# jtframe_cpurom_resp

**config.mk**
```make
export PLATFORM = sky130hd
export DESIGN_NAME = jtframe_cpurom_resp
export DESIGN_NICKNAME = d
export VERILOG_FILES = /design/src/rtl/jtframe_cpurom_resp_pkg.sv /design/src/rtl/jtframe_cpurom_line.sv /design/src/rtl/jtframe_cpurom_resp.sv
export SDC_FILE = /design/constraint.sdc
export NUM_CORES = 1
export LEC_CHECK = 0
export ABC_AREA = 0
export CORE_UTILIZATION = 35
export CTS_CLUSTER_SIZE = 16
export DETAILED_ROUTE_END_ITERATION = 7
export PLACE_DENSITY_LB_ADDON = 0.12
export SETUP_SLACK_MARGIN = 0.2
export SYNTH_ARGS = -nofsm -noshare
export SYNTH_HDL_FRONTEND = slang
export SYNTH_HIERARCHICAL = 1
export SYNTH_SLANG_ARGS = --single-unit
```
**constraint.sdc**
```tcl
create_clock -name clk -period 2 [get_ports clk]
set_input_delay 0.4 -clock clk [delete_from_list [all_inputs] [get_ports clk]]
set_output_delay 0.4 -clock clk [all_outputs]
set_load 0.02 [all_outputs]
```
**src/rtl/jtframe_cpurom_resp_pkg.sv**
```systemverilog
// Shared types for the CPU ROM responder: FSM state encoding and byte-lane select.
package jtframe_cpurom_resp_pkg;

    typedef enum logic [1:0] {
        ST_IDLE = 2'd0,
        ST_REQ  = 2'd1,
        ST_WAIT = 2'd2
    } state_t;

    // Little-endian lane pick: sel 0 is bits [7:0], sel 3 is bits [31:24].
    function automatic logic [7:0] byte_sel(input logic [31:0] data, input logic [1:0] sel);
        logic [7:0] r;
        case (sel)
            2'd0:    r = data[7:0];
            2'd1:    r = data[15:8];
            2'd2:    r = data[23:16];
            default: r = data[31:24];
        endcase
        return r;
    endfunction

endpackage

```
**src/rtl/jtframe_cpurom_line.sv**
```systemverilog
// One cache entry: valid/tag/data registers with flush, write and tag compare.
module jtframe_cpurom_line
    import jtframe_cpurom_resp_pkg::*;
#(
    parameter int TW = 15
) (
    input  logic          clk,
    input  logic          rstn,
    input  logic          flush,
    input  logic          we,
    input  logic          wvalid,
    input  logic [TW-1:0] wtag,
    input  logic [31:0]   wdata,
    input  logic [TW-1:0] lookup,
    output logic          hit,
    output logic [31:0]   data
);

    logic          r_valid;
    logic [TW-1:0] r_tag;
    logic [31:0]   r_data;

    // Tag and data are written even when the fill lands invalid; flush always wins on valid.
    always_ff @(posedge clk or negedge rstn) begin
        if (!rstn) begin
            r_valid <= 1'b0;
            r_tag   <= '0;
            r_data  <= '0;
        end else begin
            if (flush)
                r_valid <= 1'b0;
            else if (we)
                r_valid <= wvalid;
            if (we) begin
                r_tag  <= wtag;
                r_data <= wdata;
            end
        end
    end

    assign hit  = r_valid && (r_tag == lookup);
    assign data = r_data;

endmodule

```
**src/rtl/jtframe_cpurom_resp.sv**
```systemverilog
// CPU ROM fetch responder: two-line 32-bit cache in front of one SDRAM req/ack slot.
// Handshake: sdram_req stays high until a one-cycle sdram_ack; data_rdy then pulses once with the word.
module jtframe_cpurom_resp
    import jtframe_cpurom_resp_pkg::*;
#(
    parameter int AW = 17
) (
    input  logic          clk,
    input  logic          rstn,
    input  logic [AW-1:0] cpu_addr,
    input  logic          rom_cs,
    output logic          rom_ok,
    output logic [7:0]    rom_dout,
    input  logic          flush,
    output logic [AW-3:0] sdram_addr,
    output logic          sdram_req,
    input  logic          sdram_ack,
    input  logic          data_rdy,
    input  logic [31:0]   sdram_din,
    output logic [1:0]    dbg_state
);

    localparam int TW = AW - 2;

    state_t        r_state;
    logic          r_victim;
    logic          r_fill_flushed;
    logic          r_ok;
    logic          r_req;
    logic [AW-1:0] r_addr;
    logic [7:0]    r_dout;
    logic [TW-1:0] r_sdram_addr;

    logic [TW-1:0] w_tag;
    logic [1:0]    w_hit_line;
    logic [31:0]   w_data0;
    logic [31:0]   w_data1;
    logic          w_hit;
    logic          w_fill;
    logic          w_fill_valid;
    logic [7:0]    w_byte;

    assign w_tag        = cpu_addr[AW-1:2];
    assign w_fill       = (r_state == ST_WAIT) && data_rdy;
    assign w_fill_valid = ~(flush | r_fill_flushed);

    jtframe_cpurom_line #(.TW(TW)) u_line0 (
        .clk    (clk),
        .rstn   (rstn),
        .flush  (flush),
        .we     (w_fill && !r_victim),
        .wvalid (w_fill_valid),
        .wtag   (r_sdram_addr),
        .wdata  (sdram_din),
        .lookup (w_tag),
        .hit    (w_hit_line[0]),
        .data   (w_data0)
    );

    jtframe_cpurom_line #(.TW(TW)) u_line1 (
        .clk    (clk),
        .rstn   (rstn),
        .flush  (flush),
        .we     (w_fill && r_victim),
        .wvalid (w_fill_valid),
        .wtag   (r_sdram_addr),
        .wdata  (sdram_din),
        .lookup (w_tag),
        .hit    (w_hit_line[1]),
        .data   (w_data1)
    );

    assign w_hit  = rom_cs && (|w_hit_line);
    assign w_byte = byte_sel(w_hit_line[0] ? w_data0 : w_data1, cpu_addr[1:0]);

    // Lookup result is registered; rom_ok is qualified combinationally so it drops with cs/address.
    always_ff @(posedge clk or negedge rstn) begin
        if (!rstn) begin
            r_ok   <= 1'b0;
            r_addr <= '0;
            r_dout <= '0;
        end else begin
            r_ok   <= w_hit && !flush;
            r_addr <= cpu_addr;
            if (w_hit)
                r_dout <= w_byte;
        end
    end

    always_ff @(posedge clk or negedge rstn) begin
        if (!rstn) begin
            r_state        <= ST_IDLE;
            r_req          <= 1'b0;
            r_sdram_addr   <= '0;
            r_victim       <= 1'b0;
            r_fill_flushed <= 1'b0;
        end else begin
            case (r_state)
                ST_IDLE: begin
                    if (rom_cs && !(|w_hit_line)) begin
                        r_sdram_addr <= w_tag;
                        r_req        <= 1'b1;
                        r_state      <= ST_REQ;
                    end
                end
                ST_REQ: begin
                    if (sdram_ack) begin
                        r_req   <= 1'b0;
                        r_state <= ST_WAIT;
                    end
                end
                ST_WAIT: begin
                    // A flush seen while waiting makes the eventual fill land invalid.
                    if (flush)
                        r_fill_flushed <= 1'b1;
                    if (data_rdy) begin
                        r_fill_flushed <= 1'b0;
                        r_victim       <= ~r_victim;
                        r_state        <= ST_IDLE;
                    end
                end
                default: r_state <= ST_IDLE;
            endcase
        end
    end

    assign rom_ok     = r_ok && rom_cs && (cpu_addr == r_addr);
    assign rom_dout   = r_dout;
    assign sdram_addr = r_sdram_addr;
    assign sdram_req  = r_req;
    assign dbg_state  = r_state;

endmodule
```
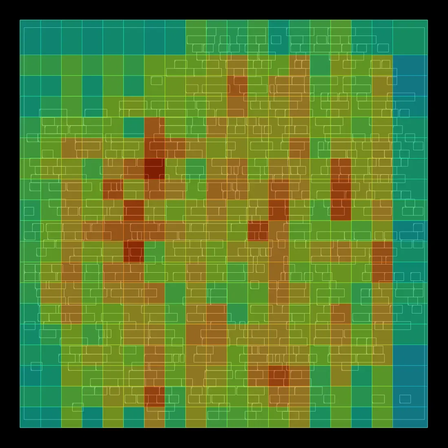
jtframe_cpurom_resp/final_congestion.png
met3 Use GR: 4.33%
Top Usage Layer GRT: met2

==> impl_metrics.py <==
# Auto-generated metrics
metrics = {
    "setup_path": {
        "cp.buffers_inverters": 3,
        "crit_path_cell_trace": "xnor2_2 > nand4_1 > nor4_4 > buf_6 > buf_16 > or3b_4 > nor3_4 > buf_6 > mux2_4",
    },
    "final_timing": {
        "finalSetupViolCount": 26,
        "max_slew_margin_pct": 72.2,
        "finalMaxSlewViolations": 0,
        "setup_ws_ps": -363,
        "tns_ps": -8240,
    },
    "synth": {
        "netlist_area_um2": 6270,
        "yosysTopAreaCell": "dfrtp_1",
        "yosysMostFrequentCell": "dfrtp_1",
        "synth-seq-area-share_pct": 56.7,
        "logic_family": "multiplexers",
    },
    "run_status": {
        "status": "complete, but fails checks",
        "violations": "setup timing",
    },
    "global_routing": {
        "overflow": 0,
        "grtUsageTotal_pct": 17.8,
    },
    "cells_and_area": {
        "final-nonclk-buf-share_pct": 15.9,
    },
    "job": {
        "warnings": 29,
    },
}
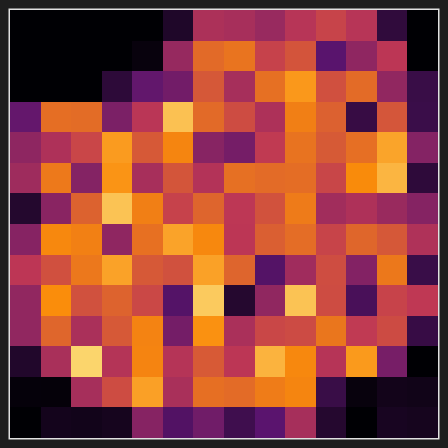
jtframe_cpurom_resp/density.png
The die is cut into 14 by 14 equal tiles; black is low, pale yellow is high, 0 to 100% covered.
emptiest ninth of the die = north-west
tiles over 75% full = 9.2%
mean over tiles = 45%
fullest tile = 91%
nearly empty tiles = 9.7%
Starting Density: 36.0%
Core Footprint: 17400 um2
Layout Utilization: 48.9%

-- flip-flops by register name (all words and copies together), names as in the netlist --
register,flops
u_line0/r_valid,1
dbg_state,2
sdram_addr,15
u_line1/r_valid,1
sdram_req,1
r_fill_flushed,1
r_addr,17
r_victim,1
u_line1/data,32
r_ok,1
u_line0/r_tag,15
u_line0/data,32
rom_dout,8
u_line1/r_tag,15
-- timing repair --
item | in CTS | in global routing
pin swaps | 9 | 4
cloned | 4 | 0
gates resized | 78 | 14
setup buffers | 3 | 0
setup endpoints to repair | 53 | 46
hold buffers | 1 | 0
endpoints found under the hold margin | 37 | 0
-- final timing paths --
kind                              startpoint              end  slack [ps]  cells past startpoint
hold reg to reg                  rom_dout[5]      rom_dout[5]         500                      2
setup reg to reg           u_line0/r_tag[13]    sdram_addr[3]        -360                      9
setup / recovery           u_line0/r_tag[13]    sdram_addr[3]        -360                      9
hold / removal                   cpu_addr[3]        r_addr[3]         290                      2
max in group asynchronous               rstn  u_line1/data[4]         930                      3
min in group asynchronous               rstn        r_addr[8]         470                      2
-- power by group --
part	internal (uW)	total (uW)	switching, uW
combinational	2240	3500	1260
clock	2150	3350	1210
sequential	4030	4800	772
total	8410	11700	3240

# pipe_ctrl

pipe_ctrl/cell_classes.png
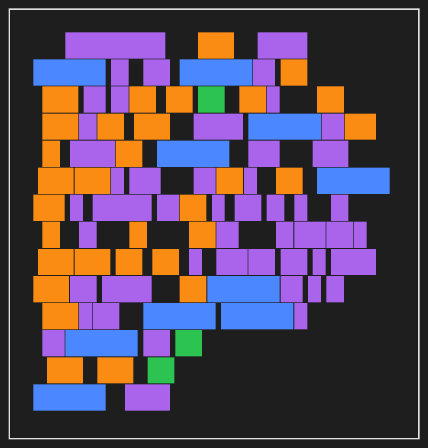
==> config.mk <==
export PLATFORM = sky130hd
export DESIGN_NAME = pipe_ctrl
export DESIGN_NICKNAME = d
export VERILOG_FILES = /design/src/rtl/pipe_pkg.sv /design/src/rtl/pipe_ctrl_md_seq.sv /design/src/rtl/pipe_ctrl.sv
export SDC_FILE = /design/constraint.sdc
export NUM_CORES = 1
export LEC_CHECK = 0
export CORE_AREA = 2 2 39 41
export CTS_CLUSTER_DIAMETER = 60
export CTS_CLUSTER_SIZE = 16
export DETAILED_ROUTE_END_ITERATION = 12
export DIE_AREA = 0 0 41 43
export PLACE_DENSITY = 0.73
export SYNTH_ARGS = -nofsm -noshare
export SYNTH_HDL_FRONTEND = slang
export SYNTH_HIERARCHICAL = 1
export SYNTH_SLANG_ARGS = --single-unit
==> constraint.sdc <==
create_clock -name clk -period 1.65 [get_ports clk]
set_input_delay 0.2475 -clock clk [delete_from_list [all_inputs] [get_ports clk]]
set_output_delay 0.2475 -clock clk [all_outputs]
set_load 0.005 [all_outputs]
==> src/rtl/pipe_pkg.sv <==
// ---------------------------------------------------------------------------
// pipe_pkg
//   Shared types and constants for the 5-stage pipeline controller.
//   - md_state_e     : mul/div sequencer states
//   - MD_LATENCY_DEF : default mul/div EXE occupancy
//   - STG_*          : stage indices into per-stage vectors (IF=0 .. WB=4)
//   - next_valid()   : stage valid-bit update rule
// ---------------------------------------------------------------------------
package pipe_pkg;

  typedef enum logic [1:0] {
    IDLE = 2'd0,
    BUSY = 2'd1,
    DONE = 2'd2
  } md_state_e;

  localparam int unsigned MD_LATENCY_DEF = 4;

  localparam int unsigned STG_IF     = 0;
  localparam int unsigned STG_DE     = 1;
  localparam int unsigned STG_EXE    = 2;
  localparam int unsigned STG_MEM    = 3;
  localparam int unsigned STG_WB     = 4;
  localparam int unsigned NUM_STAGES = 5;

  // A stage becomes valid when loaded; it empties (bubble) when its
  // instruction leaves and nothing replaces it; otherwise it holds.
  function automatic logic next_valid(input logic valid,
                                      input logic load,
                                      input logic leave);
    if (load)
      return 1'b1;
    else if (valid && leave)
      return 1'b0;
    else
      return valid;
  endfunction

endpackage : pipe_pkg

==> src/rtl/pipe_ctrl_md_seq.sv <==
// ---------------------------------------------------------------------------
// md_seq
//   Mul/div occupancy sequencer for the EXE stage.
//   Ports:
//     clk, rst  : clock, synchronous active-high reset
//     start     : valid mul/div instruction sitting in EXE
//     flush     : WB-stage flush; abandon the operation
//     accept    : EXE->MEM load (result consumed)
//     ready     : result available, EXE may advance
//     busy      : sequencer not IDLE
//   Timing: the start cycle, MD_LATENCY-1 BUSY cycles and one DONE cycle give
//   an EXE residency of MD_LATENCY+1 cycles. MD_LATENCY=1 still spends one
//   cycle in BUSY.
// ---------------------------------------------------------------------------
module md_seq
  import pipe_pkg::*;
#(
  parameter int unsigned MD_LATENCY = MD_LATENCY_DEF
) (
  input  logic clk,
  input  logic rst,
  input  logic start,
  input  logic flush,
  input  logic accept,
  output logic ready,
  output logic busy
);

  localparam int unsigned      CNT_W    = $clog2(MD_LATENCY) + 1;
  localparam logic [CNT_W-1:0] CNT_LOAD = CNT_W'(MD_LATENCY - 1);
  localparam logic [CNT_W-1:0] CNT_ONE  = CNT_W'(1);

  md_state_e        state_q, state_d;
  logic [CNT_W-1:0] cnt_q, cnt_d;

  // NOTE: every variable written here gets a default first, so no path
  // leaves it unassigned and no latch is inferred.
  always_comb begin
    state_d = state_q;
    cnt_d   = cnt_q;
    unique case (state_q)
      IDLE: begin
        if (start) begin
          state_d = BUSY;
          cnt_d   = CNT_LOAD;
        end
      end
      BUSY: begin
        // Leave on the last count (1, or 0 when loaded with 0) so the
        // BUSY dwell is MD_LATENCY-1 cycles, minimum one.
        if (cnt_q <= CNT_ONE) begin
          state_d = DONE;
          cnt_d   = '0;
        end else begin
          cnt_d = cnt_q - CNT_ONE;
        end
      end
      DONE: begin
        if (accept) state_d = IDLE;
      end
      default: begin
        state_d = IDLE;
        cnt_d   = '0;
      end
    endcase
    if (flush) begin
      state_d = IDLE;
      cnt_d   = '0;
    end
  end

  // NOTE: state registers use non-blocking assignments so every flop
  // samples the pre-edge value regardless of block ordering.
  always_ff @(posedge clk) begin
    if (rst) begin
      state_q <= IDLE;
      cnt_q   <= '0;
    end else begin
      state_q <= state_d;
      cnt_q   <= cnt_d;
    end
  end

  assign ready = (state_q == DONE);
  assign busy  = (state_q != IDLE);

endmodule : md_seq

==> src/rtl/pipe_ctrl.sv <==
// ---------------------------------------------------------------------------
// pipe_ctrl
//   Stage-valid / handshake controller for the IF-DE-EXE-MEM-WB pipeline.
//   Owns stage valid bits, the ready_go/allowin chain and the stage-register
//   load enables; turns load-use stalls, mul/div occupancy, memory wait and
//   WB flush into bubbles.
//   Inputs : clk, rst (sync, active high), if_inst_ok, load_use_stall,
//            exe_is_md, mem_ready, wb_flush
//   Outputs: pc_en, de_en, exe_en, mem_en, wb_en (register load enables),
//            if/de/exe/mem/wb_valid (registered), md_busy,
//            stall_cycles (only with PIPE_PERF_EN)
//   Build option: define PIPE_PERF_EN to add the saturating 32-bit
//   stall_cycles counter and its port.
// ---------------------------------------------------------------------------
module pipe_ctrl
  import pipe_pkg::*;
#(
  parameter int unsigned MD_LATENCY = MD_LATENCY_DEF
) (
  input  logic        clk,
  input  logic        rst,
  input  logic        if_inst_ok,
  input  logic        load_use_stall,
  input  logic        exe_is_md,
  input  logic        mem_ready,
  input  logic        wb_flush,
  output logic        pc_en,
  output logic        de_en,
  output logic        exe_en,
  output logic        mem_en,
  output logic        wb_en,
  output logic        if_valid,
  output logic        de_valid,
  output logic        exe_valid,
  output logic        mem_valid,
  output logic        wb_valid,
  output logic        md_busy
`ifdef PIPE_PERF_EN
  ,
  output logic [31:0] stall_cycles
`endif
);

  logic [NUM_STAGES-1:0] valid_q, valid_d;
  logic [NUM_STAGES-1:0] ready_go;
  logic                  de_allowin, exe_allowin, mem_allowin, wb_allowin;
  logic                  exe_md, md_ready;

  // Only a valid EXE instruction may start or be held by the sequencer.
  assign exe_md = valid_q[STG_EXE] & exe_is_md;

  md_seq #(.MD_LATENCY(MD_LATENCY)) u_md_seq (
    .clk    (clk),
    .rst    (rst),
    .start  (exe_md),
    .flush  (wb_flush),
    .accept (mem_en),
    .ready  (md_ready),
    .busy   (md_busy)
  );

  assign ready_go[STG_IF]  = if_inst_ok;
  assign ready_go[STG_DE]  = ~load_use_stall;
  assign ready_go[STG_EXE] = ~exe_md | md_ready;
  assign ready_go[STG_MEM] = mem_ready;
  assign ready_go[STG_WB]  = 1'b1;

  // An empty stage always accepts, so a stall in an empty stage is ignored.
  assign wb_allowin  = 1'b1;
  assign mem_allowin = ~valid_q[STG_MEM] | (ready_go[STG_MEM] & wb_allowin);
  assign exe_allowin = ~valid_q[STG_EXE] | (ready_go[STG_EXE] & mem_allowin);
  assign de_allowin  = ~valid_q[STG_DE]  | (ready_go[STG_DE]  & exe_allowin);

  // Flush kills DE/EXE/MEM, so nothing may be loaded into them that cycle.
  assign de_en  = valid_q[STG_IF]  & ready_go[STG_IF]  & de_allowin  & ~wb_flush;
  assign exe_en = valid_q[STG_DE]  & ready_go[STG_DE]  & exe_allowin & ~wb_flush;
  assign mem_en = valid_q[STG_EXE] & ready_go[STG_EXE] & mem_allowin & ~wb_flush;
  assign wb_en  = valid_q[STG_MEM] & ready_go[STG_MEM] & wb_allowin;

  assign pc_en = wb_flush | (valid_q[STG_IF] & ready_go[STG_IF] & de_allowin);

  always_comb begin
    valid_d          = valid_q;
    valid_d[STG_IF]  = 1'b1;
    valid_d[STG_DE]  = next_valid(valid_q[STG_DE],  de_en,
                                  ready_go[STG_DE]  & exe_allowin);
    valid_d[STG_EXE] = next_valid(valid_q[STG_EXE], exe_en,
                                  ready_go[STG_EXE] & mem_allowin);
    valid_d[STG_MEM] = next_valid(valid_q[STG_MEM], mem_en,
                                  ready_go[STG_MEM] & wb_allowin);
    valid_d[STG_WB]  = next_valid(valid_q[STG_WB],  wb_en,
                                  ready_go[STG_WB]);
    if (wb_flush) begin
      valid_d[STG_DE]  = 1'b0;
      valid_d[STG_EXE] = 1'b0;
      valid_d[STG_MEM] = 1'b0;
    end
  end

  always_ff @(posedge clk) begin
    if (rst) valid_q <= '0;
    else     valid_q <= valid_d;
  end

  assign if_valid  = valid_q[STG_IF];
  assign de_valid  = valid_q[STG_DE];
  assign exe_valid = valid_q[STG_EXE];
  assign mem_valid = valid_q[STG_MEM];
  assign wb_valid  = valid_q[STG_WB];

`ifdef PIPE_PERF_EN
  logic [31:0] stall_q;

  always_ff @(posedge clk) begin
    if (rst)
      stall_q <= '0;
    else if (valid_q[STG_DE] && !exe_en && !wb_flush && (stall_q != '1))
      stall_q <= stall_q + 32'd1;
  end

  assign stall_cycles = stall_q;
`endif

endmodule : pipe_ctrl
==> impl_metrics.py <==
# Auto-generated metrics
metrics = {
    "clocking": {
        "clkSinkCount": 10,
    },
    "synth": {
        "ys_ff": 10,
        "ys_area_um2": 544,
        "synth-adder-area-share_pct": 2.30,
    },
    "floorplan": {
        "coreArea_um2": 1380,
        "die-area_um2": 1760,
    },
    "setup_path": {
        "cpPeakStageDelay_ps": 490,
        "reg2reg_slack_ps": 170,
    },
    "power_and_ir_drop": {
        "power_frac_seq_pct": 52.6,
        "comb_power_share_pct": 12.6,
    },
    "cells_and_area": {
        "nNetsFinal": 103,
        "ff_count": 10,
        "top_area_cell_class": "combinational gates",
        "inv_count": 4,
    },
    "final_timing": {
        "rsz0062_at_grt": "yes",
        "tightest_slew_ps": 305,
    },
    "global_routing": {
        "met1_usage_pct": 19.5,
        "grt_util_met2_pct": 29.4,
        "grt_busiest_layer": "met2",
    },
    "place": {
        "dp_slack_ps": -285,
    },
    "run_status": {
        "status": "finished clean",
    },
}
Notes on pipe_ctrl/cell_classes.png above:
blue -> flip-flops  # cells 10
green -> cells driving clock nets  # cells 3
purple -> all other logic  # cells 49
orange -> other buffers and delay cells  # cells 31
final instance area: 863 um2
Layout Utilization: 62.4%

-- worst max-delay path, delay by kind of cell --
family	cells	cell delay [ps]
buffers and inverters	2	960
AND/OR/NAND/NOR	1	150
-- worst max-delay path by stage --
| stage | startpoint | end | slack (ps) | cells past startpoint |
|---|---|---|---|---|
| after floorplan | u_md_seq/state_q[1] | u_md_seq/state_q[1] | 200 | 7 |
| after global placement | exe_is_md | mem_en | -290 | 5 |
| after detailed placement | exe_is_md | mem_en | -290 | 5 |
| after CTS | u_md_seq/state_q[1] | mem_en | -20 | 5 |
| after global routing | exe_is_md | pc_en | -1 | 5 |
| final | mem_ready | wb_en | 50 | 3 |
-- metal layers --
| metal | wire (um) | part of all wire (%) |
|---|---|---|
| met2 | 653 | 51 |
| met5 | 0 | 0 |
| met4 | 38 | 3.0 |
| met3 | 84 | 6.5 |
| met1 | 507 | 39 |
-- per-stage QoR --
step	utilization, %	hold slack, ps	setup TNS [ps]	total power, uW
after CTS	62.0	551	-19.1	477
final	62.4	543	0	468
after global routing	62.4	583	-1.00	491
after detailed placement	59.8	536	-979	312
after global placement	59.8	533	-957	311
after floorplan	-	312	0	268

# serial_subtractor

serial_subtractor/registers.png
Other sequential cells in the stronger gray, the rest of the logic in the fainter gray.
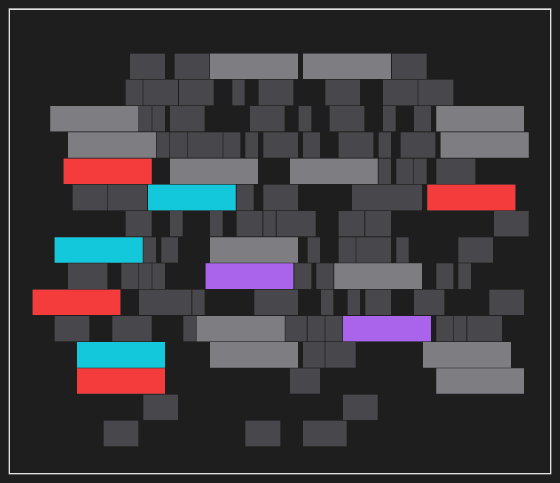
==> config.mk <==
export PLATFORM = sky130hd
export DESIGN_NAME = serial_subtractor
export DESIGN_NICKNAME = d
export VERILOG_FILES = /design/src/rtl/serial_subtractor.sv
export SDC_FILE = /design/constraint.sdc
export NUM_CORES = 1
export LEC_CHECK = 0
export CAP_MARGIN = 30
export CORE_AREA = 2 2 54 46
export DETAILED_ROUTE_END_ITERATION = 12
export DIE_AREA = 0 0 56 48
export GPL_TIMING_DRIVEN = 1
export PLACE_DENSITY = 0.76
export SLEW_MARGIN = 20
export SYNTH_ARGS = -nofsm -noshare
export SYNTH_HDL_FRONTEND = slang
export SYNTH_SLANG_ARGS = --single-unit
==> constraint.sdc <==
create_clock -name clk -period 4.3 [get_ports clk]
set_clock_uncertainty 0.15 [all_clocks]
set_input_delay 0.86 -clock clk [delete_from_list [all_inputs] [get_ports clk]]
set_output_delay 0.86 -clock clk [all_outputs]
set_load 0.03 [all_outputs]
==> src/rtl/serial_subtractor.sv <==
// Bit-serial subtractor: d = a - b - bin over WIDTH bits, one bit per clock,
// LSB first, built around a single full-subtractor cell. A start/busy/done
// handshake lets a sequencer issue operations back to back; results (d, bout,
// ovf) are registered and only change on the completion edge.
module serial_subtractor #(
    parameter int WIDTH = 4
) (
    input  logic             clk,
    input  logic             rst_n,
    input  logic             start,
    input  logic [WIDTH-1:0] a,
    input  logic [WIDTH-1:0] b,
    input  logic             bin,
    output logic             busy,
    output logic             done,
    output logic [WIDTH-1:0] d,
    output logic             bout,
    output logic             ovf
);

    localparam int              CW     = (WIDTH > 2) ? $clog2(WIDTH) : 1;
    localparam logic [CW-1:0]   LAST   = CW'(WIDTH - 1);
    localparam logic [CW-1:0]   PENULT = CW'(WIDTH - 2);

    typedef enum logic [1:0] {
        IDLE  = 2'd0,
        SHIFT = 2'd1,
        DONE  = 2'd2
    } state_t;

    state_t state;
    state_t state_nxt;

    // Operand shift registers, consumed from bit 0 upwards.
    logic [WIDTH-1:0] a_sr;
    logic [WIDTH-1:0] b_sr;
    // Partial result: the WIDTH-1 most recently produced difference bits.
    // The final bit is merged in combinationally on the completion edge, so
    // the register never needs to hold the full word.
    logic [WIDTH-2:0] res_sr;
    logic [WIDTH-1:0] res_nxt;

    logic             borrow;
    logic             msb_borrow;
    logic [CW-1:0]    cnt;

    logic             x;
    logic             y;
    logic             r;
    logic             diff_bit;
    logic             borrow_nxt;
    logic             accept;
    logic             in_shift;
    logic             last_bit;
    logic             penult_bit;

    // Full-subtractor cell and handshake qualifiers for the current cycle.
    always_comb begin
        x          = a_sr[0];
        y          = b_sr[0];
        r          = borrow;
        diff_bit   = x ^ y ^ r;
        borrow_nxt = (~x & y) | (~(x ^ y) & r);
        res_nxt    = {diff_bit, res_sr};
        in_shift   = (state == SHIFT);
        accept     = start && !in_shift;
        last_bit   = in_shift && (cnt == LAST);
        penult_bit = in_shift && (cnt == PENULT);
    end

    // State register.
    always_ff @(posedge clk or negedge rst_n) begin
        if (!rst_n) begin
            state <= IDLE;
        end else begin
            state <= state_nxt;
        end
    end

    // Next-state logic: start is honoured in IDLE and in DONE, never in SHIFT.
    always_comb begin
        state_nxt = state;
        case (state)
            IDLE: begin
                if (start) begin
                    state_nxt = SHIFT;
                end
            end
            SHIFT: begin
                if (cnt == LAST) begin
                    state_nxt = DONE;
                end
            end
            DONE: begin
                state_nxt = start ? SHIFT : IDLE;
            end
            default: begin
                state_nxt = IDLE;
            end
        endcase
    end

    // Handshake outputs decoded from the state.
    always_comb begin
        busy = 1'b0;
        done = 1'b0;
        case (state)
            SHIFT:   busy = 1'b1;
            DONE:    done = 1'b1;
            default: begin
                busy = 1'b0;
                done = 1'b0;
            end
        endcase
    end

    // Operand capture and per-bit datapath shifting.
    always_ff @(posedge clk or negedge rst_n) begin
        if (!rst_n) begin
            a_sr       <= '0;
            b_sr       <= '0;
            res_sr     <= '0;
            borrow     <= 1'b0;
            msb_borrow <= 1'b0;
            cnt        <= '0;
        end else if (accept) begin
            a_sr       <= a;
            b_sr       <= b;
            res_sr     <= '0;
            borrow     <= bin;
            msb_borrow <= 1'b0;
            cnt        <= '0;
        end else if (in_shift) begin
            a_sr   <= a_sr >> 1;
            b_sr   <= b_sr >> 1;
            res_sr <= res_nxt[WIDTH-1:1];
            borrow <= borrow_nxt;
            cnt    <= cnt + CW'(1);
            if (penult_bit) begin
                msb_borrow <= borrow_nxt;
            end
        end
    end

    // Result registers: loaded only on the edge that processes the MSB.
    always_ff @(posedge clk or negedge rst_n) begin
        if (!rst_n) begin
            d    <= '0;
            bout <= 1'b0;
            ovf  <= 1'b0;
        end else if (last_bit) begin
            d    <= res_nxt;
            bout <= borrow_nxt;
            ovf  <= msb_borrow ^ borrow_nxt;
        end
    end

endmodule

==> impl_metrics.py <==
# Auto-generated metrics
metrics = {
    "global_routing": {
        "grt_pass1_vias": 627,
        "grt_max_degree": 23,
    },
    "place": {
        "dp_slack_ps": 1620,
        "io_buffer_count": 19,
    },
    "final_timing": {
        "rsz0062_at_grt": "no",
        "hold_viol": 0,
    },
    "cells_and_area": {
        "clkbuf_count": 3,
        "final-nonclk-buf-share_pct": 16.4,
        "num_antenna_cells": 0,
        "buffers": 20,
    },
    "detailed_routing": {
        "drtPass1Iterations": 5,
        "dr_wl_met2_um": 839,
        "drc": 0,
    },
    "power_and_ir_drop": {
        "leakage_uw": 0.000592,
        "peakVddDrop_v": 0.000474,
    },
    "floorplan": {
        "die_h_um": 48,
    },
    "setup_path": {
        "slowest_stage": "clkdlybuf4s50_1",
        "path_max_fanout": 22,
        "critical_path.top_delay_family": "buffers and inverters",
    },
    "synth": {
        "ys_cells": 90,
        "netlist_area_um2": 1020,
        "yosysMostFrequentCell": "dfrtp_1",
        "top_cell_area_share_pct": 56.5,
        "synth_warnings": 0,
    },
    "run_status": {
        "status": "finished clean",
    },
}
## Picture notes: serial_subtractor/registers.png
purple -> cnt  # sequential cells 2
cyan -> res_sr  # sequential cells 3
red -> d  # sequential cells 4
Layout Utilization: 59.5%
flop share of the area: 46.0%
Power Sequential: 368 uW

==> report_power, final <==
part           switching [uW]  internal (uW)
clock                    65.4           35.5
combinational             226            169
sequential               57.3            311
==> worst max-delay path by stage <==
stage | from | end | slack [ps] | cells after the start
final | state[1] | busy | 1240 | 3
after global routing | state[1] | busy | 1110 | 3
after CTS | state[1] | busy | 1250 | 3
after detailed placement | state[1] | busy | 1620 | 3
after global placement | state[1] | busy | 1670 | 3
after floorplan | state[1] | busy | 2430 | 4
==> through the flow <==
step / utilization (%) / total power (uW) / std cells / area (um2) / hold WS, ps
after global routing: 59.5 / 934 / 135 / 1250 / 388
after global placement: 57.3 / 748 / 130 / 1200 / 309
after detailed placement: 58.0 / 770 / 131 / 1220 / 319
after CTS: 59.5 / 874 / 135 / 1250 / 350
after floorplan: - / 658 / 90 / 1020 / 299
final: 59.5 / 865 / 135 / 1250 / 346
==> kinds of logic after synthesis <==
family / count (synthesis) / synth area share, %
fa+ha+maj: 3 / 4.42
flops: 23 / 56.5
buf+inv: 10 / 5.65
simple gates: 23 / 10.2
mux: 12 / 12.3
compound gates: 18 / 10.1
xor+xnor: 1 / 0.860

# ex_mdu

$ cat src/rtl/ex_mdu_pkg.sv
// Shared definitions for the EX-stage multiply/divide unit:
// operation codes, FSM state encodings and operation decode helpers.
package ex_mdu_pkg;

  typedef enum logic [1:0] {
    MDU_MULT  = 2'd0,
    MDU_MULTU = 2'd1,
    MDU_DIV   = 2'd2,
    MDU_DIVU  = 2'd3
  } mdu_op_e;

  typedef enum logic [1:0] {
    ST_IDLE = 2'd0,
    ST_MUL  = 2'd1,
    ST_DIV  = 2'd2,
    ST_DONE = 2'd3
  } mdu_state_e;

  function automatic logic op_is_div(input mdu_op_e op);
    return (op == MDU_DIV) || (op == MDU_DIVU);
  endfunction

  function automatic logic op_is_signed(input mdu_op_e op);
    return (op == MDU_MULT) || (op == MDU_DIV);
  endfunction

endpackage

$ cat src/rtl/mdu_div_core.sv
// Unsigned restoring divider: one quotient bit per cycle, MSB first,
// results settle WIDTH cycles after start.
module mdu_div_core #(
  parameter int unsigned WIDTH = 32
) (
  input  logic             clk,
  input  logic             rst,
  input  logic             start,
  input  logic [WIDTH-1:0] dividend,
  input  logic [WIDTH-1:0] divisor,
  output logic [WIDTH-1:0] quotient,
  output logic [WIDTH-1:0] remainder
);

  localparam int unsigned CNT_W = $clog2(WIDTH + 1);

  logic [WIDTH-1:0] rem_q;
  logic [WIDTH-1:0] quo_q;
  logic [WIDTH-1:0] dvs_q;
  logic [CNT_W-1:0] cnt_q;
  logic [WIDTH:0]   shifted_c;
  logic             borrow_c;
  logic [WIDTH-1:0] rem_sub_c;

  // Trial subtraction; the true difference always fits WIDTH bits when there is no borrow
  always_comb begin
    shifted_c = {rem_q, quo_q[WIDTH-1]};
    borrow_c  = shifted_c < {1'b0, dvs_q};
    rem_sub_c = shifted_c[WIDTH-1:0] - dvs_q;
  end

  always_ff @(posedge clk) begin
    if (rst) begin
      rem_q <= '0;
      quo_q <= '0;
      dvs_q <= '0;
      cnt_q <= '0;
    end else if (start) begin
      rem_q <= '0;
      quo_q <= dividend;
      dvs_q <= divisor;
      cnt_q <= CNT_W'(WIDTH);
    end else if (cnt_q != '0) begin
      cnt_q <= cnt_q - CNT_W'(1);
      if (borrow_c) begin
        rem_q <= shifted_c[WIDTH-1:0];
        quo_q <= {quo_q[WIDTH-2:0], 1'b0};
      end else begin
        rem_q <= rem_sub_c;
        quo_q <= {quo_q[WIDTH-2:0], 1'b1};
      end
    end
  end

  assign quotient  = quo_q;
  assign remainder = rem_q;

endmodule

$ cat src/rtl/ex_mdu.sv
// EX-stage multi-cycle multiply/divide unit producing a HI/LO pair with a
// one-cycle done pulse; stalls the pipeline while busy, abortable by flush.
module ex_mdu
  import ex_mdu_pkg::*;
#(
  parameter int unsigned WIDTH   = 32,
  parameter int unsigned MUL_LAT = 2
) (
  input  logic             clk,
  input  logic             rst,
  input  logic             id2_mdu_valid,
  input  logic [1:0]       id2_mdu_op,
  input  logic [WIDTH-1:0] id2_rs_data,
  input  logic [WIDTH-1:0] id2_rt_data,
  input  logic             ex_flush,
  output logic             ex_stall_req,
  output logic             ex_mdu_done,
  output logic [1:0]       ex_w_hilo_ena,
  output logic [WIDTH-1:0] ex_hi_res,
  output logic [WIDTH-1:0] ex_lo_res
);

  localparam int unsigned CNT_W  = $clog2(WIDTH);
  localparam int unsigned PROD_W = 2 * WIDTH;

  mdu_state_e        state_q, state_d;
  logic [CNT_W-1:0]  cnt_q, cnt_d;
  logic              capture_c, done_c;
  mdu_op_e           op_c;

  logic [WIDTH-1:0]  a_q, b_q;
  logic              div_q, sgn_q, neg_quo_q, neg_rem_q, zero_q;
  logic [PROD_W-1:0] prod_q, prod_c, ext_a_c, ext_b_c;
  logic [WIDTH-1:0]  out_hi_q, out_lo_q, fin_hi_c, fin_lo_c;
  logic [WIDTH-1:0]  mag_a_c, mag_b_c, quo_c, rem_c;
  logic              div_signed_c;

  assign op_c = mdu_op_e'(id2_mdu_op);

  always_ff @(posedge clk) begin
    if (rst) begin
      state_q <= ST_IDLE;
      cnt_q   <= '0;
    end else begin
      state_q <= state_d;
      cnt_q   <= cnt_d;
    end
  end

  // Next state; flush overrides capture and the done pulse
  always_comb begin
    state_d   = state_q;
    cnt_d     = cnt_q;
    capture_c = 1'b0;
    done_c    = 1'b0;
    case (state_q)
      ST_IDLE: begin
        if (id2_mdu_valid) begin
          capture_c = 1'b1;
          if (op_is_div(op_c)) begin
            state_d = ST_DIV;
            cnt_d   = CNT_W'(WIDTH - 1);
          end else begin
            state_d = ST_MUL;
            cnt_d   = CNT_W'(MUL_LAT - 1);
          end
        end
      end
      ST_MUL, ST_DIV: begin
        if (cnt_q == '0) state_d = ST_DONE;
        else             cnt_d   = cnt_q - CNT_W'(1);
      end
      ST_DONE: begin
        done_c  = 1'b1;
        state_d = ST_IDLE;
      end
      default: state_d = ST_IDLE;
    endcase
    if (ex_flush) begin
      state_d   = ST_IDLE;
      capture_c = 1'b0;
      done_c    = 1'b0;
    end
    ex_stall_req  = id2_mdu_valid & (state_q != ST_DONE) & ~ex_flush;
    ex_mdu_done   = done_c;
    ex_w_hilo_ena = {2{done_c}};
  end

  // Divider sees magnitudes; signs are reapplied on the way out
  always_comb begin
    div_signed_c = (op_c == MDU_DIV);
    mag_a_c = (div_signed_c && id2_rs_data[WIDTH-1]) ? -id2_rs_data : id2_rs_data;
    mag_b_c = (div_signed_c && id2_rt_data[WIDTH-1]) ? -id2_rt_data : id2_rt_data;
  end

  mdu_div_core #(.WIDTH(WIDTH)) u_div_core (
    .clk       (clk),
    .rst       (rst),
    .start     (capture_c & op_is_div(op_c)),
    .dividend  (mag_a_c),
    .divisor   (mag_b_c),
    .quotient  (quo_c),
    .remainder (rem_c)
  );

  always_comb begin
    ext_a_c = sgn_q ? {{WIDTH{a_q[WIDTH-1]}}, a_q} : {{WIDTH{1'b0}}, a_q};
    ext_b_c = sgn_q ? {{WIDTH{b_q[WIDTH-1]}}, b_q} : {{WIDTH{1'b0}}, b_q};
    prod_c  = ext_a_c * ext_b_c;
  end

  always_comb begin
    if (!div_q) begin
      fin_hi_c = prod_q[PROD_W-1:WIDTH];
      fin_lo_c = prod_q[WIDTH-1:0];
    end else if (zero_q) begin
      fin_hi_c = a_q;
      fin_lo_c = '1;
    end else begin
      fin_hi_c = neg_rem_q ? -rem_c : rem_c;
      fin_lo_c = neg_quo_q ? -quo_c : quo_c;
    end
  end

  always_ff @(posedge clk) begin
    if (rst) begin
      a_q       <= '0;
      b_q       <= '0;
      div_q     <= 1'b0;
      sgn_q     <= 1'b0;
      neg_quo_q <= 1'b0;
      neg_rem_q <= 1'b0;
      zero_q    <= 1'b0;
      prod_q    <= '0;
      out_hi_q  <= '0;
      out_lo_q  <= '0;
    end else begin
      if (capture_c) begin
        a_q       <= id2_rs_data;
        b_q       <= id2_rt_data;
        div_q     <= op_is_div(op_c);
        sgn_q     <= op_is_signed(op_c);
        neg_quo_q <= div_signed_c & (id2_rs_data[WIDTH-1] ^ id2_rt_data[WIDTH-1]);
        neg_rem_q <= div_signed_c & id2_rs_data[WIDTH-1];
        zero_q    <= (id2_rt_data == '0);
      end
      if (state_q == ST_MUL && cnt_q == '0) prod_q <= prod_c;
      if (done_c) begin
        out_hi_q <= fin_hi_c;
        out_lo_q <= fin_lo_c;
      end
    end
  end

  assign ex_hi_res = done_c ? fin_hi_c : out_hi_q;
  assign ex_lo_res = done_c ? fin_lo_c : out_lo_q;

endmodule
$ cat config.mk
export PLATFORM = sky130hd
export DESIGN_NAME = ex_mdu
export DESIGN_NICKNAME = d
export VERILOG_FILES = /design/src/rtl/ex_mdu_pkg.sv /design/src/rtl/mdu_div_core.sv /design/src/rtl/ex_mdu.sv
export SDC_FILE = /design/constraint.sdc
export NUM_CORES = 2
export LEC_CHECK = 0
export CELL_PAD_IN_SITES_DETAIL_PLACEMENT = 0
export CELL_PAD_IN_SITES_GLOBAL_PLACEMENT = 1
export CORE_MARGIN = 2
export CORE_UTILIZATION = 45
export DETAILED_ROUTE_END_ITERATION = 8
export HOLD_SLACK_MARGIN = 0.08
export PLACE_DENSITY = 0.78
export SLEW_MARGIN = 15
export SYNTH_ARGS = -nofsm -noshare
export SYNTH_HDL_FRONTEND = slang
export SYNTH_SLANG_ARGS = --single-unit
$ cat constraint.sdc
create_clock -name clk -period 9.5 [get_ports clk]
set_clock_uncertainty 0.05 [all_clocks]
set_input_delay 1.425 -clock clk [delete_from_list [all_inputs] [get_ports clk]]
set_output_delay 1.425 -clock clk [all_outputs]
set_load 0.01 [all_outputs]
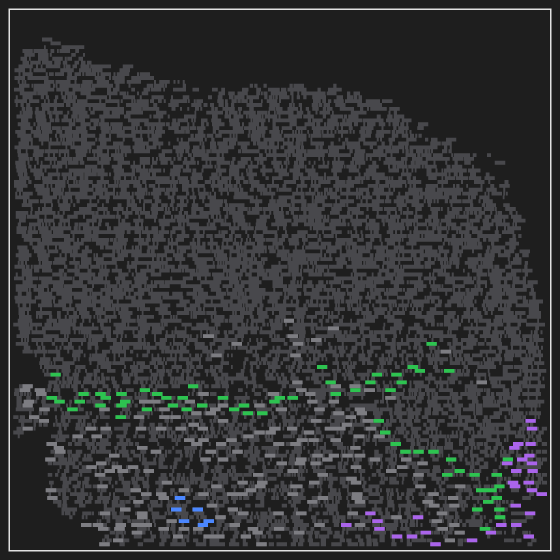
ex_mdu/registers.png
Other sequential cells in the stronger gray, the rest of the logic in the fainter gray.
purple -> out_lo_q  # sequential cells 32
green -> prod_q  # sequential cells 64, where a band across the bottom
blue -> u_div_core.cnt_q  # sequential cells 6
not colored = 204
Power Sequential: 1580 uW
Layout Utilization: 49.3%
FF/Latch Area: 6150 um2
flop share of the area: 8.82%

==> impl_metrics.py <==
# Auto-generated metrics
metrics = {
    "run_status": {
        "status": "finished clean",
    },
    "clocking": {
        "cts.reportedPaths.clkPinSlew_ps": 70,
        "clockRootBuffer": "clkbuf_16",
        "cts_tree": "built",
    },
    "power_and_ir_drop": {
        "power_density_nw_per_um2": 83.1,
        "power_frac_seq_pct": 27.3,
        "comb_power_share_pct": 49.2,
        "peakVddDrop_v": 0.000152,
    },
    "place": {
        "io_buffer_count": 137,
        "gp_congestion": 0.972,
    },
    "final_timing": {
        "fmax_mhz": 109,
    },
    "cells_and_area": {
        "nFillCells": 13506,
        "num_antenna_cells": 1,
        "nNetsFinal": 9076,
    },
    "synth": {
        "syn_avg_cell_area_um2": 8.86,
        "synthDistinctLibCells": 74,
        "aoi_share_pct": 7.66,
        "ys_ff": 306,
        "netlist_area_um2": 64000,
    },
    "setup_path": {
        "cpPeakStageDelay_ps": 610,
    },
    "job": {
        "cap_violations": 0,
        "warnings": 33,
    },
    "floorplan": {
        "die_h_um": 381,
    },
    "detailed_routing": {
        "ant_nets": 0,
    },
}
==> final timing paths <==
path | from | endpoint | cells past startpoint | slack, ps
setup reg to reg | b_q[7] | prod_q[42] | 30 | 310
hold / removal | prod_q[17] | prod_q[17] | 2 | 400
setup / recovery | b_q[7] | prod_q[42] | 30 | 310
hold reg to reg | prod_q[17] | prod_q[17] | 2 | 400
==> sequential cells by signal (all words and copies together), names as in the netlist, 5 cells and up <==
register / flops
out_hi_q: 32
out_lo_q: 32
u_div_core.cnt_q: 6
cnt_q: 5
b_q: 32
u_div_core.remainder: 32
a_q: 32
u_div_core.quotient: 32
prod_q: 64
u_div_core.dvs_q: 32
==> per-stage QoR <==
stage | hold slack [ps] | util [%] | power [uW] | worst slack, ps | setup TNS, ps
final | 400 | 49.3 | 5790 | 313 | 0
after global routing | 424 | 49.3 | 6190 | -64.3 | -64.3
after CTS | 403 | 49.2 | 5780 | 169 | 0
after detailed placement | 393 | 48.4 | 4410 | 211 | 0
after global placement | 388 | 48.4 | 4380 | 243 | 0
after floorplan | 374 | - | 3500 | 311 | 0
==> routing by layer <==
layer  global-route usage (%)  routed length [um]
met1                     34.8               77400
met2                     46.7               95100
met3                     2.57                8980
met4                     10.7                9590
met5                        0                   0

# timx_apb_cfg_seq_flat

timx_apb_cfg_seq_flat/final_congestion.png
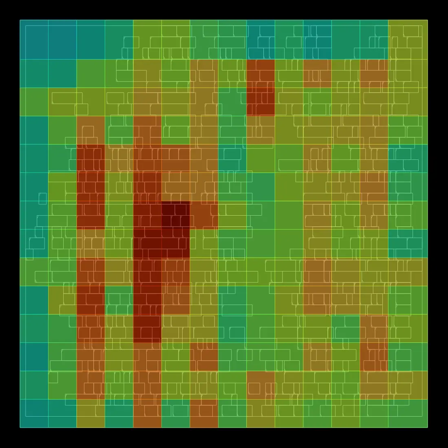
timx_apb_cfg_seq_flat/cell_classes.png
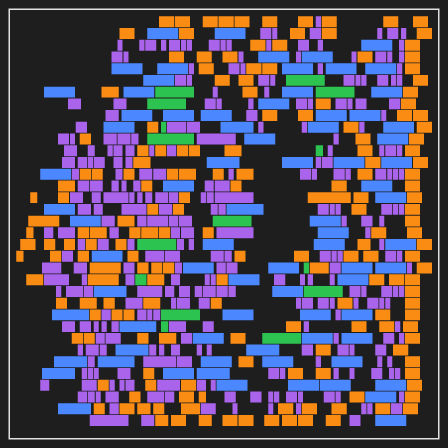
timx_apb_cfg_seq_flat/drive_strength.png
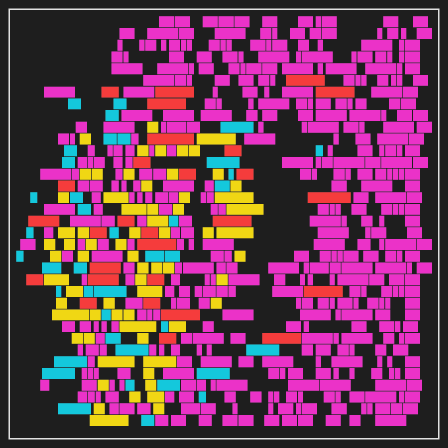
===== src/rtl/timx_apb_cfg_seq_if.sv =====
// APB write bus between the config sequencer and the timer slave port.
// Only the write subset is carried.
interface timx_apb_cfg_seq_if #(
  parameter int ADDR_W = 16,
  parameter int DATA_W = 32
);
  logic              psel;
  logic              penable;
  logic              pwrite;
  logic [ADDR_W-1:0] paddr;
  logic [DATA_W-1:0] pwdata;
  logic              pready;
  logic              pslverr;

  modport master (
    output psel, penable, pwrite, paddr, pwdata,
    input  pready, pslverr
  );

  modport slave (
    input  psel, penable, pwrite, paddr, pwdata,
    output pready, pslverr
  );
endinterface


===== src/rtl/timx_apb_cfg_seq.sv =====
// APB master replaying an (address, data) table into the timer.
// Reports completion, slave error and access timeout.
module timx_apb_cfg_seq #(
  parameter int MAX_ENTRIES = 16,
  parameter int ADDR_W      = 16,
  parameter int DATA_W      = 32,
  parameter int GAP_CYCLES  = 0,
  parameter int TIMEOUT     = 255,
  localparam int IDX_W      = $clog2(MAX_ENTRIES)
) (
  input  logic              apb_clk,
  input  logic              apb_rst_n,
  input  logic              start,
  output logic [IDX_W-1:0]  tbl_idx,
  input  logic [ADDR_W-1:0] tbl_addr,
  input  logic [DATA_W-1:0] tbl_data,
  input  logic              tbl_last,
  timx_apb_cfg_seq_if.master timx,
  output logic              busy,
  output logic              done,
  output logic              err,
  output logic [IDX_W-1:0]  err_idx
);

  localparam int CNT_W = 16;
  localparam logic [CNT_W-1:0] TO_LAST  = CNT_W'(TIMEOUT - 1);
  localparam logic [CNT_W-1:0] GAP_LAST = CNT_W'(GAP_CYCLES - 1);
  localparam logic [IDX_W-1:0] IDX_MAX  = IDX_W'(MAX_ENTRIES - 1);

  typedef enum logic [2:0] {
    S_IDLE, S_FETCH, S_SETUP, S_ACCESS, S_GAP, S_DONE, S_ERR
  } state_t;

  state_t            state_q, state_d;
  logic [CNT_W-1:0]  cnt_q, cnt_d;
  logic [IDX_W-1:0]  idx_q, idx_d;
  logic              last_q;
  logic [ADDR_W-1:0] paddr_q;
  logic [DATA_W-1:0] pwdata_q;
  logic              err_q;
  logic [IDX_W-1:0]  err_idx_q;

  always_comb begin
    state_d = state_q;
    cnt_d   = cnt_q;
    idx_d   = idx_q;
    unique case (state_q)
      S_IDLE: begin
        if (start) begin
          state_d = S_FETCH;
          idx_d   = '0;
          cnt_d   = '0;
        end
      end
      S_FETCH: state_d = S_SETUP;
      S_SETUP: begin
        state_d = S_ACCESS;
        cnt_d   = '0;
      end
      S_ACCESS: begin
        if (timx.pready) begin
          cnt_d = '0;
          if (timx.pslverr) begin
            state_d = S_ERR;
          end else if (last_q || idx_q == IDX_MAX) begin
            state_d = S_DONE;
          end else begin
            idx_d   = idx_q + 1'b1;
            state_d = (GAP_CYCLES == 0) ? S_FETCH : S_GAP;
          end
        end else if (cnt_q == TO_LAST) begin
          state_d = S_ERR;
        end else begin
          cnt_d = cnt_q + 1'b1;
        end
      end
      S_GAP: begin
        if (cnt_q == GAP_LAST) begin
          state_d = S_FETCH;
          cnt_d   = '0;
        end else begin
          cnt_d = cnt_q + 1'b1;
        end
      end
      S_DONE:  state_d = S_IDLE;
      S_ERR:   state_d = S_IDLE;
      default: state_d = S_IDLE;
    endcase
  end

  always_ff @(posedge apb_clk) begin
    if (!apb_rst_n) begin
      state_q   <= S_IDLE;
      cnt_q     <= '0;
      idx_q     <= '0;
      last_q    <= 1'b0;
      paddr_q   <= '0;
      pwdata_q  <= '0;
      err_q     <= 1'b0;
      err_idx_q <= '0;
    end else begin
      state_q <= state_d;
      cnt_q   <= cnt_d;
      idx_q   <= idx_d;
      if (state_q == S_FETCH) begin
        paddr_q  <= tbl_addr;
        pwdata_q <= tbl_data;
        last_q   <= tbl_last;
      end
      if (state_q == S_IDLE && start) err_q <= 1'b0;
      if (state_q == S_ERR) begin
        err_q     <= 1'b1;
        err_idx_q <= idx_q;
      end
    end
  end

  assign timx.psel    = (state_q == S_SETUP) || (state_q == S_ACCESS);
  assign timx.penable = (state_q == S_ACCESS);
  assign timx.pwrite  = timx.psel;
  assign timx.paddr   = paddr_q;
  assign timx.pwdata  = pwdata_q;

  assign tbl_idx = idx_q;
  assign busy    = (state_q != S_IDLE);
  assign done    = (state_q == S_DONE);
  assign err     = err_q;
  assign err_idx = err_idx_q;

endmodule


===== src/flat_wrapper.sv =====
// flat-port wrapper written by rule: the top's interface ports become plain ports
module timx_apb_cfg_seq_flat 
#(
  parameter int MAX_ENTRIES = 16,
  parameter int ADDR_W      = 16,
  parameter int DATA_W      = 32,
  parameter int GAP_CYCLES  = 0,
  parameter int TIMEOUT     = 255,
  localparam int IDX_W      = $clog2(MAX_ENTRIES)
)
  (apb_clk, apb_rst_n, start, tbl_idx, tbl_addr, tbl_data, tbl_last, busy, done, err, err_idx, timx_psel, timx_penable, timx_pwrite, timx_paddr, timx_pwdata, timx_pready, timx_pslverr);
  timx_apb_cfg_seq_if #(.ADDR_W(ADDR_W), .DATA_W(DATA_W)) timx_i ();
  input  logic apb_clk;
  input  logic apb_rst_n;
  input  logic start;
  output logic [IDX_W-1:0] tbl_idx;
  input  logic [ADDR_W-1:0] tbl_addr;
  input  logic [DATA_W-1:0] tbl_data;
  input  logic tbl_last;
  output logic busy;
  output logic done;
  output logic err;
  output logic [IDX_W-1:0] err_idx;
  output wire logic [$bits(timx_i.psel)-1:0] timx_psel;
  output wire logic [$bits(timx_i.penable)-1:0] timx_penable;
  output wire logic [$bits(timx_i.pwrite)-1:0] timx_pwrite;
  output wire logic [$bits(timx_i.paddr)-1:0] timx_paddr;
  output wire logic [$bits(timx_i.pwdata)-1:0] timx_pwdata;
  input wire logic [$bits(timx_i.pready)-1:0] timx_pready;
  input wire logic [$bits(timx_i.pslverr)-1:0] timx_pslverr;
  assign timx_psel = timx_i.psel;
  assign timx_penable = timx_i.penable;
  assign timx_pwrite = timx_i.pwrite;
  assign timx_paddr = timx_i.paddr;
  assign timx_pwdata = timx_i.pwdata;
  assign timx_i.pready = timx_pready;
  assign timx_i.pslverr = timx_pslverr;
  timx_apb_cfg_seq #(.MAX_ENTRIES(MAX_ENTRIES), .ADDR_W(ADDR_W), .DATA_W(DATA_W), .GAP_CYCLES(GAP_CYCLES), .TIMEOUT(TIMEOUT)) u_core (.apb_clk(apb_clk), .apb_rst_n(apb_rst_n), .start(start), .tbl_idx(tbl_idx), .tbl_addr(tbl_addr), .tbl_data(tbl_data), .tbl_last(tbl_last), .timx(timx_i), .busy(busy), .done(done), .err(err), .err_idx(err_idx));
endmodule

===== config.mk =====
export PLATFORM = sky130hd
export DESIGN_NAME = timx_apb_cfg_seq_flat
export DESIGN_NICKNAME = d
export VERILOG_FILES = /design/src/rtl/timx_apb_cfg_seq_if.sv /design/src/rtl/timx_apb_cfg_seq.sv /design/src/flat_wrapper.sv
export SDC_FILE = /design/constraint.sdc
export NUM_CORES = 1
export LEC_CHECK = 0
export ABC_AREA = 0
export CORE_UTILIZATION = 35
export CTS_BUF_LIST = sky130_fd_sc_hd__clkbuf_16
export CTS_CLUSTER_DIAMETER = 30
export DETAILED_ROUTE_END_ITERATION = 6
export PLACE_DENSITY = 0.67
export RECOVER_POWER = 50
export SYNTH_ARGS = -nofsm -noshare
export SYNTH_HDL_FRONTEND = slang
export SYNTH_SLANG_ARGS = --single-unit

===== constraint.sdc =====
create_clock -name apb_clk -period 1.5 [get_ports apb_clk]
set_input_delay 0.3 -clock apb_clk [delete_from_list [all_inputs] [get_ports apb_clk]]
set_output_delay 0.3 -clock apb_clk [all_outputs]
set_load 0.005 [all_outputs]

==> impl_metrics.py <==
# Auto-generated metrics
metrics = {
    "run_status": {
        "status": "complete, but fails checks",
        "violations": "setup timing",
    },
    "min_path": {
        "worstHoldStart": "apb_rst_n",
        "min_to": "u_core.cnt_q[0]",
    },
    "detailed_routing": {
        "wl_per_cell_um": 14.8,
        "wirelength_um": 10000,
        "drc": 0,
    },
    "floorplan": {
        "die_h_um": 99.3,
        "taps": 111,
    },
    "power_and_ir_drop": {
        "total_power_uw": 5350,
        "p_switching_uw": 1350,
        "clockPowerShare_pct": 39.3,
        "powerComb_uw": 1030,
    },
    "setup_path": {
        "crit_path_cell_trace": "buf_6 > and3b_2 > nand2b_2 > buf_4 > o211ai_1 > xor2_1 > nor2_2",
        "startpoint_type": "register",
        "reg2reg_slack_ps": -230,
        "criticalPathCategory": "reg -> reg",
        "worstPathRequired_ps": 1720,
    },
    "final_timing": {
        "rsz0062_at_grt": "yes",
        "finalSetupViolCount": 20,
        "max_slew_margin_pct": 81.1,
        "fmax_mhz": 577,
        "setup_ws_ps": -233,
    },
    "synth": {
        "syn_inst": 395,
        "muxShareOfSynthArea_pct": 0.906,
        "synthArstFlopShare_pct": 0,
    },
    "cells_and_area": {
        "ff_count": 77,
    },
    "place": {
        "place_area_um2": 4940,
    },
}
About timx_apb_cfg_seq_flat/final_congestion.png:
GR Util All Layers: 20.5%
Top Usage Layer GRT: met2
Layout Utilization: 60.4%

About timx_apb_cfg_seq_flat/cell_classes.png:
blue -> flip-flops  # cells 77
purple -> all other logic  # cells 294
green -> clock drivers and dummy loads  # cells 15
orange -> other buffers and delay cells  # cells 179
flop share of the area: 28.2%
Core Rows: 35

About timx_apb_cfg_seq_flat/drive_strength.png:
yellow -> drive 3 to 4  # cells 67
red -> drive 6 and up  # cells 28
magenta -> drive 1 or less  # cells 431
cyan -> drive 2  # cells 39
final worst slack: -233 ps
P&R area growth vs syn: 67.7%

-- sequential cells by signal, summed over array words and instances (netlist names) --
name	cells
u_core.cnt_q	16
u_core.err	1
u_core.timx.paddr	16
u_core.state_q	3
u_core.timx.pwdata	32
u_core.err_idx	4
u_core.last_q	1
u_core.tbl_idx	4
-- per-layer routing --
metal	vias up	part of all wire, %	global-route usage, %
met2	128	46	32.9
met4	0	2.2	9.50
met5	-	0	0
met3	20	6.8	4.15
li1	1684	-	-
met1	1595	45	26.7
-- synth_stat cells (4+ instances only) --
cell type / n / area, um2
a21boi_0: 29 / 218
a21boi_1: 22 / 165
a21oi_1: 9 / 45.0
and4_1: 4 / 35.0
buf_2: 4 / 20.0
clkbuf_1: 17 / 63.8
dfxtp_1: 77 / 1540
nand2_1: 116 / 435
nand2b_1: 4 / 25.0
nand3_1: 14 / 70.1
nand4_1: 8 / 50.1
nor2_1: 11 / 41.3
nor2b_1: 4 / 25.0
o211ai_1: 4 / 30.0
o21ai_1: 7 / 35.0
or3_1: 6 / 37.5
xor2_1: 4 / 35.0
-- what timing repair did --
item,in CTS,in global routing
pin swaps,21,24
gates resized,68,47
cloned,1,0
buffers inserted,8,5
setup endpoints to repair,79,99
hold buffers,0,0

# serial_operand_sequencer

serial_operand_sequencer/cell_classes.png
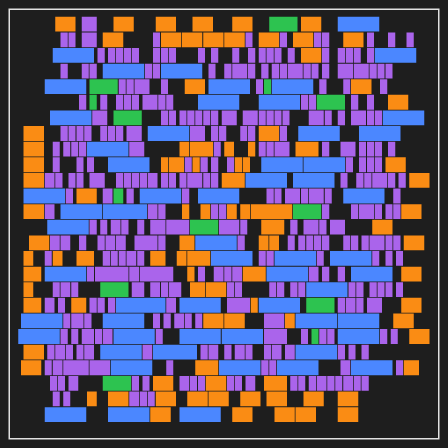
serial_operand_sequencer/registers.png
Other sequential cells in the stronger gray, the rest of the logic in the fainter gray.
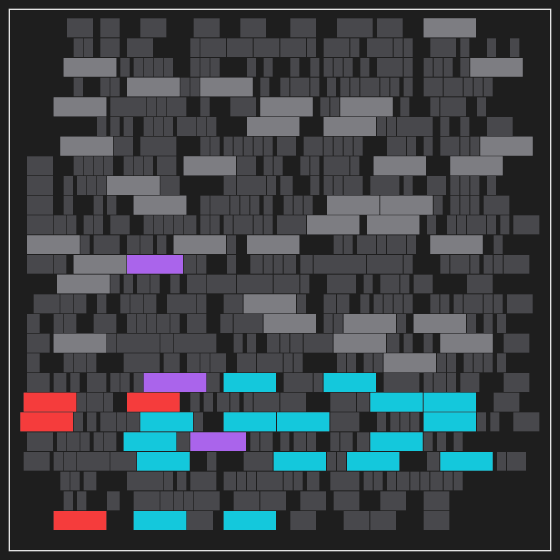
--- config.mk ---
export PLATFORM = sky130hd
export DESIGN_NAME = serial_operand_sequencer
export DESIGN_NICKNAME = d
export VERILOG_FILES = /design/src/rtl/seq_pkg.sv /design/src/rtl/seq_bit_counter.sv /design/src/rtl/serial_operand_sequencer.sv
export SDC_FILE = /design/constraint.sdc
export NUM_CORES = 1
export LEC_CHECK = 0
export ABC_AREA = 1
export CAP_MARGIN = 20
export CORE_UTILIZATION = 53
export CTS_CLUSTER_SIZE = 10
export DETAILED_ROUTE_END_ITERATION = 12
export GPL_TIMING_DRIVEN = 0
export HOLD_SLACK_MARGIN = 0.05
export PLACE_DENSITY = 0.85
export SYNTH_ARGS = -nofsm -noshare
export SYNTH_HDL_FRONTEND = slang
export SYNTH_HIERARCHICAL = 1
export SYNTH_SLANG_ARGS = --single-unit
--- constraint.sdc ---
create_clock -name clk -period 1.8 [get_ports clk]
set_input_delay 0.36 -clock clk [delete_from_list [all_inputs] [get_ports clk]]
set_output_delay 0.36 -clock clk [all_outputs]
set_load 0.02 [all_outputs]
--- src/rtl/seq_pkg.sv ---
// ---------------------------------------------------------------------------
// seq_pkg
// Shared types and constants for the serial operand sequencer that feeds the
// bit-serial alu.
//   state_e  : sequencer FSM states
//   op_e     : alu op codes (110 and 111 are reserved and pass through as-is)
//   SEQ_OP_W : width of the op code field
// ---------------------------------------------------------------------------
package seq_pkg;

    localparam int SEQ_OP_W = 3;

    typedef enum logic [2:0] {
        IDLE,
        CLEAR,
        SHIFT,
        CARRY,
        DONE
    } state_e;

    typedef enum logic [SEQ_OP_W-1:0] {
        OP_ADD  = 3'b000,
        OP_AND  = 3'b001,
        OP_OR   = 3'b010,
        OP_XOR  = 3'b011,
        OP_NOT  = 3'b100,
        OP_NAND = 3'b101
    } op_e;

endpackage

--- src/rtl/seq_bit_counter.sv ---
// ---------------------------------------------------------------------------
// seq_bit_counter
// Bit-index counter for the serial sequencer. Clears to 0, advances by one on
// each enabled clock, and raises 'last' while the index equals WIDTH-1. The
// index saturates at WIDTH-1 instead of wrapping.
// Ports:
//   clk   in   1  clock
//   rst   in   1  synchronous active-high reset
//   clr   in   1  return the index to 0 (wins over en)
//   en    in   1  advance the index
//   last  out  1  index is WIDTH-1
// ---------------------------------------------------------------------------
module seq_bit_counter #(
    parameter int WIDTH = 16,
    parameter int CNT_W = $clog2(WIDTH)
) (
    input  logic clk,
    input  logic rst,
    input  logic clr,
    input  logic en,
    output logic last
);

    localparam logic [CNT_W-1:0] LAST_IDX = CNT_W'(WIDTH - 1);

    logic [CNT_W-1:0] cnt_q;
    logic [CNT_W-1:0] cnt_d;

    // Saturating at the last index keeps the counter from wrapping; the FSM
    // leaves SHIFT on that same cycle, so the held value is never used.
    always_comb begin
        cnt_d = cnt_q;
        if (clr) begin
            cnt_d = '0;
        end else if (en && (cnt_q != LAST_IDX)) begin
            cnt_d = cnt_q + CNT_W'(1);
        end
    end

    always_ff @(posedge clk) begin
        if (rst) begin
            cnt_q <= '0;
        end else begin
            cnt_q <= cnt_d;
        end
    end

    assign last = (cnt_q == LAST_IDX);

endmodule

--- src/rtl/serial_operand_sequencer.sv ---
// ---------------------------------------------------------------------------
// serial_operand_sequencer
// Upstream feeder for the bit-serial alu. Takes two WIDTH-bit operands and an
// op code through a valid/ready handshake, clears the alu carry register,
// streams the operand bits LSB-first (one per clock), gathers alu_out into a
// result word and returns it through a second valid/ready handshake.
//
// Build option: define SEQ_CARRY_FLAG_EN to add a one-cycle CARRY state after
// the last bit in which the alu registered carry is captured into res_carry.
// Without it res_carry is tied to 0 and each operation is one cycle shorter.
//
// Ports:
//   clk, rst                      clock, synchronous active-high reset
//   in_valid/in_ready             operand request handshake
//   in_a, in_b, in_op             operands and op code
//   alu_ina, alu_inb              current operand bits (0 when alu_en=0)
//   alu_op                        op held for the whole operation, 0 in IDLE
//   alu_clr                       one-cycle clear of the alu carry register
//   alu_en                        alu step strobe
//   alu_out, alu_regout           alu result bit and registered carry
//   res_valid/res_ready           result handshake
//   res_data, res_carry           result word and final carry
// ---------------------------------------------------------------------------
module serial_operand_sequencer
    import seq_pkg::*;
#(
    parameter int WIDTH = 16,
    parameter int CNT_W = $clog2(WIDTH)
) (
    input  logic                clk,
    input  logic                rst,
    input  logic                in_valid,
    output logic                in_ready,
    input  logic [WIDTH-1:0]    in_a,
    input  logic [WIDTH-1:0]    in_b,
    input  logic [SEQ_OP_W-1:0] in_op,
    output logic                alu_ina,
    output logic                alu_inb,
    output logic [SEQ_OP_W-1:0] alu_op,
    output logic                alu_clr,
    output logic                alu_en,
    input  logic                alu_out,
    input  logic                alu_regout,
    output logic                res_valid,
    input  logic                res_ready,
    output logic [WIDTH-1:0]    res_data,
    output logic                res_carry
);

    state_e                state_q, state_d;
    logic [WIDTH-1:0]      a_q, a_d;
    logic [WIDTH-1:0]      b_q, b_d;
    logic [SEQ_OP_W-1:0]   op_q, op_d;
    logic [WIDTH-1:0]      res_q, res_d;
    logic                  cnt_clr;
    logic                  cnt_en;
    logic                  cnt_last;

    seq_bit_counter #(
        .WIDTH (WIDTH),
        .CNT_W (CNT_W)
    ) u_bit_counter (
        .clk  (clk),
        .rst  (rst),
        .clr  (cnt_clr),
        .en   (cnt_en),
        .last (cnt_last)
    );

    // Next-state and output decode. The operand registers shift right while
    // streaming so bit 0 always holds the bit at the current index; the
    // result fills from the MSB side so the first bit lands in bit 0.
    always_comb begin
        state_d   = state_q;
        a_d       = a_q;
        b_d       = b_q;
        op_d      = op_q;
        res_d     = res_q;
        in_ready  = 1'b0;
        alu_ina   = 1'b0;
        alu_inb   = 1'b0;
        alu_op    = '0;
        alu_clr   = 1'b0;
        alu_en    = 1'b0;
        res_valid = 1'b0;
        cnt_clr   = 1'b0;
        cnt_en    = 1'b0;

        case (state_q)
            IDLE: begin
                in_ready = 1'b1;
                if (in_valid) begin
                    a_d     = in_a;
                    b_d     = in_b;
                    op_d    = in_op;
                    state_d = CLEAR;
                end
            end
            CLEAR: begin
                alu_op  = op_q;
                alu_clr = 1'b1;
                cnt_clr = 1'b1;
                state_d = SHIFT;
            end
            SHIFT: begin
                alu_op  = op_q;
                alu_en  = 1'b1;
                cnt_en  = 1'b1;
                alu_ina = a_q[0];
                alu_inb = b_q[0];
                a_d     = {1'b0, a_q[WIDTH-1:1]};
                b_d     = {1'b0, b_q[WIDTH-1:1]};
                res_d   = {alu_out, res_q[WIDTH-1:1]};
                if (cnt_last) begin
`ifdef SEQ_CARRY_FLAG_EN
                    state_d = CARRY;
`else
                    state_d = DONE;
`endif
                end
            end
            CARRY: begin
                alu_op  = op_q;
                state_d = DONE;
            end
            DONE: begin
                alu_op    = op_q;
                res_valid = 1'b1;
                if (res_ready) begin
                    state_d = IDLE;
                end
            end
            default: begin
                state_d = IDLE;
            end
        endcase
    end

    // State and datapath registers; reset discards any partial result.
    always_ff @(posedge clk) begin
        if (rst) begin
            state_q <= IDLE;
            a_q     <= '0;
            b_q     <= '0;
            op_q    <= '0;
            res_q   <= '0;
        end else begin
            state_q <= state_d;
            a_q     <= a_d;
            b_q     <= b_d;
            op_q    <= op_d;
            res_q   <= res_d;
        end
    end

    assign res_data = res_q;

`ifdef SEQ_CARRY_FLAG_EN
    logic carry_q, carry_d;

    // The alu holds its carry while alu_en=0, so the CARRY state sees the
    // carry left behind by the final bit.
    always_comb begin
        carry_d = carry_q;
        if (state_q == CARRY) begin
            carry_d = alu_regout;
        end
    end

    always_ff @(posedge clk) begin
        if (rst) begin
            carry_q <= 1'b0;
        end else begin
            carry_q <= carry_d;
        end
    end

    assign res_carry = carry_q;
`else
    logic unused_alu_regout;
    assign unused_alu_regout = alu_regout;
    assign res_carry         = 1'b0;
`endif

endmodule

==> impl_metrics.py <==
# Auto-generated metrics
metrics = {
    "clocking": {
        "cts.reportedPaths.clkPinSlew_ps": 60,
        "cts_buffers": 9,
    },
    "setup_path": {
        "cp.buffers_inverters": 3,
        "r2r_start": "state_q[0]",
        "critical_path.top_delay_family": "flip-flops",
        "slowest_stage": "dfxtp_4",
        "reg2reg_depth": 7,
    },
    "global_routing": {
        "grt_max_degree": 23,
    },
    "min_path": {
        "hold_depth": 2,
    },
    "place": {
        "gp_congestion": 0.762,
        "io_buffer_count": 64,
        "dp_slack_ps": -381,
    },
    "detailed_routing": {
        "via_per_inst": 4.91,
        "vias": 2805,
        "drc": 0,
        "drtPass1Iterations": 4,
        "met3WireLength_um": 258,
    },
    "final_timing": {
        "tns_ps": 0,
        "holdWs_ps": 453,
    },
    "cells_and_area": {
        "finalNonFillerCells": 571,
    },
    "synth": {
        "synth-edff-count": 0,
        "synthDistinctLibCells": 22,
        "ys_area_um2": 2790,
        "ys_cells": 420,
    },
    "run_status": {
        "status": "finished clean",
    },
    "job": {
        "warnings": 29,
    },
}
Notes on serial_operand_sequencer/cell_classes.png above:
purple -> all other logic  # cells 336
orange -> other buffers and delay cells  # cells 94
blue -> flip-flops  # cells 58
green -> clock drivers and dummy loads  # cells 13
Core Rows: 26
Layout Utilization: 73.5%
final instance area: 3730 um2
flop share of the area: 31.3%

Notes on serial_operand_sequencer/registers.png above:
purple -> state_q  # sequential cells 3
cyan -> res_data  # sequential cells 16
red -> u_bit_counter/cnt_q  # sequential cells 4, where south-west
not colored = 35
Power Sequential: 1560 uW
FF/Latch Area: 1170 um2

==> state kept, by name, summed over array words and instances, names as in the netlist <==
signal / count
op_q: 3
res_data: 16
a_q: 16
state_q: 3
b_q: 16
u_bit_counter/cnt_q: 4
==> where the power goes <==
part / total, uW / switching, uW / leakage, uW / internal (uW)
logic: 1080 / 598 / 0.00122 / 479
clock network: 935 / 461 / 0.0000722 / 475
registers: 1560 / 99.5 / 0.000478 / 1470
==> final cells by class <==
cell class	count	area share, %
clock inverter	1	0.134
tap	70	2.35
clock buffer	12	3.62
sequential	58	31.3
inverter	18	1.81
timing repair buffer	70	17.7
multi-input combinational	318	38.6
buffer	24	4.43
==> worst register-to-register path, stage by stage (launching register included) <==
cell and delay, ps:
dfxtp_2 410, inv_1 120, nand2_4 100, buf_4 120, clkbuf_1 350, nand3b_1 170
nand2_1 100, nor2_1 60
==> logic make-up (layout without fill, tap and decap cells) <==
kind of cell             Yosys count  in the layout  synth area share (%)
AND-OR/OR-AND                     30             30                  5.47
buffers and inverters             44            125                  8.34
other                              1              1                 0.134
adder cells (fa/ha/maj)            1              1                 0.448
AND/OR/NAND/NOR                  286            286                  44.0
flip-flops                        58             58                  41.6

# mem_bus_ctrl_flat

mem_bus_ctrl_flat/cell_classes.png
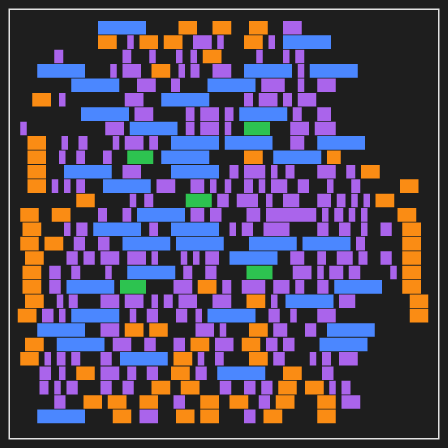
mem_bus_ctrl_flat/density.png
The die is cut into 8 by 8 equal tiles; black is low, pale yellow is high, 0 to 100% covered.
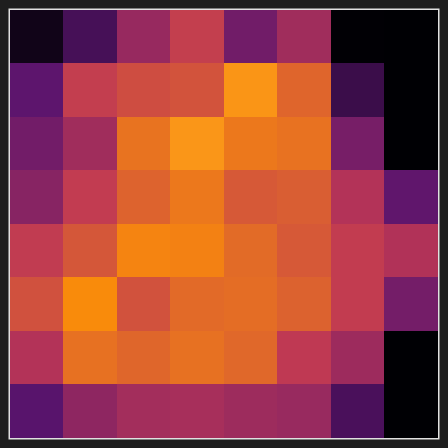
==> src/rtl/mem_bus_ctrl_pkg.sv <==
// Shared types for the external-memory sequencer: request types,
// sequencer state encoding and a small sizing helper.
package mem_bus_ctrl_pkg;

  // Request type as issued by the core state machine
  typedef enum logic [1:0] {
    TYPE_IDLE       = 2'd0,
    TYPE_IMEM_READ  = 2'd1,
    TYPE_DMEM_READ  = 2'd2,
    TYPE_DMEM_WRITE = 2'd3
  } mem_type_t;

  // Sequencer states kept as plain constants so older tools can share them
  typedef logic [2:0] bus_state_t;
  localparam bus_state_t BUS_IDLE     = 3'd0;
  localparam bus_state_t BUS_ADDR     = 3'd1;
  localparam bus_state_t BUS_WDATA    = 3'd2;
  localparam bus_state_t BUS_WAIT_ACK = 3'd3;
  localparam bus_state_t BUS_RDATA    = 3'd4;
  localparam bus_state_t BUS_RESP     = 3'd5;

  // Larger of two beat counts, used to size the shared beat counter
  function automatic int maxBeats(input int a, input int b);
    return (a > b) ? a : b;
  endfunction

endpackage

==> src/rtl/mem_bus_ctrl_if.sv <==
// Request/response and external bus signals of the memory sequencer.
// The master modport is the sequencer itself (it masters the off-chip bus);
// the slave modport is the environment (core plus memory device).
interface mem_bus_ctrl_if #(
  parameter int ADDR_W = 16,
  parameter int DATA_W = 16,
  parameter int BUS_W  = 4
) ();
  import mem_bus_ctrl_pkg::*;

  logic              req_valid;
  logic              req_ready;
  mem_type_t         req_type;
  logic [ADDR_W-1:0] req_addr;
  logic [DATA_W-1:0] req_wdata;
  logic              rsp_valid;
  logic [DATA_W-1:0] rsp_rdata;
  logic              rsp_err;
  mem_type_t         bus_type;
  logic [BUS_W-1:0]  bus_out;
  logic              bus_oe;
  logic [BUS_W-1:0]  bus_in;
  logic              bus_ack;
  logic              busy;

  modport master (
    input  req_valid, req_type, req_addr, req_wdata, bus_in, bus_ack,
    output req_ready, rsp_valid, rsp_rdata, rsp_err,
           bus_type, bus_out, bus_oe, busy
  );

  modport slave (
    output req_valid, req_type, req_addr, req_wdata, bus_in, bus_ack,
    input  req_ready, rsp_valid, rsp_rdata, rsp_err,
           bus_type, bus_out, bus_oe, busy
  );

endinterface

==> src/rtl/mem_bus_ctrl_shifter.sv <==
// mem_bus_shifter: WIDTH-bit register with parallel load that presents its
// top BUS_W bits as the outgoing beat and shifts a new beat in at the bottom.
module mem_bus_shifter #(
  parameter int WIDTH = 16,
  parameter int BUS_W = 4
) (
  input  logic             clk,
  input  logic             rst,
  input  logic             i_load,
  input  logic [WIDTH-1:0] i_loadData,
  input  logic             i_shift,
  input  logic [BUS_W-1:0] i_beatIn,
  output logic [BUS_W-1:0] o_beatOut,
  output logic [WIDTH-1:0] o_data
);

  logic [WIDTH-1:0] r_data;

  // Load has priority; a shift moves the word up one beat, MSB beat first out
  always_ff @(posedge clk or posedge rst) begin
    if (rst) begin
      r_data <= '0;
    end else if (i_load) begin
      r_data <= i_loadData;
    end else if (i_shift) begin
      r_data <= (r_data << BUS_W) | WIDTH'(i_beatIn);
    end
  end

  assign o_beatOut = r_data[WIDTH-1 -: BUS_W];
  assign o_data    = r_data;

endmodule

==> src/rtl/mem_bus_ctrl.sv <==
// mem_bus_ctrl: sequences one memory request at a time onto a narrow bus:
// address beats, write-data beats, wait for ack, read-data beats, response.
// Optional acknowledge timeout is enabled by defining MEM_BUS_TIMEOUT_EN.
module mem_bus_ctrl
  import mem_bus_ctrl_pkg::*;
#(
  parameter int ADDR_W   = 16,
  parameter int DATA_W   = 16,
  parameter int BUS_W    = 4,
  parameter int MAX_WAIT = 15
) (
  input logic            clk,
  input logic            rst,
  mem_bus_ctrl_if.master bus
);

  localparam int A_BEATS = ADDR_W / BUS_W;
  localparam int D_BEATS = DATA_W / BUS_W;
  localparam int CNT_W   = $clog2(maxBeats(A_BEATS, D_BEATS) + 1);
  localparam logic [CNT_W-1:0] A_LAST = CNT_W'(A_BEATS - 1);
  localparam logic [CNT_W-1:0] D_LAST = CNT_W'(D_BEATS - 1);

  bus_state_t       r_state;
  mem_type_t        r_type;
  logic [CNT_W-1:0] r_beatCnt;

  logic              w_accept;
  logic              w_isWrite;
  logic              w_isRead;
  logic              w_timeout;
  logic              w_rspErr;
  logic              w_inAddr;
  logic              w_inWdata;
  logic              w_inRdata;
  logic [BUS_W-1:0]  w_addrBeat;
  logic [BUS_W-1:0]  w_dataBeat;
  logic [DATA_W-1:0] w_dataWord;

  assign w_accept  = bus.req_valid && (r_state == BUS_IDLE);
  assign w_isWrite = (r_type == TYPE_DMEM_WRITE);
  assign w_isRead  = (r_type == TYPE_IMEM_READ) || (r_type == TYPE_DMEM_READ);
  assign w_inAddr  = (r_state == BUS_ADDR);
  assign w_inWdata = (r_state == BUS_WDATA);
  assign w_inRdata = (r_state == BUS_RDATA);

`ifdef MEM_BUS_TIMEOUT_EN
  localparam int WAIT_W = $clog2(MAX_WAIT + 1);

  logic [WAIT_W-1:0] r_waitCnt;
  logic              r_err;

  assign w_timeout = (r_state == BUS_WAIT_ACK) && !bus.bus_ack &&
                     (r_waitCnt == WAIT_W'(MAX_WAIT));
  assign w_rspErr  = (r_state == BUS_RESP) && r_err;

  // Count ack-less WAIT_ACK cycles; held at zero outside WAIT_ACK
  always_ff @(posedge clk or posedge rst) begin
    if (rst) begin
      r_waitCnt <= '0;
    end else if (r_state != BUS_WAIT_ACK || bus.bus_ack || w_timeout) begin
      r_waitCnt <= '0;
    end else begin
      r_waitCnt <= r_waitCnt + 1'b1;
    end
  end

  // Remember a timeout until its response has been issued
  always_ff @(posedge clk or posedge rst) begin
    if (rst) begin
      r_err <= 1'b0;
    end else if (w_accept) begin
      r_err <= 1'b0;
    end else if (w_timeout) begin
      r_err <= 1'b1;
    end
  end
`else
  assign w_timeout = 1'b0;
  assign w_rspErr  = 1'b0;
`endif

  // Main sequencer: one state per phase, beat counter reused across phases
  always_ff @(posedge clk or posedge rst) begin
    if (rst) begin
      r_state   <= BUS_IDLE;
      r_type    <= TYPE_IDLE;
      r_beatCnt <= '0;
    end else begin
      case (r_state)
        BUS_IDLE: begin
          if (w_accept) begin
            r_type    <= bus.req_type;
            r_beatCnt <= '0;
            r_state   <= (bus.req_type == TYPE_IDLE) ? BUS_RESP : BUS_ADDR;
          end
        end
        BUS_ADDR: begin
          if (r_beatCnt == A_LAST) begin
            r_beatCnt <= '0;
            r_state   <= w_isWrite ? BUS_WDATA : BUS_WAIT_ACK;
          end else begin
            r_beatCnt <= r_beatCnt + 1'b1;
          end
        end
        BUS_WDATA: begin
          if (r_beatCnt == D_LAST) begin
            r_beatCnt <= '0;
            r_state   <= BUS_WAIT_ACK;
          end else begin
            r_beatCnt <= r_beatCnt + 1'b1;
          end
        end
        BUS_WAIT_ACK: begin
          if (bus.bus_ack) begin
            r_state <= w_isWrite ? BUS_RESP : BUS_RDATA;
          end else if (w_timeout) begin
            r_state <= BUS_RESP;
          end
        end
        BUS_RDATA: begin
          if (r_beatCnt == D_LAST) begin
            r_beatCnt <= '0;
            r_state   <= BUS_RESP;
          end else begin
            r_beatCnt <= r_beatCnt + 1'b1;
          end
        end
        BUS_RESP: begin
          r_state <= BUS_IDLE;
        end
        default: begin
          r_state   <= BUS_IDLE;
          r_beatCnt <= '0;
        end
      endcase
    end
  end

  mem_bus_shifter #(.WIDTH(ADDR_W), .BUS_W(BUS_W)) u_addrShift (
    .clk        (clk),
    .rst        (rst),
    .i_load     (w_accept),
    .i_loadData (bus.req_addr),
    .i_shift    (w_inAddr),
    .i_beatIn   ({BUS_W{1'b0}}),
    .o_beatOut  (w_addrBeat),
    .o_data     ()
  );

  // Write data is preloaded; reads start from zero and fill up from bus_in
  mem_bus_shifter #(.WIDTH(DATA_W), .BUS_W(BUS_W)) u_dataShift (
    .clk        (clk),
    .rst        (rst),
    .i_load     (w_accept),
    .i_loadData ((bus.req_type == TYPE_DMEM_WRITE) ? bus.req_wdata : {DATA_W{1'b0}}),
    .i_shift    (w_inWdata || w_inRdata),
    .i_beatIn   (w_inRdata ? bus.bus_in : {BUS_W{1'b0}}),
    .o_beatOut  (w_dataBeat),
    .o_data     (w_dataWord)
  );

  assign bus.req_ready = (r_state == BUS_IDLE);
  assign bus.busy      = (r_state != BUS_IDLE);
  assign bus.bus_oe    = w_inAddr || w_inWdata;
  assign bus.bus_out   = w_inAddr  ? w_addrBeat :
                         w_inWdata ? w_dataBeat : {BUS_W{1'b0}};
  assign bus.bus_type  = (w_inAddr || w_inWdata || w_inRdata ||
                          r_state == BUS_WAIT_ACK) ? r_type : TYPE_IDLE;
  assign bus.rsp_valid = (r_state == BUS_RESP);
  assign bus.rsp_err   = w_rspErr;
  assign bus.rsp_rdata = ((r_state == BUS_RESP) && w_isRead && !w_rspErr) ?
                         w_dataWord : {DATA_W{1'b0}};

endmodule

==> src/flat_wrapper.sv <==
// flat-port wrapper written by rule: the top's interface ports become plain ports
module mem_bus_ctrl_flat import mem_bus_ctrl_pkg::*;
#(
  parameter int ADDR_W   = 16,
  parameter int DATA_W   = 16,
  parameter int BUS_W    = 4,
  parameter int MAX_WAIT = 15
)
  (clk, rst, bus_req_valid, bus_req_type, bus_req_addr, bus_req_wdata, bus_bus_in, bus_bus_ack, bus_req_ready, bus_rsp_valid, bus_rsp_rdata, bus_rsp_err, bus_bus_type, bus_bus_out, bus_bus_oe, bus_busy);
  mem_bus_ctrl_if #(.ADDR_W(ADDR_W), .DATA_W(DATA_W), .BUS_W(BUS_W)) bus_i ();
  input logic clk;
  input logic rst;
  input wire logic [$bits(bus_i.req_valid)-1:0] bus_req_valid;
  input wire logic [$bits(bus_i.req_type)-1:0] bus_req_type;
  input wire logic [$bits(bus_i.req_addr)-1:0] bus_req_addr;
  input wire logic [$bits(bus_i.req_wdata)-1:0] bus_req_wdata;
  input wire logic [$bits(bus_i.bus_in)-1:0] bus_bus_in;
  input wire logic [$bits(bus_i.bus_ack)-1:0] bus_bus_ack;
  output wire logic [$bits(bus_i.req_ready)-1:0] bus_req_ready;
  output wire logic [$bits(bus_i.rsp_valid)-1:0] bus_rsp_valid;
  output wire logic [$bits(bus_i.rsp_rdata)-1:0] bus_rsp_rdata;
  output wire logic [$bits(bus_i.rsp_err)-1:0] bus_rsp_err;
  output wire logic [$bits(bus_i.bus_type)-1:0] bus_bus_type;
  output wire logic [$bits(bus_i.bus_out)-1:0] bus_bus_out;
  output wire logic [$bits(bus_i.bus_oe)-1:0] bus_bus_oe;
  output wire logic [$bits(bus_i.busy)-1:0] bus_busy;
  assign bus_i.req_valid = bus_req_valid;
  assign bus_i.req_type = bus_req_type;
  assign bus_i.req_addr = bus_req_addr;
  assign bus_i.req_wdata = bus_req_wdata;
  assign bus_i.bus_in = bus_bus_in;
  assign bus_i.bus_ack = bus_bus_ack;
  assign bus_req_ready = bus_i.req_ready;
  assign bus_rsp_valid = bus_i.rsp_valid;
  assign bus_rsp_rdata = bus_i.rsp_rdata;
  assign bus_rsp_err = bus_i.rsp_err;
  assign bus_bus_type = bus_i.bus_type;
  assign bus_bus_out = bus_i.bus_out;
  assign bus_bus_oe = bus_i.bus_oe;
  assign bus_busy = bus_i.busy;
  mem_bus_ctrl #(.ADDR_W(ADDR_W), .DATA_W(DATA_W), .BUS_W(BUS_W), .MAX_WAIT(MAX_WAIT)) u_core (.clk(clk), .rst(rst), .bus(bus_i));
endmodule
==> config.mk <==
export PLATFORM = sky130hd
export DESIGN_NAME = mem_bus_ctrl_flat
export DESIGN_NICKNAME = d
export VERILOG_FILES = /design/src/rtl/mem_bus_ctrl_pkg.sv /design/src/rtl/mem_bus_ctrl_if.sv /design/src/rtl/mem_bus_ctrl_shifter.sv /design/src/rtl/mem_bus_ctrl.sv /design/src/flat_wrapper.sv
export SDC_FILE = /design/constraint.sdc
export NUM_CORES = 1
export LEC_CHECK = 0
export CELL_PAD_IN_SITES_DETAIL_PLACEMENT = 1
export CELL_PAD_IN_SITES_GLOBAL_PLACEMENT = 1
export CORE_UTILIZATION = 39
export DETAILED_ROUTE_END_ITERATION = 10
export HOLD_SLACK_MARGIN = 0.02
export PLACE_DENSITY = 0.95
export SLEW_MARGIN = 20
export SYNTH_ARGS = -nofsm -noshare
export SYNTH_HDL_FRONTEND = slang
export SYNTH_HIERARCHICAL = 1
export SYNTH_SLANG_ARGS = --single-unit
==> constraint.sdc <==
create_clock -name clk -period 5.19 [get_ports clk]
set_clock_uncertainty 0.05 [all_clocks]
set_input_delay 0.7785 -clock clk [delete_from_list [all_inputs] [get_ports clk]]
set_output_delay 0.7785 -clock clk [all_outputs]
set_load 0.05 [all_outputs]
==> impl_metrics.py <==
# Auto-generated metrics
metrics = {
    "power_and_ir_drop": {
        "p_switching_uw": 795,
        "clockPowerShare_pct": 10.8,
        "internal-power_uw": 924,
        "power_frac_seq_pct": 36.4,
        "leakage_uw": 0.00134,
        "top_power_group": "combinational cells",
        "comb_power_share_pct": 52.8,
    },
    "detailed_routing": {
        "wl_per_cell_um": 17.7,
        "via_per_inst": 5.36,
        "drtIter0Drc": 116,
    },
    "clocking": {
        "clkSinkCount": 40,
    },
    "place": {
        "dp_hpwl_um": 4990,
        "gp_congestion": 0.809,
    },
    "global_routing": {
        "grt_pass1_vias": 2249,
    },
    "final_timing": {
        "fin_crit_sh_pct": 71.7,
        "tns_ps": 0,
        "max_slew_margin_pct": 30.7,
        "holdWs_ps": 459,
    },
    "floorplan": {
        "die-area_um2": 6540,
    },
    "run_status": {
        "status": "finished clean",
    },
    "setup_path": {
        "arrival_ps": 2890,
    },
    "cells_and_area": {
        "final-nonclk-buf-share_pct": 21.9,
    },
    "synth": {
        "syn_avg_cell_area_um2": 9.37,
    },
}
## Picture notes: mem_bus_ctrl_flat/cell_classes.png
orange -> other buffers and delay cells  # cells 68
purple -> all other logic  # cells 198
blue -> flip-flops  # cells 40
green -> cells driving clock nets  # cells 5
final instance area: 3100 um2
Core Rows: 28
Layout Utilization: 52.1%
Core Footprint: 5960 um2

## Picture notes: mem_bus_ctrl_flat/density.png
tiles over 75% full = 3.1%
emptiest ninth of the die = north-east
fullest tile = 77%
densest ninth of the die = center
mean over tiles = 46%
Starting Density: 40.7%

[state kept, by name, summed over array words and instances (netlist names)]
register	count
u_core/r_beatCnt	3
u_core/u_dataShift/o_data	16
u_core/r_type	2
u_core/u_addrShift/o_data	16
u_core/r_state	3
[layer usage]
metal / share of wire (%) / vias to the layer above / routed length [um] / global-route usage (%)
li1: - / 984 / - / -
met5: 0 / - / 0 / 0
met1: 43 / 1019 / 2970 / 29.8
met4: 1.2 / 0 / 79 / 7.86
met2: 52 / 60 / 3530 / 39.8
met3: 3.6 / 6 / 247 / 3.71
[path summary, 6_finish.rpt]
kind / startpoint / end / slack, ps / cells past startpoint
max reg2reg: u_core/r_state[2] / u_core/u_dataShift/o_data[14] / 2810 / 4
max: u_core/r_state[0] / bus_rsp_rdata[14] / 1470 / 4
min reg2reg: u_core/r_beatCnt[1] / u_core/r_beatCnt[1] / 460 / 2
min in group asynchronous: rst / u_core/r_state[2] / 780 / 2
min: u_core/r_beatCnt[1] / u_core/r_beatCnt[1] / 460 / 2
max in group asynchronous: rst / u_core/u_addrShift/o_data[12] / 3750 / 2
[worst max-delay path, delay by kind of cell, from the launching register on]
kind | cells | cell delay, ps
flops | 1 | 670
buf+inv | 1 | 810
simple gates | 3 | 1120

# mem_wb_reg

mem_wb_reg/drive_strength.png
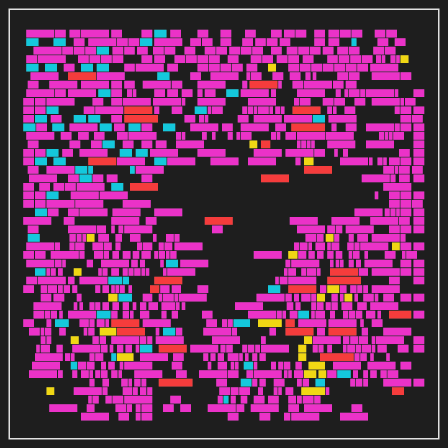
mem_wb_reg/cell_classes.png
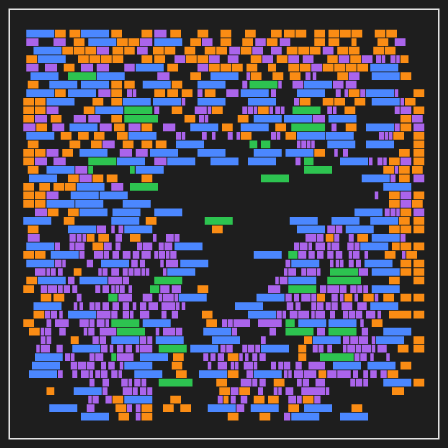
<file path="config.mk">
export PLATFORM = sky130hd
export DESIGN_NAME = mem_wb_reg
export DESIGN_NICKNAME = d
export VERILOG_FILES = /design/src/rtl/mem_wb_reg.sv
export SDC_FILE = /design/constraint.sdc
export NUM_CORES = 1
export LEC_CHECK = 0
export CORE_MARGIN = 4
export CORE_UTILIZATION = 39
export DETAILED_ROUTE_END_ITERATION = 10
export GPL_TIMING_DRIVEN = 1
export HOLD_SLACK_MARGIN = 0.03
export PLACE_DENSITY = 0.72
export SLEW_MARGIN = 10
export SYNTH_ARGS = -nofsm -noshare
export SYNTH_HDL_FRONTEND = slang
export SYNTH_SLANG_ARGS = --single-unit
</file>
<file path="constraint.sdc">
create_clock -name clk -period 2.5 [get_ports clk]
set_input_delay 0.375 -clock clk [delete_from_list [all_inputs] [get_ports clk]]
set_output_delay 0.375 -clock clk [all_outputs]
set_load 0.01 [all_outputs]
</file>
<file path="src/rtl/mem_wb_reg.sv">
// ============================================================================
// mem_wb_reg : MEM/WB pipeline register with bubble-on-freeze behaviour and
//              saturating retired-instruction / stall-cycle counters.
// Revision   : 1.0  initial release
// ============================================================================
`default_nettype none

`ifndef ADDRESS_LEN
`define ADDRESS_LEN 32
`endif
`ifndef REGISTER_LEN
`define REGISTER_LEN 32
`endif

module mem_wb_reg (
  input  logic                     clk,
  input  logic                     rst,
  input  logic                     freeze_MEM,
  input  logic                     valid_in,
  input  logic                     wb_en_in,
  input  logic                     mem_read_in,
  input  logic [3:0]               dest_in,
  input  logic [`ADDRESS_LEN-1:0]  pc_in,
  input  logic [`REGISTER_LEN-1:0] alu_res_in,
  input  logic [`REGISTER_LEN-1:0] data_mem_in,
  input  logic                     clear_counters,
  output logic                     wb_en_out,
  output logic [3:0]               dest_out,
  output logic [`REGISTER_LEN-1:0] wb_value_out,
  output logic [`ADDRESS_LEN-1:0]  pc_out,
  output logic                     valid_out,
  output logic [31:0]              retired_count,
  output logic [31:0]              stall_count
);

  localparam logic [31:0] C_CNT_MAX = 32'hFFFF_FFFF;

  logic                     valid_q,    valid_d;
  logic                     wb_en_q,    wb_en_d;
  logic [3:0]               dest_q,     dest_d;
  logic [`ADDRESS_LEN-1:0]  pc_q,       pc_d;
  logic [`REGISTER_LEN-1:0] wb_value_q, wb_value_d;
  logic [31:0]              retired_count_q, retired_count_d;
  logic [31:0]              stall_count_q,   stall_count_d;

  always_comb begin
    valid_d         = 1'b0;
    wb_en_d         = 1'b0;
    dest_d          = dest_q;
    pc_d            = pc_q;
    wb_value_d      = wb_value_q;
    retired_count_d = retired_count_q;
    stall_count_d   = stall_count_q;

    // A frozen stage emits a bubble; the held instruction is captured once
    // the freeze lifts, so it writes back exactly once.
    if (!freeze_MEM) begin
      valid_d    = valid_in;
      wb_en_d    = wb_en_in & valid_in;
      dest_d     = dest_in;
      pc_d       = pc_in;
      wb_value_d = mem_read_in ? data_mem_in : alu_res_in;
    end

    if (clear_counters) begin
      retired_count_d = '0;
      stall_count_d   = '0;
    end else begin
      if (valid_in && !freeze_MEM && (retired_count_q != C_CNT_MAX))
        retired_count_d = retired_count_q + 32'd1;
      if (freeze_MEM && (stall_count_q != C_CNT_MAX))
        stall_count_d = stall_count_q + 32'd1;
    end
  end

  always_ff @(posedge clk or negedge rst) begin
    if (!rst) begin
      valid_q         <= 1'b0;
      wb_en_q         <= 1'b0;
      dest_q          <= '0;
      pc_q            <= '0;
      wb_value_q      <= '0;
      retired_count_q <= '0;
      stall_count_q   <= '0;
    end else begin
      valid_q         <= valid_d;
      wb_en_q         <= wb_en_d;
      dest_q          <= dest_d;
      pc_q            <= pc_d;
      wb_value_q      <= wb_value_d;
      retired_count_q <= retired_count_d;
      stall_count_q   <= stall_count_d;
    end
  end

  assign valid_out     = valid_q;
  assign wb_en_out     = wb_en_q;
  assign dest_out      = dest_q;
  assign pc_out        = pc_q;
  assign wb_value_out  = wb_value_q;
  assign retired_count = retired_count_q;
  assign stall_count   = stall_count_q;

endmodule

`default_nettype wire

</file>
==> impl_metrics.py <==
# Auto-generated metrics
metrics = {
    "cells_and_area": {
        "comb_area_um2": 2930,
    },
    "synth": {
        "ys_cells": 617,
        "syn_inst": 617,
        "yosysTopAreaCell": "dfrtp_1",
        "netlist_area_um2": 6460,
        "synth_warnings": 0,
        "yosysMostFrequentCell": "dfrtp_1",
    },
    "min_path": {
        "hold_depth": 4,
        "min_path_type": "in -> reg",
    },
    "place": {
        "gp_congestion": 0.829,
    },
    "global_routing": {
        "antenna_found_initial": 0,
    },
    "clocking": {
        "clkSinkCount": 134,
    },
    "detailed_routing": {
        "drc": 0,
        "dr_wl_met2_um": 9590,
        "wl_met1_um": 7650,
    },
    "setup_path": {
        "criticalPathCategory": "reg -> reg",
    },
    "final_timing": {
        "hold_viol": 0,
    },
    "floorplan": {
        "fp-utilization_pct": 40.3,
    },
    "job": {
        "cap_violations": 0,
    },
    "run_status": {
        "status": "finished clean",
    },
}
## Picture notes: mem_wb_reg/drive_strength.png
magenta -> drive 1 or less  # cells 761
yellow -> drive 3 to 4  # cells 25
red -> drive 6 and up  # cells 27
cyan -> drive 2  # cells 58
final worst slack: 156 ps
final instance area: 9760 um2

## Picture notes: mem_wb_reg/cell_classes.png
green -> clock drivers and dummy loads  # cells 32
purple -> all other logic  # cells 450
orange -> other buffers and delay cells  # cells 255
blue -> flip-flops  # cells 134
Core Footprint: 16100 um2
flop share of the area: 34.3%
Core Rows: 46
Layout Utilization: 60.8%

## critical path: stages (launching register included)
cell     delay, ps
dfrtp_1        470
ha_2           290
and4_1         260
nand4_4        150
or4b_1         590
or3_1          350
a21oi_1        160
## registers in the layout, indices dropped and copies added (netlist names)
| register | cells |
|---|---|
| pc_out | 32 |
| retired_count | 32 |
| stall_count | 32 |
| wb_value_out | 32 |
| dest_out | 4 |
| valid_out | 1 |
| wb_en_out | 1 |
## worst max path at each step
stage / start / to / slack [ps]
after floorplan: retired_count[0] / retired_count[30] / 280
after global placement: valid_in / retired_count[30] / 190
after detailed placement: valid_in / retired_count[26] / 120
after CTS: retired_count[0] / retired_count[28] / 120
after global routing: retired_count[0] / retired_count[30] / 10
final: retired_count[0] / retired_count[28] / 160
## cell type report
type / count / share of cell area (%)
diodes: 1 / 0.0256
clock buffers: 17 / 4.36
clock inverters: 15 / 2.31
inverters: 9 / 0.346
multi-input cells: 441 / 30.1
flip-flops and latches: 134 / 34.3
well taps: 216 / 2.77
repair buffers: 255 / 25.8
## what timing repair did
action | CTS | global route
gates resized | 0 | 1
hold buffers | 1 | 0
setup endpoints to repair | 0 | 3
hold endpoints to repair | 50 | 0

# bitmask_rebuilder

File: src/rtl/bitmask_rebuilder_pkg.sv
// Shared widths and types for the bitmask rebuilder, which turns encoded
// bit positions back into a bitmask.
package bitmask_rebuilder_pkg;

  localparam int unsigned MASK_W = 7;
  localparam int unsigned POS_W  = $clog2(MASK_W);
  localparam int unsigned CNT_W  = $clog2(MASK_W + 1);

  typedef logic [MASK_W-1:0] mask_t;
  typedef logic [POS_W-1:0]  pos_t;
  typedef logic [CNT_W-1:0]  cnt_t;

endpackage

File: src/rtl/bitmask_rebuilder_p_decoder_3to7.sv
// Position-to-one-hot decoder: the inverse of the encoder mapping, so pos N
// drives bit N. Positions past the mask width raise oor and decode to zero.
module p_decoder_3to7
  import bitmask_rebuilder_pkg::*;
(
  input  pos_t  pos,
  output mask_t oh,
  output logic  oor
);

  localparam pos_t MaxPos = POS_W'(MASK_W - 1);

  always_comb begin
    oh = '0;
    for (int i = 0; i < MASK_W; i++) begin
      oh[i] = (pos == POS_W'(i));
    end
    oor = (pos > MaxPos);
  end

endmodule

File: src/rtl/bitmask_rebuilder.sv
// Rebuilds a bitmask from a stream of encoded positions. The result and its
// count and flags are held in a registered valid/ready output stage.
module bitmask_rebuilder
  import bitmask_rebuilder_pkg::*;
(
  input  logic  clk,
  input  logic  rst_n,
  input  logic  in_valid,
  output logic  in_ready,
  input  pos_t  in_pos,
  input  logic  in_nz,
  input  logic  in_last,
  output logic  out_valid,
  input  logic  out_ready,
  output mask_t out_mask,
  output cnt_t  out_cnt,
  output logic  out_dup,
  output logic  out_err
);

  localparam cnt_t CntMax = CNT_W'(MASK_W);

  mask_t acc_mask_q, acc_mask_d;
  cnt_t  acc_cnt_q, acc_cnt_d;
  logic  acc_dup_q, acc_dup_d;
  logic  acc_err_q, acc_err_d;

  mask_t oh;
  logic  oor;
  logic  fire_in;
  logic  close;

  p_decoder_3to7 u_dec (
    .pos (in_pos),
    .oh  (oh),
    .oor (oor)
  );

  assign in_ready = !(out_valid && !out_ready);
  assign fire_in  = in_valid && in_ready;
  assign close    = fire_in && in_last;

  // Accumulator value including the current beat; only used when fire_in.
  always_comb begin
    acc_mask_d = acc_mask_q;
    acc_cnt_d  = acc_cnt_q;
    acc_dup_d  = acc_dup_q;
    acc_err_d  = acc_err_q;
    if (in_nz) begin
      if (oor) begin
        acc_err_d = 1'b1;
      end else if ((acc_mask_q & oh) != '0) begin
        acc_dup_d = 1'b1;
      end else begin
        acc_mask_d = acc_mask_q | oh;
        if (acc_cnt_q < CntMax) begin
          acc_cnt_d = acc_cnt_q + CNT_W'(1);
        end
      end
    end
  end

  always_ff @(posedge clk or negedge rst_n) begin
    if (!rst_n) begin
      acc_mask_q <= '0;
      acc_cnt_q  <= '0;
      acc_dup_q  <= 1'b0;
      acc_err_q  <= 1'b0;
    end else if (close) begin
      // Clear on close so the next beat opens a fresh group with no bubble.
      acc_mask_q <= '0;
      acc_cnt_q  <= '0;
      acc_dup_q  <= 1'b0;
      acc_err_q  <= 1'b0;
    end else if (fire_in) begin
      acc_mask_q <= acc_mask_d;
      acc_cnt_q  <= acc_cnt_d;
      acc_dup_q  <= acc_dup_d;
      acc_err_q  <= acc_err_d;
    end
  end

  always_ff @(posedge clk or negedge rst_n) begin
    if (!rst_n) begin
      out_valid <= 1'b0;
      out_mask  <= '0;
      out_cnt   <= '0;
      out_dup   <= 1'b0;
      out_err   <= 1'b0;
    end else if (close) begin
      out_valid <= 1'b1;
      out_mask  <= acc_mask_d;
      out_cnt   <= acc_cnt_d;
      out_dup   <= acc_dup_d;
      out_err   <= acc_err_d;
    end else if (out_ready) begin
      out_valid <= 1'b0;
    end
  end

endmodule
File: config.mk
export PLATFORM = sky130hd
export DESIGN_NAME = bitmask_rebuilder
export DESIGN_NICKNAME = d
export VERILOG_FILES = /design/src/rtl/bitmask_rebuilder_pkg.sv /design/src/rtl/bitmask_rebuilder_p_decoder_3to7.sv /design/src/rtl/bitmask_rebuilder.sv
export SDC_FILE = /design/constraint.sdc
export NUM_CORES = 1
export LEC_CHECK = 0
export CAP_MARGIN = 20
export CORE_UTILIZATION = 45
export DETAILED_ROUTE_END_ITERATION = 8
export GPL_ROUTABILITY_DRIVEN = 0
export PLACE_DENSITY = 0.7
export SYNTH_ARGS = -nofsm -noshare
export SYNTH_HDL_FRONTEND = slang
export SYNTH_SLANG_ARGS = --single-unit
File: constraint.sdc
create_clock -name clk -period 1.9 [get_ports clk]
set_input_delay 0.38 -clock clk [delete_from_list [all_inputs] [get_ports clk]]
set_output_delay 0.38 -clock clk [all_outputs]
set_load 0.05 [all_outputs]
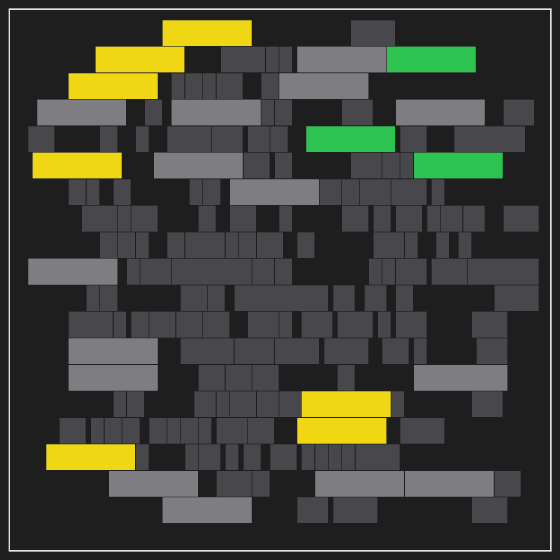
bitmask_rebuilder/registers.png
Other sequential cells in the stronger gray, the rest of the logic in the fainter gray.
yellow -> out_mask  # sequential cells 7
green -> acc_cnt_q  # sequential cells 3
Layout Utilization: 61.1%
FF/Latch Area: 627 um2
Power Sequential: 679 uW
flop share of the area: 37.6%

==> impl_metrics.py <==
# Auto-generated metrics
metrics = {
    "run_status": {
        "status": "finished clean",
    },
    "synth": {
        "netlist_area_um2": 1280,
        "yosysMostFrequentCell": "dfrtp_1",
        "yosys.area_share.simple_pct": 18.9,
        "aoi_share_pct": 17.5,
        "syn_avg_cell_area_um2": 9.37,
        "synthArstFlopShare_pct": 100,
    },
    "global_routing": {
        "grt_max_degree": 26,
        "overflow": 0,
    },
    "floorplan": {
        "die_h_um": 55.4,
    },
    "setup_path": {
        "worstSetupEndpoint": "acc_cnt_q[1]",
        "arrival_ps": 2020,
        "path_max_fanout": 6,
        "worstPathRequired_ps": 2140,
    },
    "clocking": {
        "ctsResizeCount": 5,
        "cts_setup_buffers": 1,
        "cts_tree": "built",
    },
    "detailed_routing": {
        "vias": 1107,
        "met3WireLength_um": 127,
        "drc": 0,
    },
    "cells_and_area": {
        "layout-drive-gt1-share_pct": 18.3,
        "lay_top_cells": "a21oi_1 (24), dfrtp_1 (24), nor2_1 (20)",
    },
    "place": {
        "io_buffer_count": 22,
    },
}
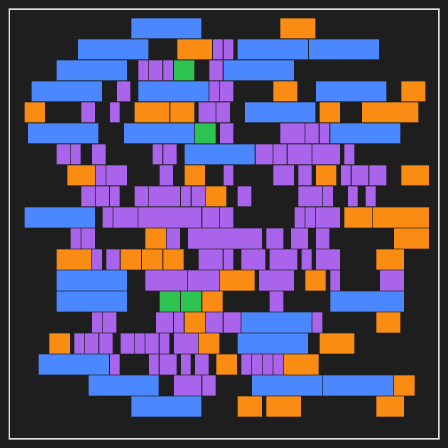
bitmask_rebuilder/cell_classes.png
orange -> other buffers and delay cells  # cells 37
green -> clock drivers and dummy loads  # cells 4
purple -> all other logic  # cells 103
blue -> flip-flops  # cells 25
Core Footprint: 2730 um2
Core Rows: 19
final instance area: 1670 um2

==> final cells by class <==
class	count	area (um2)	share of cell area, %
Clock buffer	3	22.5	1.35
Clock inverter	1	7.51	0.450
Inverter	2	7.51	0.450
Multi-Input combinational cell	101	599	35.9
Sequential cell	25	627	37.6
Tap cell	31	38.8	2.32
Timing Repair Buffer	37	367	22.0
==> sequential cells by signal (all words and copies together), names as in the netlist <==
name / count
out_dup: 1
acc_err_q: 1
out_mask: 7
out_err: 1
out_valid: 1
acc_cnt_q: 3
out_cnt: 3
acc_mask_q: 7
acc_dup_q: 1
==> per-stage QoR <==
stage          std cells  utilization [%]  setup slack [ps]  hold slack, ps  TNS [ps]
6_report             200             61.1               111             391         0
5_1_grt              200             61.1              23.3             418         0
4_1_cts              200             60.2              2.72             399         0
3_5_place_dp         195             59.1              -533             455     -4630
3_3_place_gp         195             59.1              -392             450     -3630
2_1_floorplan        137                -              43.1            84.4         0
==> where the power goes <==
| part | total (uW) | internal [uW] | switching, uW |
|---|---|---|---|
| Clock | 248 | 80.6 | 167 |
| Sequential | 679 | 612 | 66.6 |
| Combinational | 560 | 207 | 353 |

# serial_adder

serial_adder/drive_strength.png
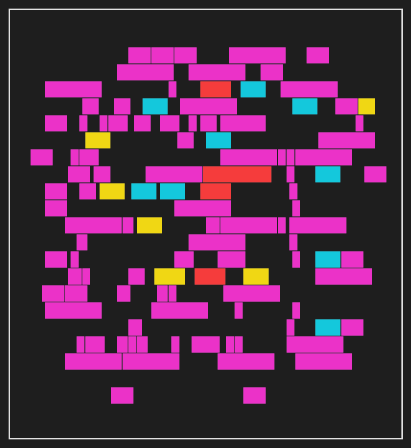
serial_adder/density.png
The die is cut into 6 by 7 equal tiles; black is low, pale yellow is high, 0 to 100% covered.
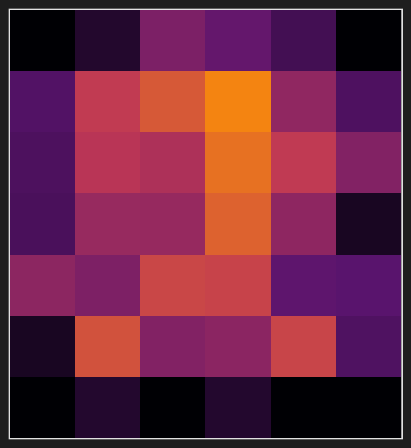
`src/rtl/serial_adder_pkg.sv`:
```
// -----------------------------------------------------------------------------
// serial_adder_pkg
// Shared definitions for the bit-serial adder:
//   state_t      - FSM state encoding (IDLE/SHIFT/FIN; code 2'd3 is unused and
//                  recovers to IDLE inside the FSM)
//   count_width  - width of the bit counter for a given operand width
// -----------------------------------------------------------------------------
package serial_adder_pkg;

   typedef enum logic [1:0] {
      IDLE  = 2'd0,
      SHIFT = 2'd1,
      FIN   = 2'd2
   } state_t;

   // One extra bit beyond clog2 so the counter can never wrap, even at WIDTH=32.
   function automatic int count_width(input int width);
      return $clog2(width) + 1;
   endfunction

endpackage

```
`src/rtl/full_adder.sv`:
```
// -----------------------------------------------------------------------------
// full_adder
// Single-bit combinational full adder cell.
// Ports:
//   a, b  in  1  operand bits
//   ci    in  1  carry in
//   s     out 1  sum bit
//   co    out 1  carry out
// -----------------------------------------------------------------------------
module full_adder (
   input  logic a,
   input  logic b,
   input  logic ci,
   output logic s,
   output logic co
);

   assign s  = a ^ b ^ ci;
   assign co = (a & b) | (ci & (a ^ b));

endmodule

```
`src/rtl/serial_adder.sv`:
```
// -----------------------------------------------------------------------------
// serial_adder
// Bit-serial adder computing {COUT,SUM} = A + B + CIN, one bit per clock,
// LSB first, using a single full_adder cell with a registered carry loop.
// A START accepted in IDLE leads to WIDTH SHIFT cycles (BUSY high), then one
// FIN cycle (DONE high). SUM/COUT update on the edge that ends the last SHIFT
// cycle and hold until the next completion.
// Ports:
//   CLK    in  1      clock, rising edge
//   RST    in  1      asynchronous active-high reset
//   START  in  1      request an addition (accepted only in IDLE)
//   A, B   in  WIDTH  operands, sampled on the accepting edge
//   CIN    in  1      carry in, sampled on the accepting edge
//   BUSY   out 1      high during the WIDTH shift cycles
//   DONE   out 1      one-cycle pulse, SUM/COUT valid from this cycle
//   SUM    out WIDTH  result register
//   COUT   out 1      final carry out
// -----------------------------------------------------------------------------
module serial_adder
   import serial_adder_pkg::*;
#(
   parameter int WIDTH = 4
) (
   input  logic             CLK,
   input  logic             RST,
   input  logic             START,
   input  logic [WIDTH-1:0] A,
   input  logic [WIDTH-1:0] B,
   input  logic             CIN,
   output logic             BUSY,
   output logic             DONE,
   output logic [WIDTH-1:0] SUM,
   output logic             COUT
);

   localparam int            CW   = count_width(WIDTH);
   localparam logic [CW-1:0] LAST = CW'(WIDTH - 1);

   state_t           state;
   logic [WIDTH-1:0] a_sr;
   logic [WIDTH-1:0] b_sr;
   logic [WIDTH-1:0] s_sr;
   logic [WIDTH-1:0] s_next;
   logic             carry;
   logic [CW-1:0]    count;
   logic             fa_s;
   logic             fa_co;
   logic             last_bit;

   full_adder u_fa (
      .a  (a_sr[0]),
      .b  (b_sr[0]),
      .ci (carry),
      .s  (fa_s),
      .co (fa_co)
   );

   // Result shift register view including the bit being produced this cycle.
   // Written as shift-then-overwrite so WIDTH=1 needs no special case.
   always_comb begin
      s_next            = s_sr >> 1;
      s_next[WIDTH-1]   = fa_s;
   end

   assign last_bit = (count == LAST);

   // BUSY/DONE are registered alongside the state so they decode glitch-free
   // and never depend combinationally on inputs.
   always_ff @(posedge CLK or posedge RST) begin
      if (RST) begin
         state <= IDLE;
         BUSY  <= 1'b0;
         DONE  <= 1'b0;
         SUM   <= '0;
         COUT  <= 1'b0;
         a_sr  <= '0;
         b_sr  <= '0;
         s_sr  <= '0;
         carry <= 1'b0;
         count <= '0;
      end else begin
         case (state)
            IDLE: begin
               DONE <= 1'b0;
               if (START) begin
                  a_sr  <= A;
                  b_sr  <= B;
                  carry <= CIN;
                  count <= '0;
                  state <= SHIFT;
                  BUSY  <= 1'b1;
               end
            end

            SHIFT: begin
               a_sr  <= a_sr >> 1;
               b_sr  <= b_sr >> 1;
               s_sr  <= s_next;
               carry <= fa_co;
               count <= count + 1'b1;
               if (last_bit) begin
                  SUM   <= s_next;
                  COUT  <= fa_co;
                  state <= FIN;
                  BUSY  <= 1'b0;
                  DONE  <= 1'b1;
               end
            end

            FIN: begin
               DONE  <= 1'b0;
               state <= IDLE;
            end

            default: begin
               // Unused encoding: fall back to a clean idle.
               state <= IDLE;
               BUSY  <= 1'b0;
               DONE  <= 1'b0;
            end
         endcase
      end
   end

endmodule
```
`config.mk`:
```
export PLATFORM = sky130hd
export DESIGN_NAME = serial_adder
export DESIGN_NICKNAME = d
export VERILOG_FILES = /design/src/rtl/serial_adder_pkg.sv /design/src/rtl/full_adder.sv /design/src/rtl/serial_adder.sv
export SDC_FILE = /design/constraint.sdc
export NUM_CORES = 1
export LEC_CHECK = 0
export CAP_MARGIN = 20
export CORE_ASPECT_RATIO = 1.1
export CORE_MARGIN = 2
export CORE_UTILIZATION = 29
export CTS_CLUSTER_DIAMETER = 80
export DETAILED_ROUTE_END_ITERATION = 6
export PLACE_DENSITY_LB_ADDON = 0.12
export SLEW_MARGIN = 20
export SYNTH_ARGS = -nofsm -noshare
export SYNTH_HDL_FRONTEND = slang
export SYNTH_HIERARCHICAL = 1
export SYNTH_SLANG_ARGS = --single-unit
```
`constraint.sdc`:
```
create_clock -name CLK -period 2.2 [get_ports CLK]
set_input_delay 0.44 -clock CLK [delete_from_list [all_inputs] [get_ports CLK]]
set_output_delay 0.44 -clock CLK [all_outputs]
set_load 0.01 [all_outputs]
```
==> impl_metrics.py <==
# Auto-generated metrics
metrics = {
    "run_status": {
        "status": "finished clean",
    },
    "cells_and_area": {
        "comb_area_um2": 433,
        "layout-drive-gt1-share_pct": 17.0,
        "regArea_um2": 601,
        "lay_top_cells": "dfrtp_1 (24), clkdlybuf4s50_1 (18), nand2_1 (11)",
    },
    "final_timing": {
        "fmax_mhz": 616,
    },
    "floorplan": {
        "die-area_um2": 4280,
        "die_h_um": 68.4,
        "die_x_um": 62.6,
    },
    "clocking": {
        "cts_buffers": 3,
    },
    "synth": {
        "synthDistinctLibCells": 26,
        "ys_cells": 93,
        "ys_area_um2": 1090,
    },
    "setup_path": {
        "worstPathRequired_ps": 1760,
        "r2r_end": "a_sr[0]",
        "r2r_start": "state[1]",
        "slowest_stage": "clkdlybuf4s50_1",
    },
    "global_routing": {
        "grt_pass1_vias": 699,
    },
    "detailed_routing": {
        "drtIter0Drc": 43,
        "wl_per_cell_um": 12.3,
    },
    "power_and_ir_drop": {
        "internal-power_uw": 1300,
        "p_switching_uw": 648,
    },
}
## Picture notes: serial_adder/drive_strength.png
red -> drive 6 and up  # cells 4
magenta -> drive 1 or less  # cells 93
cyan -> drive 2  # cells 9
yellow -> drive 3 to 4  # cells 6
final instance area: 1390 um2
Signal buffers: 19
P&R area growth vs syn: 26.5%
final worst slack: 577 ps

## Picture notes: serial_adder/density.png
fullest tile = 73%
mean over tiles = 31%
densest ninth of the die = center
nearly empty tiles = 14%
Starting Density: 30.2%
Core Footprint: 3630 um2

## cell families (layout without fill, tap and decap cells)
group / count (synthesis) / count (layout) / synth area share [%]
AND/OR/NAND/NOR: 29 / 29 / 15.7
AND-OR/OR-AND: 20 / 20 / 14.6
multiplexers: 5 / 5 / 5.14
adder cells (fa/ha/maj): 3 / 3 / 4.11
flip-flops: 24 / 24 / 54.9
buffers and inverters: 12 / 31 / 5.60
## metal layers
layer	vias to the layer above	track usage, %	wire (um)
met3	2	2.30	98
met2	15	16.5	910
met1	346	14.4	968
met4	0	6.67	17
met5	-	0	0
li1	361	-	-
## how the worst min path moves through the flow
stage	from	endpoint	slack (ps)	depth (start not counted)
2_1_floorplan	s_sr[1]	s_sr[1]	440	2
3_3_place_gp	s_sr[1]	s_sr[1]	460	2
3_5_place_dp	s_sr[1]	s_sr[1]	470	2
4_1_cts	s_sr[1]	s_sr[1]	490	2
5_1_grt	s_sr[1]	s_sr[1]	500	2
6_report	s_sr[1]	s_sr[1]	480	2
## sequential cells by signal, indices dropped and copies added, names as in the netlist
register and flops:
state 2, s_sr 3, count 3, COUT 1, SUM 4, BUSY 1, DONE 1, carry 1
b_sr 4, a_sr 4

# mbist_march_ctrl

mbist_march_ctrl/density.png
The die is cut into 8 by 8 equal tiles; black is low, pale yellow is high, 0 to 100% covered.
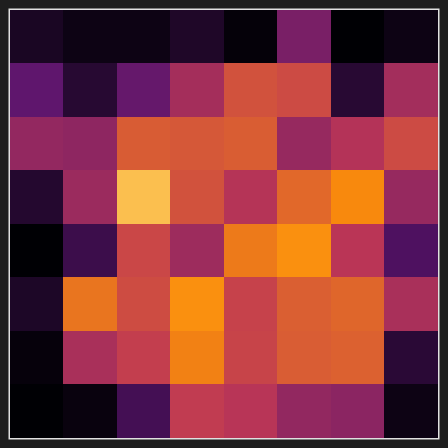
## config.mk

```make
export PLATFORM = sky130hd
export DESIGN_NAME = mbist_march_ctrl
export DESIGN_NICKNAME = d
export VERILOG_FILES = /design/src/rtl/mbist_march_ctrl.sv
export SDC_FILE = /design/constraint.sdc
export NUM_CORES = 1
export LEC_CHECK = 0
export CORE_UTILIZATION = 35
export CTS_CLUSTER_DIAMETER = 50
export DETAILED_ROUTE_END_ITERATION = 12
export PLACE_DENSITY_LB_ADDON = 0.25
export SLEW_MARGIN = 20
export SYNTH_ARGS = -nofsm -noshare
export SYNTH_HDL_FRONTEND = slang
export SYNTH_SLANG_ARGS = --single-unit
```

## constraint.sdc

```tcl
create_clock -name clk -period 7.1 [get_ports clk]
set_clock_uncertainty 0.05 [all_clocks]
set_input_delay 1.775 -clock clk [delete_from_list [all_inputs] [get_ports clk]]
set_output_delay 1.775 -clock clk [all_outputs]
set_load 0.1 [all_outputs]
```

## src/rtl/mbist_march_ctrl.sv

```systemverilog
// mbist_march_ctrl: March C- memory BIST sequencer with a pipelined read checker.
// Drives one single-port memory through six March C- elements (w0 / r0,w1 / r1,w0 /
// down r0,w1 / down r1,w0 / r0) and reports pass/fail with the first failing
// address and element.
//
// Ports:
//   clk, rst          rising-edge clock, asynchronous active-high reset
//   start             one-cycle run request (ignored while busy)
//   mem_write_read    1 = write, 0 = read
//   mem_address       memory address (0 outside the run phase)
//   mem_wdata         data of the write issued in the following cycle
//   mem_rdata         read data, valid two cycles after the read is issued
//   busy, done        run in progress / run finished (sticky)
//   fail              mismatch seen (sticky)
//   fail_addr         address of the first mismatch
//   fail_elem         element index (0..5) of the first mismatch
//   err_count         mismatch count, saturating at 255
//
// Configuration macro: MBIST_ERR_COUNT_EN
//   defined   : the full sequence always runs and err_count counts mismatches
//   undefined : fail-stop on the first mismatch, err_count is tied to 0
module mbist_march_ctrl #(
    parameter int DATA_WIDTH = 8,
    parameter int ADDR_WIDTH = 4,
    parameter int CAPACITY   = 15
) (
    input  logic                  clk,
    input  logic                  rst,
    input  logic                  start,
    output logic                  mem_write_read,
    output logic [ADDR_WIDTH-1:0] mem_address,
    output logic [DATA_WIDTH-1:0] mem_wdata,
    input  logic [DATA_WIDTH-1:0] mem_rdata,
    output logic                  busy,
    output logic                  done,
    output logic                  fail,
    output logic [ADDR_WIDTH-1:0] fail_addr,
    output logic [2:0]            fail_elem,
    output logic [7:0]            err_count
);

    localparam logic [ADDR_WIDTH-1:0] LAST = ADDR_WIDTH'(CAPACITY);
    localparam logic [2:0]            ELEM_LAST = 3'd5;

    typedef enum logic [2:0] {
        S_IDLE,
        S_PREP,
        S_RUN,
        S_DRAIN,
        S_DONE
    } state_t;

    // Element 0 is w0 only, element 5 is r0 only; the rest are a read
    // followed by a write of the complementary background.
    function automatic logic single_op(input logic [2:0] e);
        return (e == 3'd0) || (e == 3'd5);
    endfunction

    function automatic logic is_down(input logic [2:0] e);
        return (e == 3'd3) || (e == 3'd4);
    endfunction

    function automatic logic op_wr(input logic [2:0] e, input logic s);
        return (e == 3'd0) || ((e != 3'd5) && s);
    endfunction

    // Background bit of an op: the expected value for a read, the written
    // value for a write.
    function automatic logic op_bit(input logic [2:0] e, input logic s);
        logic b;
        b = 1'b0;
        if ((e == 3'd1) || (e == 3'd3)) b = s;
        if ((e == 3'd2) || (e == 3'd4)) b = ~s;
        return b;
    endfunction

    state_t                state_q, state_d;
    logic [2:0]            elem_q, elem_d;
    logic [ADDR_WIDTH-1:0] addr_q, addr_d;
    logic                  sub_q, sub_d;
    logic                  drain_q, drain_d;

    logic [2:0]            adv_elem;
    logic [ADDR_WIDTH-1:0] adv_addr;
    logic                  adv_sub;
    logic                  last_op;
    logic                  sub_end;
    logic                  addr_end;

    logic                  start_run;
    logic                  stop;
    logic                  run;
    logic                  cmp_en;
    logic                  hit;
    logic                  first;

    logic                  p1_v_q, p2_v_q;
    logic                  p1_exp_q, p2_exp_q;
    logic [ADDR_WIDTH-1:0] p1_addr_q, p2_addr_q;
    logic [2:0]            p1_elem_q, p2_elem_q;

    logic                  fail_q;
    logic [ADDR_WIDTH-1:0] fail_addr_q;
    logic [2:0]            fail_elem_q;

    logic                  nxt_vld;
    logic                  nxt_bit;

    assign run    = (state_q == S_RUN);
    assign cmp_en = (state_q == S_RUN) || (state_q == S_DRAIN);

    // Successor of the op currently presented.
    always_comb begin
        adv_elem = elem_q;
        adv_addr = addr_q;
        adv_sub  = 1'b0;
        last_op  = 1'b0;
        sub_end  = single_op(elem_q) || sub_q;
        addr_end = is_down(elem_q) ? (addr_q == '0) : (addr_q == LAST);
        if (!sub_end) begin
            adv_sub = 1'b1;
        end else if (!addr_end) begin
            adv_addr = is_down(elem_q) ? addr_q - ADDR_WIDTH'(1)
                                       : addr_q + ADDR_WIDTH'(1);
        end else if (elem_q == ELEM_LAST) begin
            last_op = 1'b1;
        end else begin
            adv_elem = elem_q + 3'd1;
            adv_addr = is_down(elem_q + 3'd1) ? LAST : '0;
        end
    end

    always_comb begin
        state_d   = state_q;
        elem_d    = elem_q;
        addr_d    = addr_q;
        sub_d     = sub_q;
        drain_d   = drain_q;
        start_run = 1'b0;
        unique case (state_q)
            S_IDLE, S_DONE: begin
                if (start) begin
                    state_d   = S_PREP;
                    elem_d    = 3'd0;
                    addr_d    = '0;
                    sub_d     = 1'b0;
                    start_run = 1'b1;
                end
            end
            S_PREP: begin
                state_d = S_RUN;
            end
            S_RUN: begin
                if (last_op) begin
                    state_d = S_DRAIN;
                    drain_d = 1'b0;
                end else begin
                    elem_d = adv_elem;
                    addr_d = adv_addr;
                    sub_d  = adv_sub;
                end
            end
            S_DRAIN: begin
                drain_d = 1'b1;
                if (drain_q) state_d = S_DONE;
            end
            default: begin
                state_d = S_IDLE;
            end
        endcase
        if (stop) state_d = S_DONE;
    end

    always_ff @(posedge clk or posedge rst) begin
        if (rst) begin
            state_q <= S_IDLE;
            elem_q  <= 3'd0;
            addr_q  <= '0;
            sub_q   <= 1'b0;
            drain_q <= 1'b0;
        end else begin
            state_q <= state_d;
            elem_q  <= elem_d;
            addr_q  <= addr_d;
            sub_q   <= sub_d;
            drain_q <= drain_d;
        end
    end

    // Memory bus. Write data runs one op ahead: in PREP the upcoming op is
    // the one already loaded, during RUN it is the successor.
    always_comb begin
        nxt_vld = 1'b0;
        nxt_bit = 1'b0;
        if (state_q == S_PREP) begin
            nxt_vld = 1'b1;
            nxt_bit = op_bit(elem_q, sub_q);
        end else if (run && !last_op) begin
            nxt_vld = 1'b1;
            nxt_bit = op_bit(adv_elem, adv_sub);
        end
    end

    assign mem_write_read = run && op_wr(elem_q, sub_q);
    assign mem_address    = run ? addr_q : '0;
    assign mem_wdata      = nxt_vld ? {DATA_WIDTH{nxt_bit}} : '0;

    // Checker pipeline: two stages match the memory read latency.
    always_ff @(posedge clk or posedge rst) begin
        if (rst) begin
            p1_v_q    <= 1'b0;
            p1_exp_q  <= 1'b0;
            p1_addr_q <= '0;
            p1_elem_q <= 3'd0;
            p2_v_q    <= 1'b0;
            p2_exp_q  <= 1'b0;
            p2_addr_q <= '0;
            p2_elem_q <= 3'd0;
        end else if (start_run || stop) begin
            p1_v_q <= 1'b0;
            p2_v_q <= 1'b0;
        end else begin
            p1_v_q    <= run && !op_wr(elem_q, sub_q);
            p1_exp_q  <= op_bit(elem_q, sub_q);
            p1_addr_q <= addr_q;
            p1_elem_q <= elem_q;
            p2_v_q    <= p1_v_q;
            p2_exp_q  <= p1_exp_q;
            p2_addr_q <= p1_addr_q;
            p2_elem_q <= p1_elem_q;
        end
    end

    assign hit   = cmp_en && p2_v_q && (mem_rdata != {DATA_WIDTH{p2_exp_q}});
    assign first = hit && !fail_q;

    always_ff @(posedge clk or posedge rst) begin
        if (rst) begin
            fail_q      <= 1'b0;
            fail_addr_q <= '0;
            fail_elem_q <= 3'd0;
        end else if (start_run) begin
            fail_q      <= 1'b0;
            fail_addr_q <= '0;
            fail_elem_q <= 3'd0;
        end else if (first) begin
            fail_q      <= 1'b1;
            fail_addr_q <= p2_addr_q;
            fail_elem_q <= p2_elem_q;
        end
    end

`ifdef MBIST_ERR_COUNT_EN
    logic [7:0] err_q;

    always_ff @(posedge clk or posedge rst) begin
        if (rst) begin
            err_q <= 8'd0;
        end else if (start_run) begin
            err_q <= 8'd0;
        end else if (hit && (err_q != 8'hFF)) begin
            err_q <= err_q + 8'd1;
        end
    end

    assign stop      = 1'b0;
    assign err_count = err_q;
`else
    // Fail-stop: the edge that records the first mismatch also ends the run.
    assign stop      = first;
    assign err_count = 8'd0;
`endif

    assign busy      = (state_q == S_PREP) || run || (state_q == S_DRAIN);
    assign done      = (state_q == S_DONE);
    assign fail      = fail_q;
    assign fail_addr = fail_addr_q;
    assign fail_elem = fail_elem_q;

endmodule

```

==> impl_metrics.py <==
# Auto-generated metrics
metrics = {
    "setup_path": {
        "crit_start": "elem_q[0]",
        "slowest_stage": "clkdlybuf4s50_1",
        "reg2reg_depth": 5,
        "worstPathRequired_ps": 5280,
    },
    "final_timing": {
        "holdWs_ps": 428,
        "tns_ps": 0,
        "tightest_slew_ps": 973,
        "fmax_mhz": 165,
    },
    "cells_and_area": {
        "synthToLayoutAreaGrowth_pct": 20.9,
        "logic_gates": 149,
        "nFillCells": 577,
        "comb_area_um2": 1050,
    },
    "detailed_routing": {
        "wl_per_cell_um": 13.0,
        "ant_nets": 0,
        "wirelength_um": 4130,
    },
    "run_status": {
        "status": "finished clean",
    },
    "synth": {
        "synthArstFlopShare_pct": 100,
        "ys_ff": 38,
        "ys_area_um2": 2180,
        "yosysMostFrequentCell": "dfrtp_1",
    },
    "global_routing": {
        "grt_pass1_vias": 1464,
        "grt_pass1_wl_um": 6780,
    },
    "min_path": {
        "hold_depth": 2,
    },
    "clocking": {
        "clkLatencyLatePin_ps": 290,
        "cts.hold.buffers_added": 0,
        "cts_tree": "built",
    },
    "power_and_ir_drop": {
        "power_density_nw_per_um2": 399,
        "leakage_uw": 0.00121,
    },
    "floorplan": {
        "taps": 75,
    },
    "job": {
        "cap_violations": 0,
    },
}
## Picture notes: mbist_march_ctrl/density.png
fullest tile = 86%
tiles over 75% full = 4.7%
emptiest ninth of the die = north-west
nearly empty tiles = 7.8%
mean over tiles = 39%
Starting Density: 36.6%
Layout Utilization: 44.2%
Core Footprint: 5960 um2

-- sequential cells by signal, summed over array words and instances, names as in the netlist, 4 cells and up --
register   count
addr_q         4
fail_addr      4
p2_addr_q      4
p1_addr_q      4
-- critical path, delay by kind of cell (launching register included) --
kind	cells	cell delay (ps)
AND/OR/NAND/NOR	2	440
multiplexers	2	710
buffers and inverters	2	1410
flip-flops	1	450
adder cells (fa/ha/maj)	1	270
AND-OR/OR-AND	2	640
-- power breakdown --
| part | leakage (uW) | switching [uW] | internal [uW] |
|---|---|---|---|
| combinational | 0.000622 | 382 | 160 |
| clock | 0.0000683 | 77.8 | 141 |
| sequential | 0.000517 | 35.4 | 256 |
| total | 0.00121 | 495 | 557 |
-- per-layer routing --
layer | track usage (%) | vias to the layer above | part of all wire, %
met5 | 0 | - | 0
met4 | 5.36 | 0 | 1.5
met2 | 22.5 | 39 | 46
met1 | 17.3 | 746 | 48
met3 | 4.04 | 5 | 4.9
li1 | - | 764 | -


==> screenshots <==
Local utilization.
shot_01.png
The die is cut into 7 by 7 equal tiles; black is low, pale yellow is high, 0 to 100% covered.
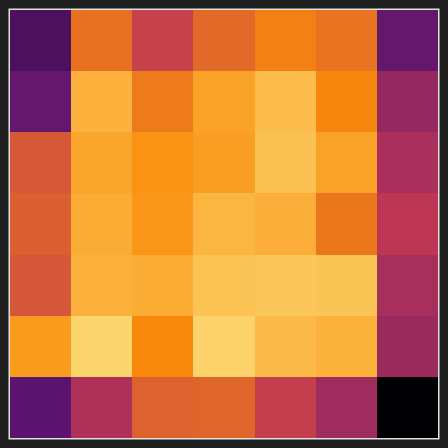
shot_02.png
The die is cut into 38 by 38 equal tiles; black is low, pale yellow is high, 0 to 100% covered.
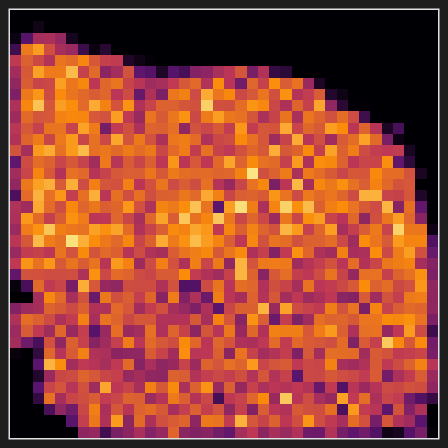
shot_03.png
The die is cut into 11 by 11 equal tiles; black is low, pale yellow is high, 0 to 100% covered.
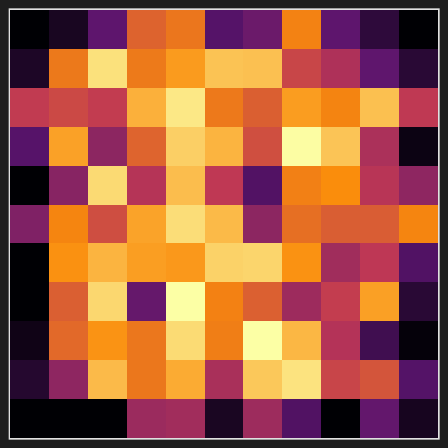
shot_04.png
The die is cut into 11 by 10 equal tiles; black is low, pale yellow is high, 0 to 100% covered.
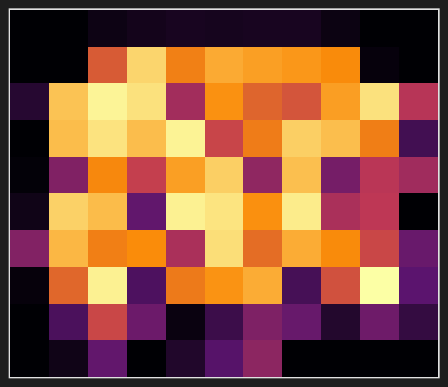
shot_05.png
The die is cut into 8 by 9 equal tiles; black is low, pale yellow is high, 0 to 100% covered.
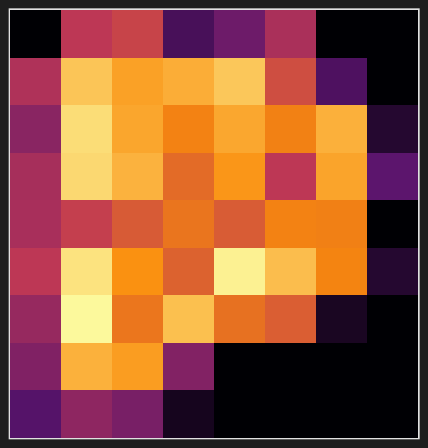
shot_06.png
The die is cut into 14 by 14 equal tiles; black is low, pale yellow is high, 0 to 100% covered.
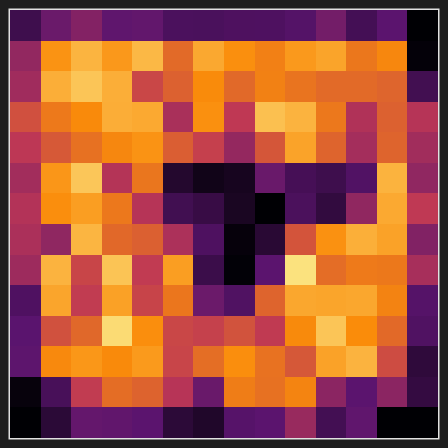
pipe_ctrl: shot_05.png
bitmask_rebuilder: shot_03.png
serial_subtractor: shot_04.png
ex_mdu: shot_02.png
serial_operand_sequencer: shot_01.png
mem_wb_reg: shot_06.png
- highest utilization: shot_01.png
- lowest utilization: shot_02.png

Key to shot_06.png:
fullest tile = 94%
mean over tiles = 51%
emptiest ninth of the die = center


==> gallery <==
Cells by drive strength.
panel A
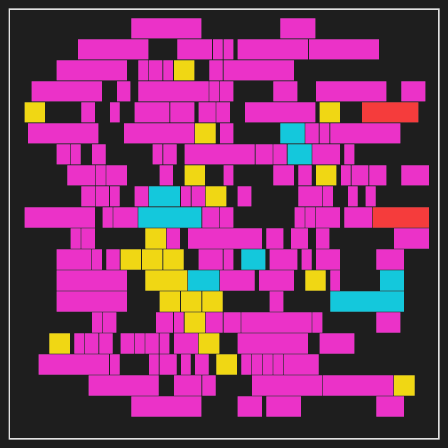
panel B
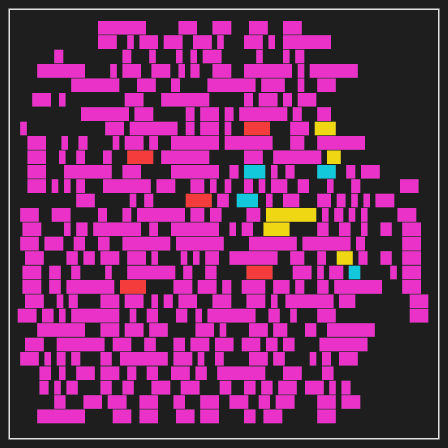
panel C
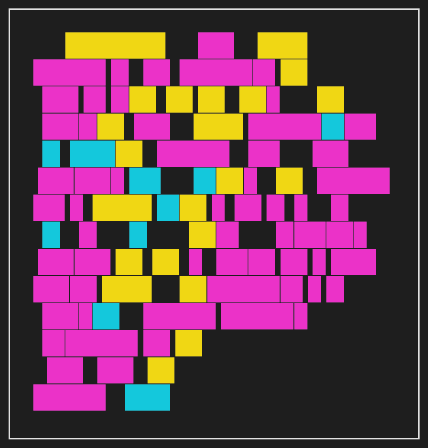
panel D
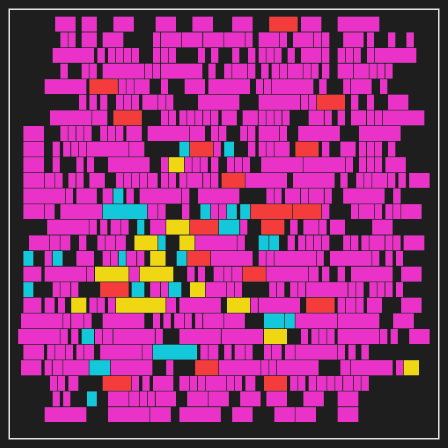
panel E
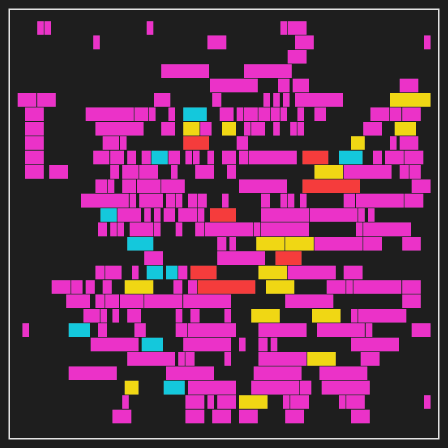
panel F
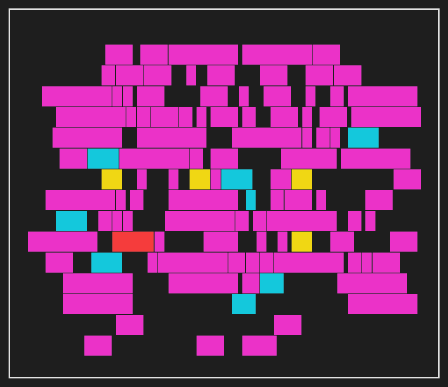
- panel F = serial_subtractor
- panel E = mbist_march_ctrl
- panel C = pipe_ctrl
- panel A = bitmask_rebuilder
- panel D = serial_operand_sequencer
- panel B = mem_bus_ctrl_flat
The one with the most cells is panel D.
The one with the fewest cells is panel C.

Key to panel E:
magenta -> drive 1 or less  # cells 210
yellow -> drive 3 to 4  # cells 16
cyan -> drive 2  # cells 10
red -> drive 6 and up  # cells 7

Power figures rest on the tool's default switching activity, not on a simulated workload.
